# design 1

Fig. 1: design 1, supply network
Bar = 50 um. Pins as bars on the die edge.
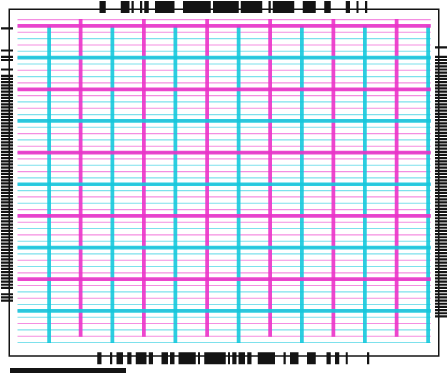

$ cat src/rtl/decode_rf_skid_reg.sv
// Two-entry elastic register between decode and register fetch.
// in_ready/out_valid come from registered state only, so there is no ready path back to decode.
module decode_rf_skid_reg #(
    parameter int DataWidth = 142,
    parameter int CntWidth  = 16
) (
    input  logic                 clk,
    input  logic                 rst,
    input  logic                 in_valid,
    output logic                 in_ready,
    input  logic [DataWidth-1:0] in_data,
    input  logic                 flush,
    output logic                 out_valid,
    input  logic                 out_ready,
    output logic [DataWidth-1:0] out_data,
    output logic [1:0]           occupancy,
    output logic [CntWidth-1:0]  stall_cnt
);

    // Encoding doubles as the occupancy count.
    typedef enum logic [1:0] {
        EMPTY = 2'd0,
        ONE   = 2'd1,
        FULL  = 2'd2
    } state_e;

    state_e                state_q, state_d;
    logic [DataWidth-1:0]  main_q, main_d;
    logic [DataWidth-1:0]  skid_q, skid_d;
    logic [CntWidth-1:0]   stall_q, stall_d;
    logic                  in_fire;
    logic                  out_fire;

    assign in_ready  = (state_q != FULL);
    assign out_valid = (state_q != EMPTY);
    assign out_data  = main_q;
    assign occupancy = state_q;
    assign stall_cnt = stall_q;

    assign in_fire  = in_valid & in_ready;
    assign out_fire = out_valid & out_ready;

    always_comb begin
        state_d = state_q;
        main_d  = main_q;
        skid_d  = skid_q;
        stall_d = stall_q;

        case (state_q)
            EMPTY: begin
                if (in_fire) begin
                    state_d = ONE;
                    main_d  = in_data;
                end
            end
            ONE: begin
                if (in_fire && out_fire) begin
                    main_d = in_data;
                end else if (in_fire) begin
                    state_d = FULL;
                    skid_d  = in_data;
                end else if (out_fire) begin
                    state_d = EMPTY;
                end
            end
            FULL: begin
                if (out_fire) begin
                    state_d = ONE;
                    main_d  = skid_q;
                end
            end
            default: state_d = EMPTY;
        endcase

        // A kill drops everything in flight; data registers keep their contents.
        if (flush) begin
            state_d = EMPTY;
            main_d  = main_q;
            skid_d  = skid_q;
        end

        if (out_valid && !out_ready && (stall_q != {CntWidth{1'b1}})) begin
            stall_d = stall_q + CntWidth'(1);
        end
    end

    always_ff @(posedge clk) begin
        if (rst) begin
            state_q <= EMPTY;
            main_q  <= '0;
            skid_q  <= '0;
            stall_q <= '0;
        end else begin
            state_q <= state_d;
            main_q  <= main_d;
            skid_q  <= skid_d;
            stall_q <= stall_d;
        end
    end

endmodule

$ cat config.mk
export PLATFORM = sky130hd
export DESIGN_NAME = decode_rf_skid_reg
export DESIGN_NICKNAME = d
export VERILOG_FILES = /design/src/rtl/decode_rf_skid_reg.sv
export SDC_FILE = /design/constraint.sdc
export NUM_CORES = 1
export LEC_CHECK = 0
export CAP_MARGIN = 20
export CORE_ASPECT_RATIO = 0.8
export CORE_MARGIN = 3
export CORE_UTILIZATION = 49
export CTS_CLUSTER_DIAMETER = 30
export DETAILED_ROUTE_END_ITERATION = 12
export GPL_TIMING_DRIVEN = 0
export MAX_ROUTING_LAYER = met4
export PLACE_DENSITY_LB_ADDON = 0.1
export SLEW_MARGIN = 20
export SYNTH_ARGS = -nofsm -noshare
export SYNTH_HDL_FRONTEND = slang
export SYNTH_SLANG_ARGS = --single-unit
$ cat constraint.sdc
create_clock -name clk -period 2.1 [get_ports clk]
set_input_delay 0.315 -clock clk [delete_from_list [all_inputs] [get_ports clk]]
set_output_delay 0.315 -clock clk [all_outputs]
set_load 0.005 [all_outputs]
# design 2

===== src/rtl/fsm_cpu_sender_pkg.sv =====
// Shared definitions for the CPU-side sender and the peripheral FSM it feeds:
// the handshake state encoding and the default word width.
package fsm_cpu_pkg;

    // Default transfer width, shared with the peripheral FSM data input.
    localparam int DATA_W_DEF = 3;

    typedef enum logic [1:0] {
        IDLE    = 2'd0,
        SEND    = 2'd1,
        RELEASE = 2'd2
    } state_t;

endpackage


===== src/rtl/fsm_cpu_sender_if.sv =====
// Sender <-> peripheral handshake bundle: send/dataOutput go out, ack comes back.
// ack is produced in the peripheral clock domain and is asynchronous to clk1.
interface fsm_cpu_sender_if
    import fsm_cpu_pkg::*;
#(
    parameter int DATA_W = DATA_W_DEF
) ();

    logic              send;
    logic [DATA_W-1:0] dataOutput;
    logic              ack;

    modport master (output send, output dataOutput, input ack);
    modport slave  (input send, input dataOutput, output ack);

endinterface


===== src/rtl/fsm_cpu_sender_sync_ff.sv =====
// SYNC_STAGES-deep single-bit synchronizer with asynchronous active-low reset.
module sync_ff #(
    parameter int SYNC_STAGES = 2
) (
    input  logic clk1,
    input  logic rst1,
    input  logic d,
    output logic q
);

    logic [SYNC_STAGES-1:0] sync_r;

    // Shift the asynchronous input through the flop chain; the last flop is the clean copy.
    always_ff @(posedge clk1 or negedge rst1) begin
        if (!rst1) begin
            sync_r <= '0;
        end else begin
            sync_r <= {sync_r[SYNC_STAGES-2:0], d};
        end
    end

    assign q = sync_r[SYNC_STAGES-1];

endmodule


===== src/rtl/fsm_cpu_sender.sv =====
// CPU-side sender: queues CPU words in a small FIFO and hands each one to the
// peripheral over a 4-phase send/ack handshake, with ack synchronized into clk1.
// Optional feature macro: ACK_TIMEOUT_EN adds a handshake timeout that drops the
// in-flight word and raises a sticky err flag; without it err is constant 0.
module fsm_cpu_sender
    import fsm_cpu_pkg::*;
#(
    parameter int DATA_W         = DATA_W_DEF,
    parameter int DEPTH          = 4,
    parameter int SYNC_STAGES    = 2,
    parameter int TIMEOUT_CYCLES = 255
) (
    input  logic                 clk1,
    input  logic                 rst1,
    input  logic                 wr_en,
    input  logic [DATA_W-1:0]    wr_data,
    output logic                 full,
    fsm_cpu_sender_if.master     per,
    output logic                 busy,
    output logic [7:0]           tx_count,
    output logic                 err
);

    localparam int             AW       = $clog2(DEPTH);
    localparam logic [AW:0]    FULL_CNT = DEPTH[AW:0];
    localparam logic [AW:0]    CNT_ONE  = 1;
    localparam logic [AW-1:0]  PTR_ONE  = 1;

    if (DEPTH < 2 || (DEPTH & (DEPTH - 1)) != 0) begin : g_bad_depth
        $error("fsm_cpu_sender: DEPTH must be a power of 2 and at least 2");
    end
    if (SYNC_STAGES < 2) begin : g_bad_sync
        $error("fsm_cpu_sender: SYNC_STAGES must be at least 2");
    end
    if (TIMEOUT_CYCLES < 1) begin : g_bad_tmo
        $error("fsm_cpu_sender: TIMEOUT_CYCLES must be at least 1");
    end

    logic [DATA_W-1:0] mem [DEPTH];
    logic [AW-1:0]     wr_ptr;
    logic [AW-1:0]     rd_ptr;
    logic [AW:0]       count;
    logic              push;
    logic              pop;
    logic              ack_s;
    state_t            state;

    // ack crosses from the peripheral domain; every FSM decision uses ack_s.
    sync_ff #(
        .SYNC_STAGES (SYNC_STAGES)
    ) u_ack_sync (
        .clk1 (clk1),
        .rst1 (rst1),
        .d    (per.ack),
        .q    (ack_s)
    );

    assign full = (count == FULL_CNT);
    assign push = wr_en && !full;
    // The FSM only pops from IDLE and never from an empty FIFO.
    assign pop  = (state == IDLE) && (count != '0);
    assign busy = (state != IDLE) || (count != '0);

    // FIFO storage: data words need no reset, emptiness is tracked by count.
    always_ff @(posedge clk1) begin
        if (push) begin
            mem[wr_ptr] <= wr_data;
        end
    end

    // FIFO pointers wrap naturally modulo DEPTH; push and pop may coincide.
    always_ff @(posedge clk1 or negedge rst1) begin
        if (!rst1) begin
            wr_ptr <= '0;
            rd_ptr <= '0;
            count  <= '0;
        end else begin
            if (push) begin
                wr_ptr <= wr_ptr + PTR_ONE;
            end
            if (pop) begin
                rd_ptr <= rd_ptr + PTR_ONE;
            end
            case ({push, pop})
                2'b10:   count <= count + CNT_ONE;
                2'b01:   count <= count - CNT_ONE;
                default: count <= count;
            endcase
        end
    end

`ifdef ACK_TIMEOUT_EN
    localparam int            TW       = $clog2(TIMEOUT_CYCLES + 1);
    localparam logic [TW-1:0] TMO_LAST = TW'(TIMEOUT_CYCLES - 1);
    localparam logic [TW-1:0] TMO_ONE  = 1;

    logic [TW-1:0] tcnt;

    // Handshake FSM with a watchdog on SEND/RELEASE; a timeout abandons the word.
    always_ff @(posedge clk1 or negedge rst1) begin
        if (!rst1) begin
            state          <= IDLE;
            per.send       <= 1'b0;
            per.dataOutput <= '0;
            tx_count       <= '0;
            tcnt           <= '0;
            err            <= 1'b0;
        end else if (state != IDLE && tcnt == TMO_LAST) begin
            per.send <= 1'b0;
            err      <= 1'b1;
            tcnt     <= '0;
            state    <= IDLE;
        end else begin
            if (state != IDLE) begin
                tcnt <= tcnt + TMO_ONE;
            end
            case (state)
                IDLE: begin
                    tcnt <= '0;
                    if (pop) begin
                        per.dataOutput <= mem[rd_ptr];
                        per.send       <= 1'b1;
                        state          <= SEND;
                    end
                end
                SEND: begin
                    if (ack_s) begin
                        per.send <= 1'b0;
                        tx_count <= tx_count + 8'd1;
                        state    <= RELEASE;
                    end
                end
                RELEASE: begin
                    if (!ack_s) begin
                        tcnt  <= '0;
                        state <= IDLE;
                    end
                end
                default: begin
                    per.send <= 1'b0;
                    state    <= IDLE;
                end
            endcase
        end
    end
`else
    assign err = 1'b0;

    // Handshake FSM: pop in IDLE, hold send until ack_s, wait for ack_s to drop.
    always_ff @(posedge clk1 or negedge rst1) begin
        if (!rst1) begin
            state          <= IDLE;
            per.send       <= 1'b0;
            per.dataOutput <= '0;
            tx_count       <= '0;
        end else begin
            case (state)
                IDLE: begin
                    if (pop) begin
                        per.dataOutput <= mem[rd_ptr];
                        per.send       <= 1'b1;
                        state          <= SEND;
                    end
                end
                SEND: begin
                    if (ack_s) begin
                        per.send <= 1'b0;
                        tx_count <= tx_count + 8'd1;
                        state    <= RELEASE;
                    end
                end
                RELEASE: begin
                    if (!ack_s) begin
                        state <= IDLE;
                    end
                end
                default: begin
                    per.send <= 1'b0;
                    state    <= IDLE;
                end
            endcase
        end
    end
`endif

endmodule


===== src/flat_wrapper.sv =====
// flat-port wrapper written by rule: the top's interface ports become plain ports
module fsm_cpu_sender_flat import fsm_cpu_pkg::*;
#(
    parameter int DATA_W         = DATA_W_DEF,
    parameter int DEPTH          = 4,
    parameter int SYNC_STAGES    = 2,
    parameter int TIMEOUT_CYCLES = 255
)
  (clk1, rst1, wr_en, wr_data, full, busy, tx_count, err, per_send, per_dataOutput, per_ack);
  fsm_cpu_sender_if #(.DATA_W(DATA_W)) per_i ();
  input  logic clk1;
  input  logic rst1;
  input  logic wr_en;
  input  logic [DATA_W-1:0] wr_data;
  output logic full;
  output logic busy;
  output logic [7:0] tx_count;
  output logic err;
  output wire logic [$bits(per_i.send)-1:0] per_send;
  output wire logic [$bits(per_i.dataOutput)-1:0] per_dataOutput;
  input wire logic [$bits(per_i.ack)-1:0] per_ack;
  assign per_send = per_i.send;
  assign per_dataOutput = per_i.dataOutput;
  assign per_i.ack = per_ack;
  fsm_cpu_sender #(.DATA_W(DATA_W), .DEPTH(DEPTH), .SYNC_STAGES(SYNC_STAGES), .TIMEOUT_CYCLES(TIMEOUT_CYCLES)) u_core (.clk1(clk1), .rst1(rst1), .wr_en(wr_en), .wr_data(wr_data), .full(full), .per(per_i), .busy(busy), .tx_count(tx_count), .err(err));
endmodule

===== config.mk =====
export PLATFORM = sky130hd
export DESIGN_NAME = fsm_cpu_sender_flat
export DESIGN_NICKNAME = d
export VERILOG_FILES = /design/src/rtl/fsm_cpu_sender_pkg.sv /design/src/rtl/fsm_cpu_sender_if.sv /design/src/rtl/fsm_cpu_sender_sync_ff.sv /design/src/rtl/fsm_cpu_sender.sv /design/src/flat_wrapper.sv
export SDC_FILE = /design/constraint.sdc
export NUM_CORES = 1
export LEC_CHECK = 0
export CORE_MARGIN = 2
export CORE_UTILIZATION = 25
export CTS_CLUSTER_DIAMETER = 200
export DETAILED_ROUTE_END_ITERATION = 12
export GPL_ROUTABILITY_DRIVEN = 1
export MAX_ROUTING_LAYER = met4
export SKIP_CTS_REPAIR_TIMING = 1
export SLEW_MARGIN = 5
export SYNTH_ARGS = -nofsm -noshare
export SYNTH_HDL_FRONTEND = slang
export SYNTH_SLANG_ARGS = --single-unit
export TNS_END_PERCENT = 1

===== constraint.sdc =====
create_clock -name clk1 -period 3.1 [get_ports clk1]
set_clock_uncertainty 0.2 [all_clocks]
set_input_delay 0.31 -clock clk1 [delete_from_list [all_inputs] [get_ports clk1]]
set_output_delay 0.31 -clock clk1 [all_outputs]
set_load 0.005 [all_outputs]

Fig. 2: design 1, routing congestion
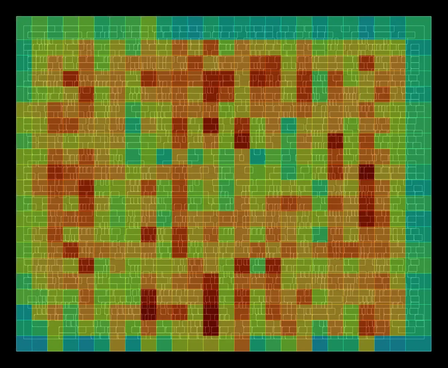
average routed wire per standard cell: 18.4 um
end-of-flow core utilization: 72.6%
met1 Track Usage GR: 37.8%

## Picture notes: Fig. 1
legend:
  VSS:
    color: cyan
  VDD:
    color: magenta
signal pins: 309
met1 rails: 52
IR drop worst, VDD: 0.686 mV
horizontal die dimension: 184 um
standard cell core area: 0.0246 mm2

==> results.txt, design 1 <==
The flow completed. Simple-gate share of the synthesized area landed at between 10% and 20%. Per the skew report, the later register of the worst-skew pair sees a clock latency of 0.55 ns. Wire length of the first global-routing pass landed at around 60 mm. The worst setup path is of the reg2reg kind.

Clock-pin slew was measured on the worst setup and hold paths at 0.05 ns. For this run, the post-layout net count is roughly 1900. Overall routing resource usage recorded by global route was approximately 28%.

Sequential cell count of the final layout landed at just over 300. Synthesis produced a netlist with a net count of roughly 1500. Reported net switching power landed at between 3 and 4 mW. Per the OpenROAD power report, leakage power amounts to approximately 7 nW. The flow ran to the end, and the final reports show no timing, DRC or antenna violations.

CTS added clock buffers totalling roughly 53. Summed over all combinational cells, the power is between 1.5 and 2 mW. Maximum fanout along the worst path landed at 8.

Portion of the layout cell area used by clock cells landed at about a tenth. Fraction of post-synthesis cell area in the top cell type by area landed at approximately 50%. For this design, the slowest cell found on the critical path is sky130_fd_sc_hd__or4b_1. STA classifies the critical path endpoint as a flip-flop. RePlAce ended its routability-driven mode at a weighted congestion of ~0.86. Number of buffer and inverter stages on the critical path landed at 1. STA reports the tightest min-delay check as being of type in2reg. Entering global routing, the biggest net connects 15 pins. In the Yosys report the total cell count is between 1000 and 1500. The sequential cells in the finished layout cover a total of between 0.006 and 0.007 mm2. Among all flip-flop cells after synthesis, the most frequent one is sky130_fd_sc_hd__dfxtp_1. In the final layout, the multi-input gates occupy ~0.0058 mm2. Clock network fraction of design power landed at 52.8%. The portion of synthesized area spent on multiplexers is between 10% and 20%. Using the TritonRoute via totals, the vias-per-cell ratio works out to ~5.7. Prior to clock tree synthesis, the placed netlist has a worst setup slack of -0.882 ns. For this run the top cell type by instance count after synthesis was sky130_fd_sc_hd__dfxtp_1.
## design 1: per-layer routing
metal / global-route usage (%) / wire length, um
met3: 5.43 / 3220
met5: - / 0
met4: 11.2 / 1380
met1: 37.8 / 16800
met2: 42.5 / 17700
## design 1: through the flow
step	util [%]	setup TNS, ns	instance area, um2	hold WS [ns]
floorplan	-	0	12400	0.392
global placement	64.4	-176.78	15900	0.440
detailed placement	64.4	-183.25	15900	0.446
CTS	72.3	-0.00470	17800	0.283
global route	72.6	-0.0610	17900	0.320
finish	72.6	0	17900	0.293
Fig. 3: design 2, metal layers overlaid
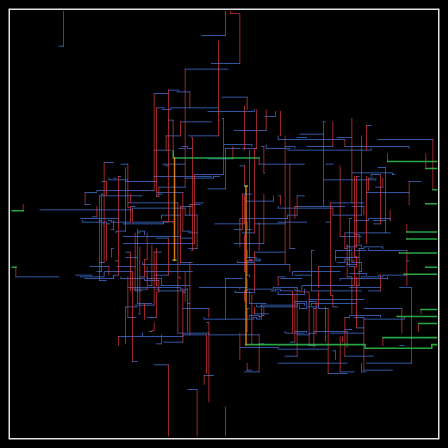
legend:
  met3:
    color: green
    wire_length: 125 um
  met1:
    color: blue
    wire_length: 1110 um
  met2:
    color: red
    wire_length: 1240 um
  met4:
    color: orange
    wire_length: 50.3 um

==> results.txt, design 2 <==
The flow completed. Post-layout period usage of the worst path landed at between 70% and 80%. Sequential cells burn ~45% of the power. In this run the deepest clock path goes through 2 buffers. Routability-driven placement congestion ratio landed at between 0.6 and 0.7. Detailed-route wire length per cell landed at around 12 um. The fraction of final cell area spent on non-clock buffers in this run is roughly 11%. For this run the detailed placement stage logged an HPWL of 1.97 mm. After synthesis the cells add up to about 0.0015 mm2. From synthesis to final layout, the design area changed by 23.9%.

The routed design shows a via density per instance of ~4.1. For the worst reg-to-reg path, the startpoint reported by OpenROAD is u_core.count[0]. Setup repair after global routing left no endpoint under its margin. Hold path depth landed at 0. The tree built by TritonCTS fans out to 35 sinks.

Summing all flip-flop and latch instances after layout gives roughly 940 um2. The run finished with clean final reports. STA classifies the critical path startpoint as a flip-flop. Fmax landed at roughly 0.45 GHz.

The first global-routing pass estimated roughly 4.1 mm of wire. Sequential cells were found to cover about three fifths of the synthesized design area. The script parses the final routing iteration and logs DRC violations as 0.

Net switching fraction of the power landed at between 30% and 40%. Per the CTS log, the root buffer master is sky130_fd_sc_hd__clkbuf_8.
==> design 2: cell families after synthesis <==
logic type / synth area share [%]
other: 0.243
buffers and inverters: 2.67
XOR/XNOR: 7.37
adder cells (fa/ha/maj): 6.15
AND/OR/NAND/NOR: 12.0
AND-OR/OR-AND: 1.62
multiplexers: 9.39
flip-flops: 60.6
==> design 2: flip-flops by register name (all words and copies together), names as in the netlist <==
name	flops
u_core.per.send	1
u_core.state	2
u_core.per.dataOutput	3
u_core.mem	12
u_core.count	3
u_core.tx_count	8
u_core.wr_ptr	2
u_core.rd_ptr	2
u_core.u_ack_sync.sync_r	2

==> gallery <==
Clock wires, drivers and flops.
image #1
Bar = 50 um.
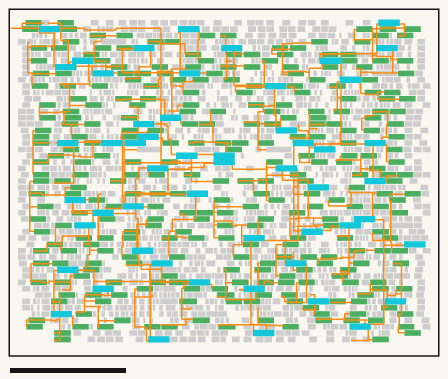
image #2
Bar = 20 um.
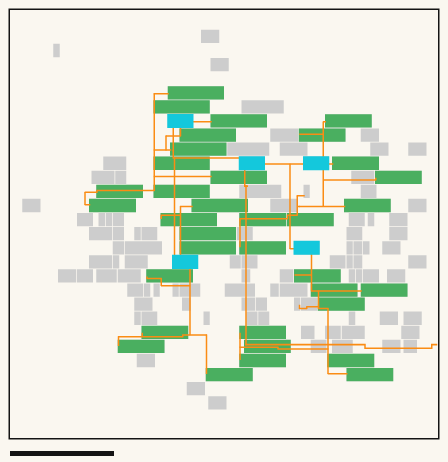
Of these, largest die: image #1
- image #1 = design 1
- image #2 = design 2


# design 3

Fig. 4: design 3, cell classes on the final placement
Bar = 50 um.
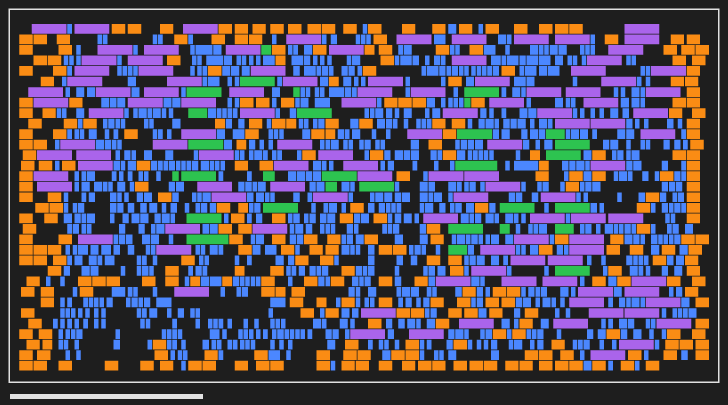

==> src/rtl/ex_operand_stage_pkg.sv <==
// ex_operand_stage_pkg
//   Shared definitions for the EX operand stage: ALUSrcB select encodings.
//   Codes 4-7 are not listed and select register B, same as SRCB_REG.
package ex_operand_stage_pkg;

    localparam logic [2:0] SRCB_REG  = 3'd0;  // forwarded register B
    localparam logic [2:0] SRCB_SEXT = 3'd1;  // sign-extended immediate
    localparam logic [2:0] SRCB_ZEXT = 3'd2;  // zero-extended immediate
    localparam logic [2:0] SRCB_LUI  = 3'd3;  // immediate in the upper bits

endpackage

==> src/rtl/ex_operand_stage_fwd_select.sv <==
// fwd_select
//   Priority forwarding match for one source register address.
//   Source 0 is the youngest result and wins over all others. Register 0
//   is hard-wired and never forwarded.
// Ports
//   addr        in   REG_AW            source register number
//   rf_data     in   DATA_W            register-file data for addr
//   fwd_valid   in   NUM_FWD           source i holds a register write
//   fwd_pending in   NUM_FWD           source i data not yet available
//   fwd_addr    in   NUM_FWD*REG_AW    destination of source i
//   fwd_data    in   NUM_FWD*DATA_W    write data of source i
//   data        out  DATA_W            forwarded or register-file data
//   hit         out  1                 some source matched
//   pending     out  1                 the winning source is still pending
module fwd_select #(
    parameter int DATA_W  = 32,
    parameter int REG_AW  = 5,
    parameter int NUM_FWD = 2
) (
    input  logic [REG_AW-1:0]         addr,
    input  logic [DATA_W-1:0]         rf_data,
    input  logic [NUM_FWD-1:0]        fwd_valid,
    input  logic [NUM_FWD-1:0]        fwd_pending,
    input  logic [NUM_FWD*REG_AW-1:0] fwd_addr,
    input  logic [NUM_FWD*DATA_W-1:0] fwd_data,
    output logic [DATA_W-1:0]         data,
    output logic                      hit,
    output logic                      pending
);

    // Walk from the oldest source to the youngest so the lowest index
    // overwrites any older match; pending follows the winner only.
    always_comb begin
        data    = rf_data;
        hit     = 1'b0;
        pending = 1'b0;
        for (int i = NUM_FWD - 1; i >= 0; i--) begin
            if (fwd_valid[i] && (fwd_addr[i*REG_AW +: REG_AW] == addr) && (addr != '0)) begin
                data    = fwd_data[i*DATA_W +: DATA_W];
                hit     = 1'b1;
                pending = fwd_pending[i];
            end
        end
    end

endmodule

==> src/rtl/ex_operand_stage.sv <==
// ex_operand_stage
//   Forms both ALU operands for EX from register data, immediates and
//   forwarded results, and registers them behind a valid/ready handshake.
//   Stalls while a used source waits on a load; Flush kills the held and
//   incoming instruction.
// Ports
//   Clk, Reset_n                  clock (rising edge), async active-low reset
//   In_Valid / In_Ready           upstream handshake from ID/EX
//   Rs_Addr_EX, Rt_Addr_EX        source register numbers
//   Read_Data_1_EX/2_EX           register-file data A / B
//   Imm_EX, Shamt_EX              raw immediate and shift amount
//   ALUSrcA_EX, ALUSrcB_EX        operand selects
//   Fwd_Valid/Pending/Addr/Data   forwarding sources, index 0 youngest
//   Flush                         kill held and incoming instruction
//   Out_Valid / Out_Ready         downstream handshake to the ALU
//   ALU_Data_1_EX/2_EX            registered operands A / B
//   Store_Data_EX                 registered forwarded register B
//   Stall_Count                   saturating count of hazard cycles
module ex_operand_stage
    import ex_operand_stage_pkg::*;
#(
    parameter int DATA_W   = 32,
    parameter int IMM_W    = 16,
    parameter int NUM_FWD  = 2,
    parameter int REG_AW   = 5,
    parameter int STALL_CW = 16
) (
    input  logic                        Clk,
    input  logic                        Reset_n,
    input  logic                        In_Valid,
    output logic                        In_Ready,
    input  logic [REG_AW-1:0]           Rs_Addr_EX,
    input  logic [REG_AW-1:0]           Rt_Addr_EX,
    input  logic [DATA_W-1:0]           Read_Data_1_EX,
    input  logic [DATA_W-1:0]           Read_Data_2_EX,
    input  logic [IMM_W-1:0]            Imm_EX,
    input  logic [$clog2(DATA_W)-1:0]   Shamt_EX,
    input  logic                        ALUSrcA_EX,
    input  logic [2:0]                  ALUSrcB_EX,
    input  logic [NUM_FWD-1:0]          Fwd_Valid,
    input  logic [NUM_FWD-1:0]          Fwd_Pending,
    input  logic [NUM_FWD*REG_AW-1:0]   Fwd_Addr,
    input  logic [NUM_FWD*DATA_W-1:0]   Fwd_Data,
    input  logic                        Flush,
    output logic                        Out_Valid,
    input  logic                        Out_Ready,
    output logic [DATA_W-1:0]           ALU_Data_1_EX,
    output logic [DATA_W-1:0]           ALU_Data_2_EX,
    output logic [DATA_W-1:0]           Store_Data_EX,
    output logic [STALL_CW-1:0]         Stall_Count
);

    logic [DATA_W-1:0] fwd_a;
    logic [DATA_W-1:0] fwd_b;
    logic              hit_a;
    logic              hit_b;
    logic              pend_a;
    logic              pend_b;
    logic              hazard;
    logic              accept;
    logic [DATA_W-1:0] operand_a;
    logic [DATA_W-1:0] operand_b;

    fwd_select #(.DATA_W(DATA_W), .REG_AW(REG_AW), .NUM_FWD(NUM_FWD)) u_fwd_rs (
        .addr        (Rs_Addr_EX),
        .rf_data     (Read_Data_1_EX),
        .fwd_valid   (Fwd_Valid),
        .fwd_pending (Fwd_Pending),
        .fwd_addr    (Fwd_Addr),
        .fwd_data    (Fwd_Data),
        .data        (fwd_a),
        .hit         (hit_a),
        .pending     (pend_a)
    );

    fwd_select #(.DATA_W(DATA_W), .REG_AW(REG_AW), .NUM_FWD(NUM_FWD)) u_fwd_rt (
        .addr        (Rt_Addr_EX),
        .rf_data     (Read_Data_2_EX),
        .fwd_valid   (Fwd_Valid),
        .fwd_pending (Fwd_Pending),
        .fwd_addr    (Fwd_Addr),
        .fwd_data    (Fwd_Data),
        .data        (fwd_b),
        .hit         (hit_b),
        .pending     (pend_b)
    );

    // Rt is always consumed because Store_Data_EX carries it even when
    // operand B comes from the immediate.
    assign hazard   = In_Valid & (((~ALUSrcA_EX) & hit_a & pend_a) | (hit_b & pend_b));
    assign In_Ready = (~Out_Valid | Out_Ready) & ~hazard;
    assign accept   = In_Valid & In_Ready;

    assign operand_a = ALUSrcA_EX ? DATA_W'(Shamt_EX) : fwd_a;

    always_comb begin
        operand_b = fwd_b;
        case (ALUSrcB_EX)
            SRCB_SEXT: operand_b = DATA_W'($signed(Imm_EX));
            SRCB_ZEXT: operand_b = DATA_W'(Imm_EX);
            SRCB_LUI:  operand_b = DATA_W'(Imm_EX) << (DATA_W - IMM_W);
            default:   operand_b = fwd_b;
        endcase
    end

    always_ff @(posedge Clk or negedge Reset_n) begin
        if (!Reset_n) begin
            Out_Valid     <= 1'b0;
            ALU_Data_1_EX <= '0;
            ALU_Data_2_EX <= '0;
            Store_Data_EX <= '0;
        end else if (Flush) begin
            Out_Valid <= 1'b0;
        end else if (accept) begin
            Out_Valid     <= 1'b1;
            ALU_Data_1_EX <= operand_a;
            ALU_Data_2_EX <= operand_b;
            Store_Data_EX <= fwd_b;
        end else if (Out_Ready) begin
            Out_Valid <= 1'b0;
        end
    end

    always_ff @(posedge Clk or negedge Reset_n) begin
        if (!Reset_n) begin
            Stall_Count <= '0;
        end else if (hazard && !Flush && (Stall_Count != '1)) begin
            Stall_Count <= Stall_Count + STALL_CW'(1);
        end
    end

endmodule
==> config.mk <==
export PLATFORM = sky130hd
export DESIGN_NAME = ex_operand_stage
export DESIGN_NICKNAME = d
export VERILOG_FILES = /design/src/rtl/ex_operand_stage_pkg.sv /design/src/rtl/ex_operand_stage_fwd_select.sv /design/src/rtl/ex_operand_stage.sv
export SDC_FILE = /design/constraint.sdc
export NUM_CORES = 1
export LEC_CHECK = 0
export ABC_AREA = 1
export CORE_AREA = 2 2 181 94
export DETAILED_ROUTE_END_ITERATION = 10
export DIE_AREA = 0 0 183 96
export HOLD_SLACK_MARGIN = 0.15
export PLACE_DENSITY_LB_ADDON = 0.08
export SYNTH_ARGS = -nofsm -noshare
export SYNTH_HDL_FRONTEND = slang
export SYNTH_SLANG_ARGS = --single-unit
export TNS_END_PERCENT = 20
==> constraint.sdc <==
create_clock -name Clk -period 7.9 [get_ports Clk]
set_clock_uncertainty 0.05 [all_clocks]
set_input_delay 2.37 -clock Clk [delete_from_list [all_inputs] [get_ports Clk]]
set_output_delay 2.37 -clock Clk [all_outputs]
set_load 0.03 [all_outputs]
# design 4

<file path="src/rtl/ps2_pkg.sv">
// ps2_pkg: shared types and helpers for the PS/2 mouse packet decoder.
//   frame_state_e  - frame receiver states
//   PS2_FRAME_BITS - start + 8 data + parity + stop
//   PKT_BYTES      - 3 (standard) or 4 (IntelliMouse, PS2_MOUSE_WHEEL_EN defined)
//   mouse_delta_t  - magnitude + sign of one movement axis
//   sat_mag()      - 9-bit two's complement delta -> saturated magnitude + sign
package ps2_pkg;

    typedef enum logic [1:0] {
        IDLE,
        DATA,
        PARITY,
        STOP
    } frame_state_e;

    localparam int unsigned PS2_FRAME_BITS = 11;

`ifdef PS2_MOUSE_WHEEL_EN
    localparam int unsigned PKT_BYTES = 4;
`else
    localparam int unsigned PKT_BYTES = 3;
`endif

    typedef struct packed {
        logic [7:0] mag;
        logic       neg;
    } mouse_delta_t;

    // -256 has no 8-bit magnitude and clamps to 255; the overflow flag forces 255 but keeps
    // the sign. A negative input can never yield a zero magnitude, so neg=0 for zero deltas.
    function automatic mouse_delta_t sat_mag(input logic [8:0] v, input logic ovf);
        mouse_delta_t d;
        logic [8:0]   abs_v;
        abs_v = v[8] ? (~v + 9'd1) : v;
        d.mag = (ovf || abs_v[8]) ? 8'hFF : abs_v[7:0];
        d.neg = v[8];
        return d;
    endfunction

endpackage

</file>
<file path="src/rtl/ps2_frame_rx.sv">
// ps2_frame_rx: synchronizes the raw PS/2 pins and receives 11-bit frames.
// Ports:
//   clk, arst_n     system clock, asynchronous active-low reset
//   i_ps2_clk/data  raw pad signals (asynchronous)
//   i_abort         force the frame FSM back to IDLE (timeout)
//   o_fall          one-cycle strobe on a synchronized ps2_clk falling edge
//   o_busy          frame in progress (FSM not IDLE)
//   o_byte          received byte (valid with o_byte_ok)
//   o_byte_ok       stop edge of a frame with good parity and stop bit
//   o_byte_err      stop edge of a frame with bad parity or stop bit
module ps2_frame_rx
    import ps2_pkg::*;
#(
    parameter int unsigned SYNC_STAGES = 2
) (
    input  logic       clk,
    input  logic       arst_n,
    input  logic       i_ps2_clk,
    input  logic       i_ps2_data,
    input  logic       i_abort,
    output logic       o_fall,
    output logic       o_busy,
    output logic [7:0] o_byte,
    output logic       o_byte_ok,
    output logic       o_byte_err
);

    localparam int unsigned DATA_BITS = PS2_FRAME_BITS - 3;

    logic [SYNC_STAGES-1:0] clk_sync_q;
    logic [SYNC_STAGES-1:0] data_sync_q;
    logic                   clk_prev_q;
    logic                   ps2_clk_s;
    logic                   ps2_data_s;

    frame_state_e state_q, state_d;
    logic [2:0]   bit_cnt_q, bit_cnt_d;
    logic [7:0]   shift_q, shift_d;
    logic         parity_q, parity_d;

    assign ps2_clk_s  = clk_sync_q[SYNC_STAGES-1];
    assign ps2_data_s = data_sync_q[SYNC_STAGES-1];
    assign o_fall     = clk_prev_q & ~ps2_clk_s;
    assign o_busy     = (state_q != IDLE);
    assign o_byte     = shift_q;

    // Synchronizers reset to 1 so an idle bus never looks like a falling edge after reset.
    always_ff @(posedge clk or negedge arst_n) begin
        if (!arst_n) begin
            clk_sync_q  <= '1;
            data_sync_q <= '1;
            clk_prev_q  <= 1'b1;
        end else begin
            clk_sync_q  <= {clk_sync_q[SYNC_STAGES-2:0], i_ps2_clk};
            data_sync_q <= {data_sync_q[SYNC_STAGES-2:0], i_ps2_data};
            clk_prev_q  <= ps2_clk_s;
        end
    end

    always_ff @(posedge clk or negedge arst_n) begin
        if (!arst_n) begin
            state_q   <= IDLE;
            bit_cnt_q <= 3'd0;
            shift_q   <= 8'd0;
            parity_q  <= 1'b0;
        end else begin
            state_q   <= state_d;
            bit_cnt_q <= bit_cnt_d;
            shift_q   <= shift_d;
            parity_q  <= parity_d;
        end
    end

    always_comb begin
        state_d    = state_q;
        bit_cnt_d  = bit_cnt_q;
        shift_d    = shift_q;
        parity_d   = parity_q;
        o_byte_ok  = 1'b0;
        o_byte_err = 1'b0;
        if (i_abort) begin
            state_d = IDLE;
        end else if (o_fall) begin
            unique case (state_q)
                IDLE: begin
                    // A high data bit here is bus noise, not a start bit.
                    if (!ps2_data_s) begin
                        state_d   = DATA;
                        bit_cnt_d = 3'd0;
                    end
                end
                DATA: begin
                    shift_d   = {ps2_data_s, shift_q[7:1]};
                    bit_cnt_d = bit_cnt_q + 3'd1;
                    if (bit_cnt_q == 3'(DATA_BITS - 1)) begin
                        state_d = PARITY;
                    end
                end
                PARITY: begin
                    parity_d = ps2_data_s;
                    state_d  = STOP;
                end
                STOP: begin
                    if (ps2_data_s && (^{shift_q, parity_q})) begin
                        o_byte_ok = 1'b1;
                    end else begin
                        o_byte_err = 1'b1;
                    end
                    state_d = IDLE;
                end
                default: state_d = IDLE;
            endcase
        end
    end

endmodule

</file>
<file path="src/rtl/ps2_mouse_packet_decoder.sv">
// ps2_mouse_packet_decoder: assembles PS/2 mouse bytes into movement packets and converts
// them to saturated magnitude + sign deltas and a button vector.
// Ports:
//   clk, arst_n            system clock, asynchronous active-low reset
//   i_ps2_clk, i_ps2_data  raw PS/2 pad signals
//   o_valid                one-cycle pulse per decoded packet
//   o_mouse_dx/dy          |delta| saturated to 255, zero outside o_valid
//   o_is_mouse_dx/dy_neg   delta signs (dy after INVERT_Y), zero outside o_valid
//   o_buttons              {middle,right,left} of the last packet
//   o_err                  one-cycle pulse on frame error, resync drop or timeout
//   o_wheel                byte3[3:0] of the last packet (only with PS2_MOUSE_WHEEL_EN)
// Configuration macro: PS2_MOUSE_WHEEL_EN selects 4-byte IntelliMouse packets.
module ps2_mouse_packet_decoder
    import ps2_pkg::*;
#(
    parameter int unsigned SYNC_STAGES    = 2,
    parameter int unsigned TIMEOUT_CYCLES = 50000,
    parameter bit          INVERT_Y       = 1'b1
) (
    input  logic       clk,
    input  logic       arst_n,
    input  logic       i_ps2_clk,
    input  logic       i_ps2_data,
    output logic       o_valid,
    output logic [7:0] o_mouse_dx,
    output logic [7:0] o_mouse_dy,
    output logic       o_is_mouse_dx_neg,
    output logic       o_is_mouse_dy_neg,
    output logic [2:0] o_buttons,
    output logic       o_err
`ifdef PS2_MOUSE_WHEEL_EN
    ,
    output logic [3:0] o_wheel
`endif
);

    localparam int unsigned TW = $clog2(TIMEOUT_CYCLES + 1);

    logic       fall;
    logic       busy;
    logic [7:0] rx_byte;
    logic       byte_ok;
    logic       byte_err;
    logic       tmo_hit;
    logic       active;

    logic [TW-1:0] tmo_q, tmo_d;
    logic [1:0]    idx_q, idx_d;
    logic [7:0]    b0_q, b0_d;
    logic [7:0]    b1_q, b1_d;
    logic [7:0]    b2_q, b2_d;
    logic          valid_q, valid_d;
    logic          err_q, err_d;
    logic [7:0]    dx_q, dx_d;
    logic [7:0]    dy_q, dy_d;
    logic          dx_neg_q, dx_neg_d;
    logic          dy_neg_q, dy_neg_d;
    logic [2:0]    buttons_q, buttons_d;
`ifdef PS2_MOUSE_WHEEL_EN
    logic [3:0]    wheel_q, wheel_d;
`endif

    logic         finish;
    logic [7:0]   y_byte;
    mouse_delta_t dxv;
    mouse_delta_t dyv;

    ps2_frame_rx #(
        .SYNC_STAGES(SYNC_STAGES)
    ) u_frame_rx (
        .clk       (clk),
        .arst_n    (arst_n),
        .i_ps2_clk (i_ps2_clk),
        .i_ps2_data(i_ps2_data),
        .i_abort   (tmo_hit),
        .o_fall    (fall),
        .o_busy    (busy),
        .o_byte    (rx_byte),
        .o_byte_ok (byte_ok),
        .o_byte_err(byte_err)
    );

    // Stall watchdog: only runs while a frame or packet is partially received; it stops at
    // TIMEOUT_CYCLES so a single stall produces a single pulse.
    assign active  = busy || (idx_q != 2'd0);
    assign tmo_hit = active && !fall && (tmo_q == TW'(TIMEOUT_CYCLES - 1));

    always_comb begin
        tmo_d = tmo_q;
        if (fall) begin
            tmo_d = '0;
        end else if (active && (tmo_q != TW'(TIMEOUT_CYCLES))) begin
            tmo_d = tmo_q + TW'(1);
        end
    end

    always_comb begin
        idx_d     = idx_q;
        b0_d      = b0_q;
        b1_d      = b1_q;
        b2_d      = b2_q;
        valid_d   = 1'b0;
        err_d     = 1'b0;
        dx_d      = 8'd0;
        dy_d      = 8'd0;
        dx_neg_d  = 1'b0;
        dy_neg_d  = 1'b0;
        buttons_d = buttons_q;
`ifdef PS2_MOUSE_WHEEL_EN
        wheel_d   = wheel_q;
`endif
        finish    = 1'b0;

        if (tmo_hit || byte_err) begin
            err_d = 1'b1;
            idx_d = 2'd0;
        end else if (byte_ok) begin
            if (idx_q == 2'd0) begin
                // Bit3 is always set in byte0; anything else means we lost packet alignment.
                if (rx_byte[3]) begin
                    b0_d  = rx_byte;
                    idx_d = 2'd1;
                end else begin
                    err_d = 1'b1;
                end
            end else if (idx_q == 2'd1) begin
                b1_d  = rx_byte;
                idx_d = 2'd2;
            end else if (idx_q == 2'(PKT_BYTES - 1)) begin
                finish = 1'b1;
                idx_d  = 2'd0;
            end else begin
                b2_d  = rx_byte;
                idx_d = idx_q + 2'd1;
            end
        end

        // In 3-byte mode the Y byte is the one arriving now; in 4-byte mode it was stored.
        y_byte = (idx_q == 2'd2) ? rx_byte : b2_q;
        dxv    = sat_mag({b0_q[4], b1_q}, b0_q[6]);
        dyv    = sat_mag({b0_q[5], y_byte}, b0_q[7]);

        if (finish) begin
            valid_d   = 1'b1;
            dx_d      = dxv.mag;
            dx_neg_d  = dxv.neg;
            dy_d      = dyv.mag;
            dy_neg_d  = dyv.neg ^ (INVERT_Y && (dyv.mag != 8'd0));
            buttons_d = b0_q[2:0];
`ifdef PS2_MOUSE_WHEEL_EN
            wheel_d   = rx_byte[3:0];
`endif
        end
    end

    always_ff @(posedge clk or negedge arst_n) begin
        if (!arst_n) begin
            tmo_q     <= '0;
            idx_q     <= 2'd0;
            b0_q      <= 8'd0;
            b1_q      <= 8'd0;
            b2_q      <= 8'd0;
            valid_q   <= 1'b0;
            err_q     <= 1'b0;
            dx_q      <= 8'd0;
            dy_q      <= 8'd0;
            dx_neg_q  <= 1'b0;
            dy_neg_q  <= 1'b0;
            buttons_q <= 3'd0;
`ifdef PS2_MOUSE_WHEEL_EN
            wheel_q   <= 4'd0;
`endif
        end else begin
            tmo_q     <= tmo_d;
            idx_q     <= idx_d;
            b0_q      <= b0_d;
            b1_q      <= b1_d;
            b2_q      <= b2_d;
            valid_q   <= valid_d;
            err_q     <= err_d;
            dx_q      <= dx_d;
            dy_q      <= dy_d;
            dx_neg_q  <= dx_neg_d;
            dy_neg_q  <= dy_neg_d;
            buttons_q <= buttons_d;
`ifdef PS2_MOUSE_WHEEL_EN
            wheel_q   <= wheel_d;
`endif
        end
    end

    assign o_valid           = valid_q;
    assign o_err             = err_q;
    assign o_mouse_dx        = dx_q;
    assign o_mouse_dy        = dy_q;
    assign o_is_mouse_dx_neg = dx_neg_q;
    assign o_is_mouse_dy_neg = dy_neg_q;
    assign o_buttons         = buttons_q;
`ifdef PS2_MOUSE_WHEEL_EN
    assign o_wheel           = wheel_q;
`endif

endmodule

</file>
<file path="config.mk">
export PLATFORM = sky130hd
export DESIGN_NAME = ps2_mouse_packet_decoder
export DESIGN_NICKNAME = d
export VERILOG_FILES = /design/src/rtl/ps2_pkg.sv /design/src/rtl/ps2_frame_rx.sv /design/src/rtl/ps2_mouse_packet_decoder.sv
export SDC_FILE = /design/constraint.sdc
export NUM_CORES = 1
export LEC_CHECK = 0
export CORE_ASPECT_RATIO = 1.5
export CORE_MARGIN = 2
export CORE_UTILIZATION = 53
export CTS_CLUSTER_SIZE = 8
export DETAILED_ROUTE_END_ITERATION = 16
export PLACE_DENSITY = 0.76
export SYNTH_ARGS = -nofsm -noshare
export SYNTH_HDL_FRONTEND = slang
export SYNTH_SLANG_ARGS = --single-unit
</file>
<file path="constraint.sdc">
create_clock -name clk -period 2.5 [get_ports clk]
set_input_delay 0.25 -clock clk [delete_from_list [all_inputs] [get_ports clk]]
set_output_delay 0.25 -clock clk [all_outputs]
set_load 0.05 [all_outputs]
</file>
# design 5

### src/rtl/uart_tx_framer.sv
// uart_tx_framer
// ---------------------------------------------------------------------------
// UART transmit framer. Serialises one DATA_WIDTH-bit word into an
// asynchronous frame: start bit, data bits LSB first, optional even/odd
// parity bit, and one or two stop bits. A one-entry holding register lets
// the next word be queued while a frame is on the line, so queued frames
// leave back-to-back with no idle bit between them. All bit timing comes
// from the external one-cycle baud enable 'tick'.
//
// Optional feature: define UART_TX_BREAK_EN to add the break_req input and
// a BREAK state that holds the line low while break_req is high.
//
// Ports:
//   clk        system clock, rising edge
//   rst        asynchronous active-high reset
//   tick       baud enable, one-cycle pulse per bit period
//   data_in    word to transmit
//   data_valid data_in valid; taken when data_ready=1
//   data_ready holding register empty
//   par_en     insert a parity bit (latched per frame)
//   par_odd    0 = even parity, 1 = odd parity (latched per frame)
//   stop2      1 = two stop bits (latched per frame)
//   break_req  (UART_TX_BREAK_EN only) request a line break
//   tx_out     serial line, idle high, registered
//   busy       frame or break in progress
//   tx_done    one-cycle pulse when the final stop bit ends
// ---------------------------------------------------------------------------
module uart_tx_framer #(
  parameter int DATA_WIDTH = 8
) (
  input  logic                  clk,
  input  logic                  rst,
  input  logic                  tick,
  input  logic [DATA_WIDTH-1:0] data_in,
  input  logic                  data_valid,
  output logic                  data_ready,
  input  logic                  par_en,
  input  logic                  par_odd,
  input  logic                  stop2,
`ifdef UART_TX_BREAK_EN
  input  logic                  break_req,
`endif
  output logic                  tx_out,
  output logic                  busy,
  output logic                  tx_done
);

  localparam int CW = $clog2(DATA_WIDTH);
  localparam logic [CW-1:0] LAST_BIT = CW'(DATA_WIDTH - 1);

`ifdef UART_TX_BREAK_EN
  typedef enum logic [2:0] {IDLE, START, DATA, PARITY, STOP1, STOP2, BREAK} state_t;
`else
  typedef enum logic [2:0] {IDLE, START, DATA, PARITY, STOP1, STOP2} state_t;
`endif

  state_t                  state_reg, state_next;
  logic [DATA_WIDTH-1:0]   hold_reg, hold_next;
  logic                    hold_valid_reg, hold_valid_next;
  logic [DATA_WIDTH-1:0]   shift_reg, shift_next;
  logic [CW-1:0]           bit_cnt_reg, bit_cnt_next;
  logic                    par_en_reg, par_en_next;
  logic                    par_bit_reg, par_bit_next;
  logic                    stop2_reg, stop2_next;
  logic                    tx_reg, tx_next;
  logic                    tx_done_reg, tx_done_next;
  logic                    frame_end;
  logic                    frame_load;

  always_ff @(posedge clk or posedge rst) begin
    if (rst) begin
      state_reg      <= IDLE;
      hold_reg       <= '0;
      hold_valid_reg <= 1'b0;
      shift_reg      <= '0;
      bit_cnt_reg    <= '0;
      par_en_reg     <= 1'b0;
      par_bit_reg    <= 1'b0;
      stop2_reg      <= 1'b0;
      tx_reg         <= 1'b1;
      tx_done_reg    <= 1'b0;
    end else begin
      state_reg      <= state_next;
      hold_reg       <= hold_next;
      hold_valid_reg <= hold_valid_next;
      shift_reg      <= shift_next;
      bit_cnt_reg    <= bit_cnt_next;
      par_en_reg     <= par_en_next;
      par_bit_reg    <= par_bit_next;
      stop2_reg      <= stop2_next;
      tx_reg         <= tx_next;
      tx_done_reg    <= tx_done_next;
    end
  end

  always_comb begin
    state_next      = state_reg;
    hold_next       = hold_reg;
    hold_valid_next = hold_valid_reg;
    shift_next      = shift_reg;
    bit_cnt_next    = bit_cnt_reg;
    par_en_next     = par_en_reg;
    par_bit_next    = par_bit_reg;
    stop2_next      = stop2_reg;
    tx_next         = tx_reg;
    tx_done_next    = 1'b0;
    frame_end       = 1'b0;
    frame_load      = 1'b0;

    // Accept only into an empty holding register. A frame load needs a full
    // one, so an accept and a load can never collide in the same cycle.
    if (data_valid && !hold_valid_reg) begin
      hold_next       = data_in;
      hold_valid_next = 1'b1;
    end

    if (tick) begin
      case (state_reg)
        IDLE: begin
`ifdef UART_TX_BREAK_EN
          // Break wins over a pending word; the word stays queued.
          if (break_req) begin
            tx_next    = 1'b0;
            state_next = BREAK;
          end else
`endif
          if (hold_valid_reg) begin
            frame_load = 1'b1;
          end
        end
        START: begin
          tx_next      = shift_reg[0];
          bit_cnt_next = '0;
          state_next   = DATA;
        end
        DATA: begin
          if (bit_cnt_reg < LAST_BIT) begin
            shift_next   = shift_reg >> 1;
            tx_next      = shift_reg[1];
            bit_cnt_next = bit_cnt_reg + CW'(1);
          end else if (par_en_reg) begin
            tx_next    = par_bit_reg;
            state_next = PARITY;
          end else begin
            tx_next    = 1'b1;
            state_next = STOP1;
          end
        end
        PARITY: begin
          tx_next    = 1'b1;
          state_next = STOP1;
        end
        STOP1: begin
          if (stop2_reg) begin
            state_next = STOP2;
          end else begin
            frame_end = 1'b1;
          end
        end
        STOP2: begin
          frame_end = 1'b1;
        end
`ifdef UART_TX_BREAK_EN
        BREAK: begin
          if (!break_req) begin
            tx_next    = 1'b1;
            state_next = IDLE;
          end
        end
`endif
        default: begin
          tx_next    = 1'b1;
          state_next = IDLE;
        end
      endcase

      // Last stop bit finished: chain straight into the queued word if there
      // is one, otherwise return the line to idle.
      if (frame_end) begin
        tx_done_next = 1'b1;
        if (hold_valid_reg) begin
          frame_load = 1'b1;
        end else begin
          tx_next    = 1'b1;
          state_next = IDLE;
        end
      end

      // Frame configuration is captured here and nowhere else, so changes on
      // par_en/par_odd/stop2 mid-frame do not disturb the frame in flight.
      if (frame_load) begin
        shift_next      = hold_reg;
        par_en_next     = par_en;
        par_bit_next    = par_odd ? ~^hold_reg : ^hold_reg;
        stop2_next      = stop2;
        hold_valid_next = 1'b0;
        tx_next         = 1'b0;
        state_next      = START;
      end
    end
  end

  assign data_ready = ~hold_valid_reg;
  assign busy       = (state_reg != IDLE);
  assign tx_out     = tx_reg;
  assign tx_done    = tx_done_reg;

endmodule

### config.mk
export PLATFORM = sky130hd
export DESIGN_NAME = uart_tx_framer
export DESIGN_NICKNAME = d
export VERILOG_FILES = /design/src/rtl/uart_tx_framer.sv
export SDC_FILE = /design/constraint.sdc
export NUM_CORES = 1
export LEC_CHECK = 0
export CAP_MARGIN = 20
export CORE_MARGIN = 2
export CORE_UTILIZATION = 50
export CTS_CLUSTER_DIAMETER = 100
export DETAILED_ROUTE_END_ITERATION = 8
export DONT_BUFFER_PORTS = 1
export PLACE_DENSITY = 0.66
export SLEW_MARGIN = 15
export SYNTH_ARGS = -nofsm -noshare
export SYNTH_HDL_FRONTEND = slang
export SYNTH_SLANG_ARGS = --single-unit
### constraint.sdc
create_clock -name clk -period 4.6 [get_ports clk]
set_clock_uncertainty 0.1 [all_clocks]
set_input_delay 0.69 -clock clk [delete_from_list [all_inputs] [get_ports clk]]
set_output_delay 0.69 -clock clk [all_outputs]
set_load 0.05 [all_outputs]
# design 6

===== src/rtl/regfile_sb.sv =====
// Register file with write-back scoreboard: two bypassed read ports, busy tracking
// of outstanding writes for RAW/WAW hazard detection, and flush of pending tracking.
module regfile_sb #(
  parameter int unsigned W_DATA = 32,
  parameter int unsigned W_RD   = 5
) (
  input  logic              clk,
  input  logic              rst,
  input  logic              wb_i,
  input  logic [W_RD-1:0]   rd_num_i,
  input  logic [W_DATA-1:0] rd_data_i,
  input  logic [W_RD-1:0]   ra_num_i,
  input  logic [W_RD-1:0]   rb_num_i,
  output logic [W_DATA-1:0] ra_data_o,
  output logic [W_DATA-1:0] rb_data_o,
  output logic              ra_busy_o,
  output logic              rb_busy_o,
  input  logic              issue_i,
  input  logic [W_RD-1:0]   issue_rd_i,
  output logic              issue_busy_o,
  input  logic              flush_i,
  output logic              issue_err_o,
  output logic [W_RD:0]     pend_cnt_o
);

  localparam int unsigned NREG  = 2 ** W_RD;
  localparam int unsigned W_CNT = W_RD + 1;

  logic [W_DATA-1:0] regs [NREG];
  logic [NREG-1:0]   busy;
  logic [NREG-1:0]   busy_nxt;
  logic [W_CNT-1:0]  pend_cnt;
  logic [W_CNT-1:0]  pend_cnt_nxt;
  logic              issue_err;
  logic              issue_err_nxt;
  logic              byp_a;
  logic              byp_b;
  logic              byp_i;
  logic              accept;
  logic              clear;

  // Read ports: a same-cycle write-back is forwarded and counts as ready
  always_comb begin
    byp_a        = wb_i && (rd_num_i == ra_num_i);
    byp_b        = wb_i && (rd_num_i == rb_num_i);
    byp_i        = wb_i && (rd_num_i == issue_rd_i);
    ra_data_o    = byp_a ? rd_data_i : regs[ra_num_i];
    rb_data_o    = byp_b ? rd_data_i : regs[rb_num_i];
    ra_busy_o    = busy[ra_num_i] && !byp_a;
    rb_busy_o    = busy[rb_num_i] && !byp_b;
    issue_busy_o = busy[issue_rd_i] && !byp_i;
  end

  // Scoreboard next state; a set on the register being cleared wins
  always_comb begin
    busy_nxt      = busy;
    pend_cnt_nxt  = pend_cnt;
    issue_err_nxt = 1'b0;
    clear         = wb_i && busy[rd_num_i];
    accept        = issue_i && !issue_busy_o;
    if (flush_i) begin
      busy_nxt     = '0;
      pend_cnt_nxt = '0;
    end else begin
      if (clear) busy_nxt[rd_num_i] = 1'b0;
      if (accept) busy_nxt[issue_rd_i] = 1'b1;
      pend_cnt_nxt  = pend_cnt + W_CNT'(accept) - W_CNT'(clear);
      issue_err_nxt = issue_i && issue_busy_o;
    end
  end

  always_ff @(posedge clk or posedge rst) begin
    if (rst) begin
      busy      <= '0;
      pend_cnt  <= '0;
      issue_err <= 1'b0;
    end else begin
      busy      <= busy_nxt;
      pend_cnt  <= pend_cnt_nxt;
      issue_err <= issue_err_nxt;
    end
  end

  // Register array; writes land regardless of busy state or flush
  always_ff @(posedge clk or posedge rst) begin
    if (rst) begin
      for (int unsigned i = 0; i < NREG; i++) regs[i] <= '0;
    end else if (wb_i) begin
      regs[rd_num_i] <= rd_data_i;
    end
  end

  assign issue_err_o = issue_err;
  assign pend_cnt_o  = pend_cnt;

endmodule


===== config.mk =====
export PLATFORM = sky130hd
export DESIGN_NAME = regfile_sb
export DESIGN_NICKNAME = d
export VERILOG_FILES = /design/src/rtl/regfile_sb.sv
export SDC_FILE = /design/constraint.sdc
export NUM_CORES = 2
export LEC_CHECK = 0
export CORE_MARGIN = 3
export CORE_UTILIZATION = 45
export CTS_CLUSTER_SIZE = 20
export DETAILED_ROUTE_END_ITERATION = 16
export HOLD_SLACK_MARGIN = 0.06
export PLACE_DENSITY = 0.73
export REMOVE_ABC_BUFFERS = 1
export SLEW_MARGIN = 5
export SYNTH_ARGS = -nofsm -noshare
export SYNTH_HDL_FRONTEND = slang
export SYNTH_SLANG_ARGS = --single-unit

===== constraint.sdc =====
create_clock -name clk -period 40.8 [get_ports clk]
set_input_delay 8.16 -clock clk [delete_from_list [all_inputs] [get_ports clk]]
set_output_delay 8.16 -clock clk [all_outputs]
set_load 0.05 [all_outputs]

Fig. 5: design 6, clock wires, drivers and flops
Bar = 100 um.
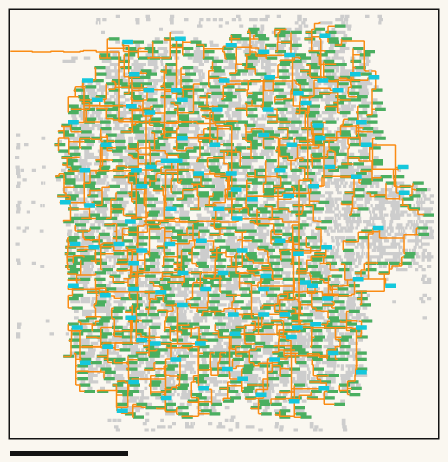
legend:
  clock wires:
    color: orange
    length: 13600 um
  flip-flops:
    color: green
    count: 1063
  cells driving clock nets:
    color: cyan
    count: 112
routed clock nets: 113

==> results.txt, design 6 <==
The flow completed. In the synthesized netlist, the cells that appear most often are sky130_fd_sc_hd__dfrtp_1, sky130_fd_sc_hd__mux2_2, sky130_fd_sc_hd__mux4_2. Clock network fraction of design power landed at between 30% and 40%. Sorting the synthesized cells by area gives the leading types as sky130_fd_sc_hd__dfrtp_1, sky130_fd_sc_hd__mux4_2, sky130_fd_sc_hd__mux2_2.

The first routing iteration left approximately 4200 violations. Yosys cell count landed at between 3000 and 4000. The startpoint identified for the worst register-to-register timing path is busy[1].

Portion of the layout cell area used by clock cells landed at slightly above 6%. Among logic cells in the layout, the one with the most instances is sky130_fd_sc_hd__dfrtp_1. The transition time recorded at the tightest slew-check pin is roughly 1.3 ns.

The flow ran to the end, and the final reports show no timing, DRC or antenna violations. between 100 and 150 I/O pins were placed. Total power for the finished layout comes to ~3.1 mW. Count of flip-flops with a built-in enable after synthesis landed at 0. 2 antenna diodes ended up in the layout.

Share of the core filled with cells landed at between 50% and 60%. Clock network power for this build is approximately 1.1 mW. In this run the layout overhead on the synthesized area is reported as 10.1%. In this design, the largest share of critical-path delay is due to buffers and inverters. The final report lists the setup-violating endpoint count as 0.

Setup repair after global routing left no endpoint under its margin. Share of synthesized registers carrying an async set or reset landed at 100%. Distinct cell type count of the synthesized netlist landed at between 50 and 60. Final worst clock skew landed at 0.0112 ns. Total wire length after detailed routing landed at 174 mm. Before placement the cells fill between 40% and 50% of the core.
==> design 6: cells by family after synthesis <==
| group | share of synthesized area, % |
|---|---|
| and+or+nand+nor | 2.37 |
| AOI/OAI and AO/OA | 4.99 |
| xor gates and xnor gates | 0.290 |
| adders and majority gates | 0.166 |
| DFF | 46.3 |
| muxes | 41.6 |
| buffers and inverters | 4.24 |
==> design 6: routing by layer <==
metal	global-route usage, %	wire [um]	up-vias
li1	-	-	14687
met1	35.9	68900	20019
met2	40.6	79700	2025
met3	6.18	17100	477
met4	11.2	7940	0
met5	0	0	-
Fig. 6: design 4, routing congestion
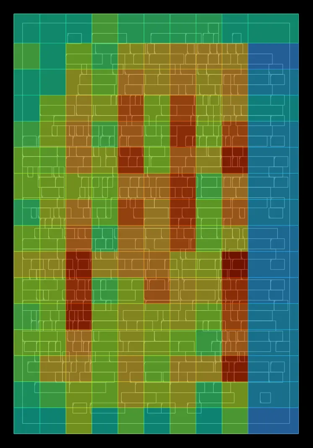
average routed wire per standard cell: 14.6 um
met1 Track Usage GR: 21.8%
Global Route met3 Usage: 5.82%

Fig. 7: design 4, cell classes on the final placement
Bar = 20 um.
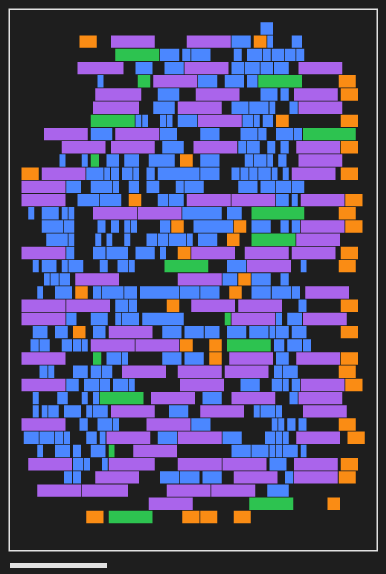
legend:
  other buffers and delay cells:
    color: orange
    cells: 42
    share_of_their_area: 8.1%
  clock drivers and dummy loads:
    color: green
    cells: 16
    share_of_their_area: 6.6%
  all other logic:
    color: blue
    cells: 256
    share_of_their_area: 41%
  flip-flops:
    color: purple
    cells: 83
    share_of_their_area: 45%

==> results.txt, design 4 <==
The flow completed. Worst setup slack before clock tree synthesis landed at between 0.1 and 0.15 ns. The worst pin sits at a relative slew slack of between 30% and 40%. Critical path depth in cells landed at 5. Area growth from synthesis to layout landed at 18.1%. Looking at the max-slew report, the worst-margin pin has a slew of 0.984 ns. The run finished with clean final reports. The clock arrives with 0.00660 ns of skew. Synthesis handed over a netlist of between 300 and 400 instances. Data arrival time of the worst path landed at around 2.6 ns.

The main area contributors are sky130_fd_sc_hd__dfrtp_1, sky130_fd_sc_hd__mux2_2, sky130_fd_sc_hd__ha_1. The detailed placer reported the number of placed instances as around 480. Yosys cell count landed at ~360. Reg-to-reg setup timing slack landed at 0.14 ns.

Registers take 0.00208 mm2. After floorplanning, the core was divided into 39 placement rows. In the final layout, the multi-input gates occupy about 0.0018 mm2. Reported combinational group power landed at between 1 and 1.5 mW. Looking at the reg2reg group, the worst path starts from u_frame_rx.o_byte[1].

Setup slack on the critical path of the routed design comes to around 0.14 ns. Number of antenna violations at the first check in global routing landed at 0. Looking at the gate-level netlist, the highest instance count belongs to sky130_fd_sc_hd__dfrtp_1. The skew report gives the latency at the later pin of the worst-skew pair as 0.33 ns. The power report lists the sequential group at between 1.5 and 2 mW. Multi-input combinational cell count landed at between 200 and 250. Number of clock buffers in the layout landed at 11. The data required time reported for the critical path is 2.71 ns.

Post-synth design cell area landed at between 0.004 and 0.005 mm2. 0 antenna diodes ended up in the layout. The worst setup path is captured at a flip-flop. Total wire length after detailed routing landed at around 7.3 mm. Share of the core filled with cells landed at between 60% and 70%. Number of nets in the layout landed at 409. Pin count of the biggest net entering global routing landed at approximately 84.
design 4: flip-flops by register name (all words and copies together) (netlist names), 2 cells and up:
name,cells
b2_q,8
o_buttons,3
u_frame_rx.o_byte,8
o_mouse_dy,8
idx_q,2
u_frame_rx.state_q,2
o_mouse_dx,8
u_frame_rx.clk_sync_q,2
u_frame_rx.bit_cnt_q,3
b1_q,8
tmo_q,16
b0_q,7
u_frame_rx.data_sync_q,2
design 4: metal layers:
metal	part of all wire [%]	up-vias	routed length, um
li1	-	1328	-
met3	3.2	13	234
met1	39	1353	2850
met2	55	60	4030
met4	2.4	0	178
met5	0	-	0
Fig. 8: design 3, supply network
Bar = 50 um. Pins as bars on the die edge.
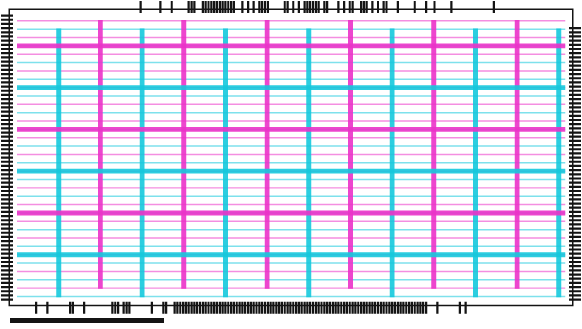
legend:
  VDD:
    color: magenta
  VSS:
    color: cyan
met5 straps: 6
signal pins: 296
met1 rails: 34
rows: 33
met4 straps: 13
IR drop worst, VDD: 0.157 mV
vertical die dimension: 96 um
standard cell core area: 0.0160 mm2
horizontal die dimension: 183 um

About Fig. 4:
legend:
  other buffers and delay cells:
    color: orange
    cells: 310
    share_of_their_area: 28%
  all other logic:
    color: blue
    cells: 986
    share_of_their_area: 41%
  flip-flops:
    color: purple
    cells: 113
    share_of_their_area: 26%
  clock drivers and dummy loads:
    color: green
    cells: 30
    share_of_their_area: 5.3%

==> results.txt, design 3 <==
The flow completed. The placed instances occupy a cell area of roughly 0.011 mm2. Number of max-cap violations landed at 0. Per STA, the endpoint of the critical path is In_Ready. Arithmetic-cell share of the synthesized area counting full adders, half adders and majority gates landed at less than 1%. Combinational share of cell area landed at approximately 37%. Per the log, the first TritonRoute iteration ended with a DRC count of approximately 1200. The data required time reported for the critical path is 5.48 ns. After synthesis, the share of flip-flops with an asynchronous set or reset is 100%. The first TritonRoute pass finished after 6 iterations. Area share of xor/xnor cells in the synthesized design landed at 1.59%. Fraction of post-synthesis cell area in the top cell type by area landed at 36.6%. Post-layout minimum cycle time landed at 7.15 ns.

The path class of the tightest hold or removal check is reg2reg. Once the floorplan was initialized, standard cells occupied roughly 48% of the core. Summed over all nets, the switching power comes to ~800 uW. Proportion of synthesized chip area in sequential cells landed at a little over a third.

By instance count, the leading cell after synthesis is sky130_fd_sc_hd__nand2_1. After synthesis, the most frequently instantiated cells are sky130_fd_sc_hd__nand2_1, sky130_fd_sc_hd__nand3_1, sky130_fd_sc_hd__nand4_1. Input and output buffers added on the ports amount to between 200 and 300.

Entering global routing, the biggest net connects roughly 100 pins. By startpoint and endpoint, the worst setup path is classified as in2out. The worst setup path is captured at an output pin. Sequential cell count of the final layout landed at between 100 and 150.

After detailed routing, the met3 layer carries approximately 5 mm of wire. Looking at the reg2reg group, the worst path ends at Stall_Count[5]. In this run, distinct cell masters in the synthesized netlist total 34. Count of antenna-violating nets left after detailed routing landed at 0. The run finished with clean final reports.

Number of H-tree levels landed at 4. Summed over all nets, the half-perimeter wirelength after detailed placement is between 20 and 25 mm. For this run, the number of Yosys warnings is 0. Final standard cell count with taps included and fillers excluded landed at around 1600. Sequential share of cell area landed at approximately a quarter. Number of nets in the layout landed at 1611.

Total placed cells including tap cells landed at between 1500 and 2000.
-- design 3: how the worst min path moves through the flow --
stage	start	endpoint	slack (ns)	cells after the start
global placement	Store_Data_EX[1]	Store_Data_EX[1]	0.41	2
floorplan	Store_Data_EX[22]	Store_Data_EX[22]	0.60	2
CTS	Store_Data_EX[30]	Store_Data_EX[30]	0.42	2
global route	Store_Data_EX[31]	Store_Data_EX[31]	0.43	2
finish	ALU_Data_1_EX[23]	ALU_Data_1_EX[23]	0.42	2
detailed placement	Store_Data_EX[26]	Store_Data_EX[26]	0.41	2
Fig. 9: design 5, metal layers overlaid
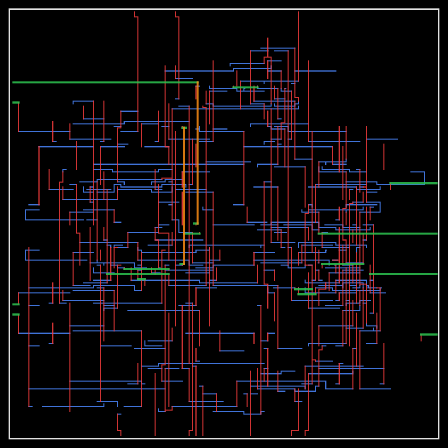
legend:
  met1:
    color: blue
    wire_length: 1120 um
  met4:
    color: orange
    wire_length: 37.4 um
  met3:
    color: green
    wire_length: 91.3 um
  met2:
    color: red
    wire_length: 1220 um

==> results.txt, design 5 <==
The flow completed. Looking at the critical path, the single cell with the biggest stage delay is sky130_fd_sc_hd__or3_1. Met3 track utilization from global routing landed at ~2.2%. The die covers between 0.003 and 0.004 mm2. For reference, the critical path cell chain is or3_1. Per the placement log, port buffering inserted 0 buffers.

Synthesis instantiated just over 40 different standard cells from the library. The synthesis log from Yosys contains 0 warnings. The largest total area in the synthesized netlist belongs to sky130_fd_sc_hd__dfrtp_1. Global routing used 16.8% of the available tracks.

According to the timing report, the arrival time at the worst endpoint equals around 1.5 ns. In this run the critical register-to-register path is launched from state_reg[2]. The layout has between 200 and 250 filler cells.

The CTS report gives the tree buffer count as 3. The flow ran to the end, and the final reports show no timing, DRC or antenna violations. Routability-driven placement congestion ratio landed at 0.866.

The number of global-route vias before repair is ~1000. For this sky-water flow run, the detailed-routed wirelength per cell is reported as 16.3 um. Via count normalized by instance count landed at 6.38. In this run the number of cells on the critical path is 1.
[design 5: where the power goes]
part / internal, mW / switching, mW / leakage [nW]
registers: 0.366 / 0.151 / 0.332
logic: 0.308 / 0.249 / 0.291
clock network: 0.0339 / 0.0696 / 0.0150
total: 0.708 / 0.470 / 0.638
[design 5: kinds of logic (layout without fill, tap and decap cells)]
kind of cell,count (synthesis),in the layout,synth area share (%)
AOI/OAI and AO/OA,34,34,18.6
DFF,28,28,48.7
and+or+nand+nor,27,27,14.0
muxes,12,12,9.29
buffers and inverters,11,11,3.38
xor gates and xnor gates,7,7,5.21
adders and majority gates,1,1,0.868


## Gallery

Supply network.
panel A
Bar = 20 um. Pins as bars on the die edge.
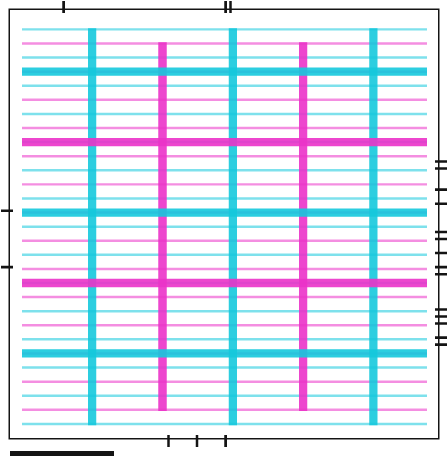
panel B
Bar = 20 um. Pins as bars on the die edge.
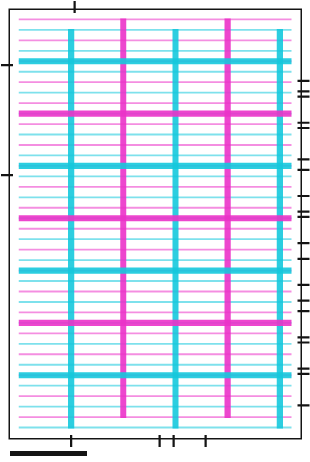
panel C
Bar = 20 um. Pins as bars on the die edge.
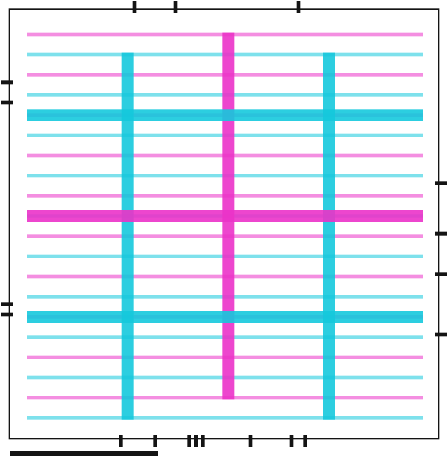
panel D
Bar = 100 um. Pins as bars on the die edge.
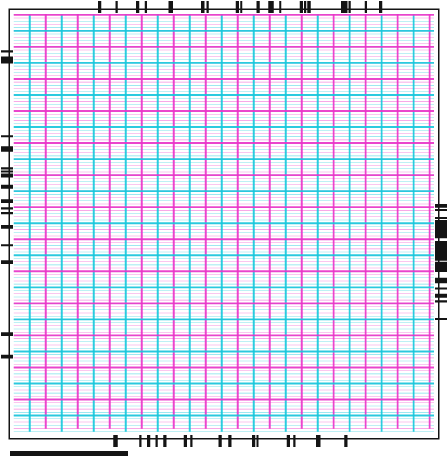
Of these, largest die: panel D
Of these, smallest die: panel C
- panel B = design 4
- panel A = design 2
- panel C = design 5
- panel D = design 6

Key to panel A:
legend:
  VDD:
    color: magenta
  VSS:
    color: cyan
signal pins: 22
rows: 28
met4 straps: 5
met1 rails: 29
met5 straps: 5


==> screenshots <==
Metal layers overlaid.
shot_01.png
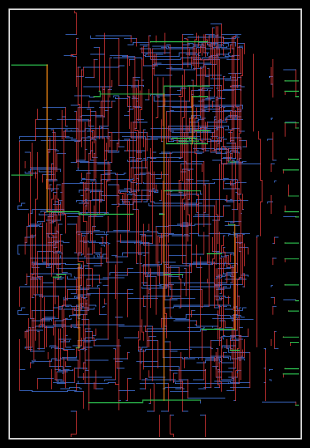
shot_02.png
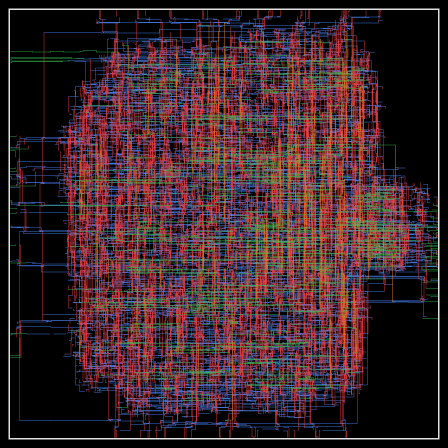
shot_03.png
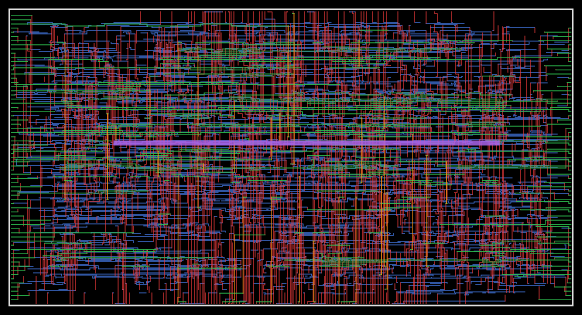
shot_04.png
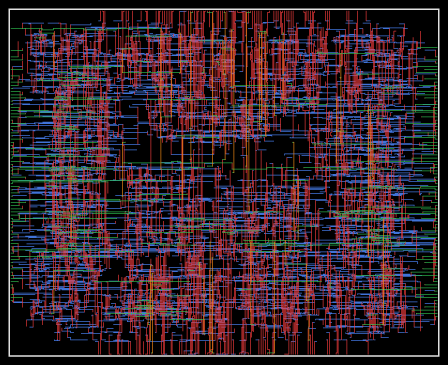
shot_03.png -> design 3
shot_02.png -> design 6
shot_01.png -> design 4
shot_04.png -> design 1
Of these, most wire: shot_02.png
Of these, least wire: shot_01.png

Power figures rest on the tool's default switching activity, not on a simulated workload.
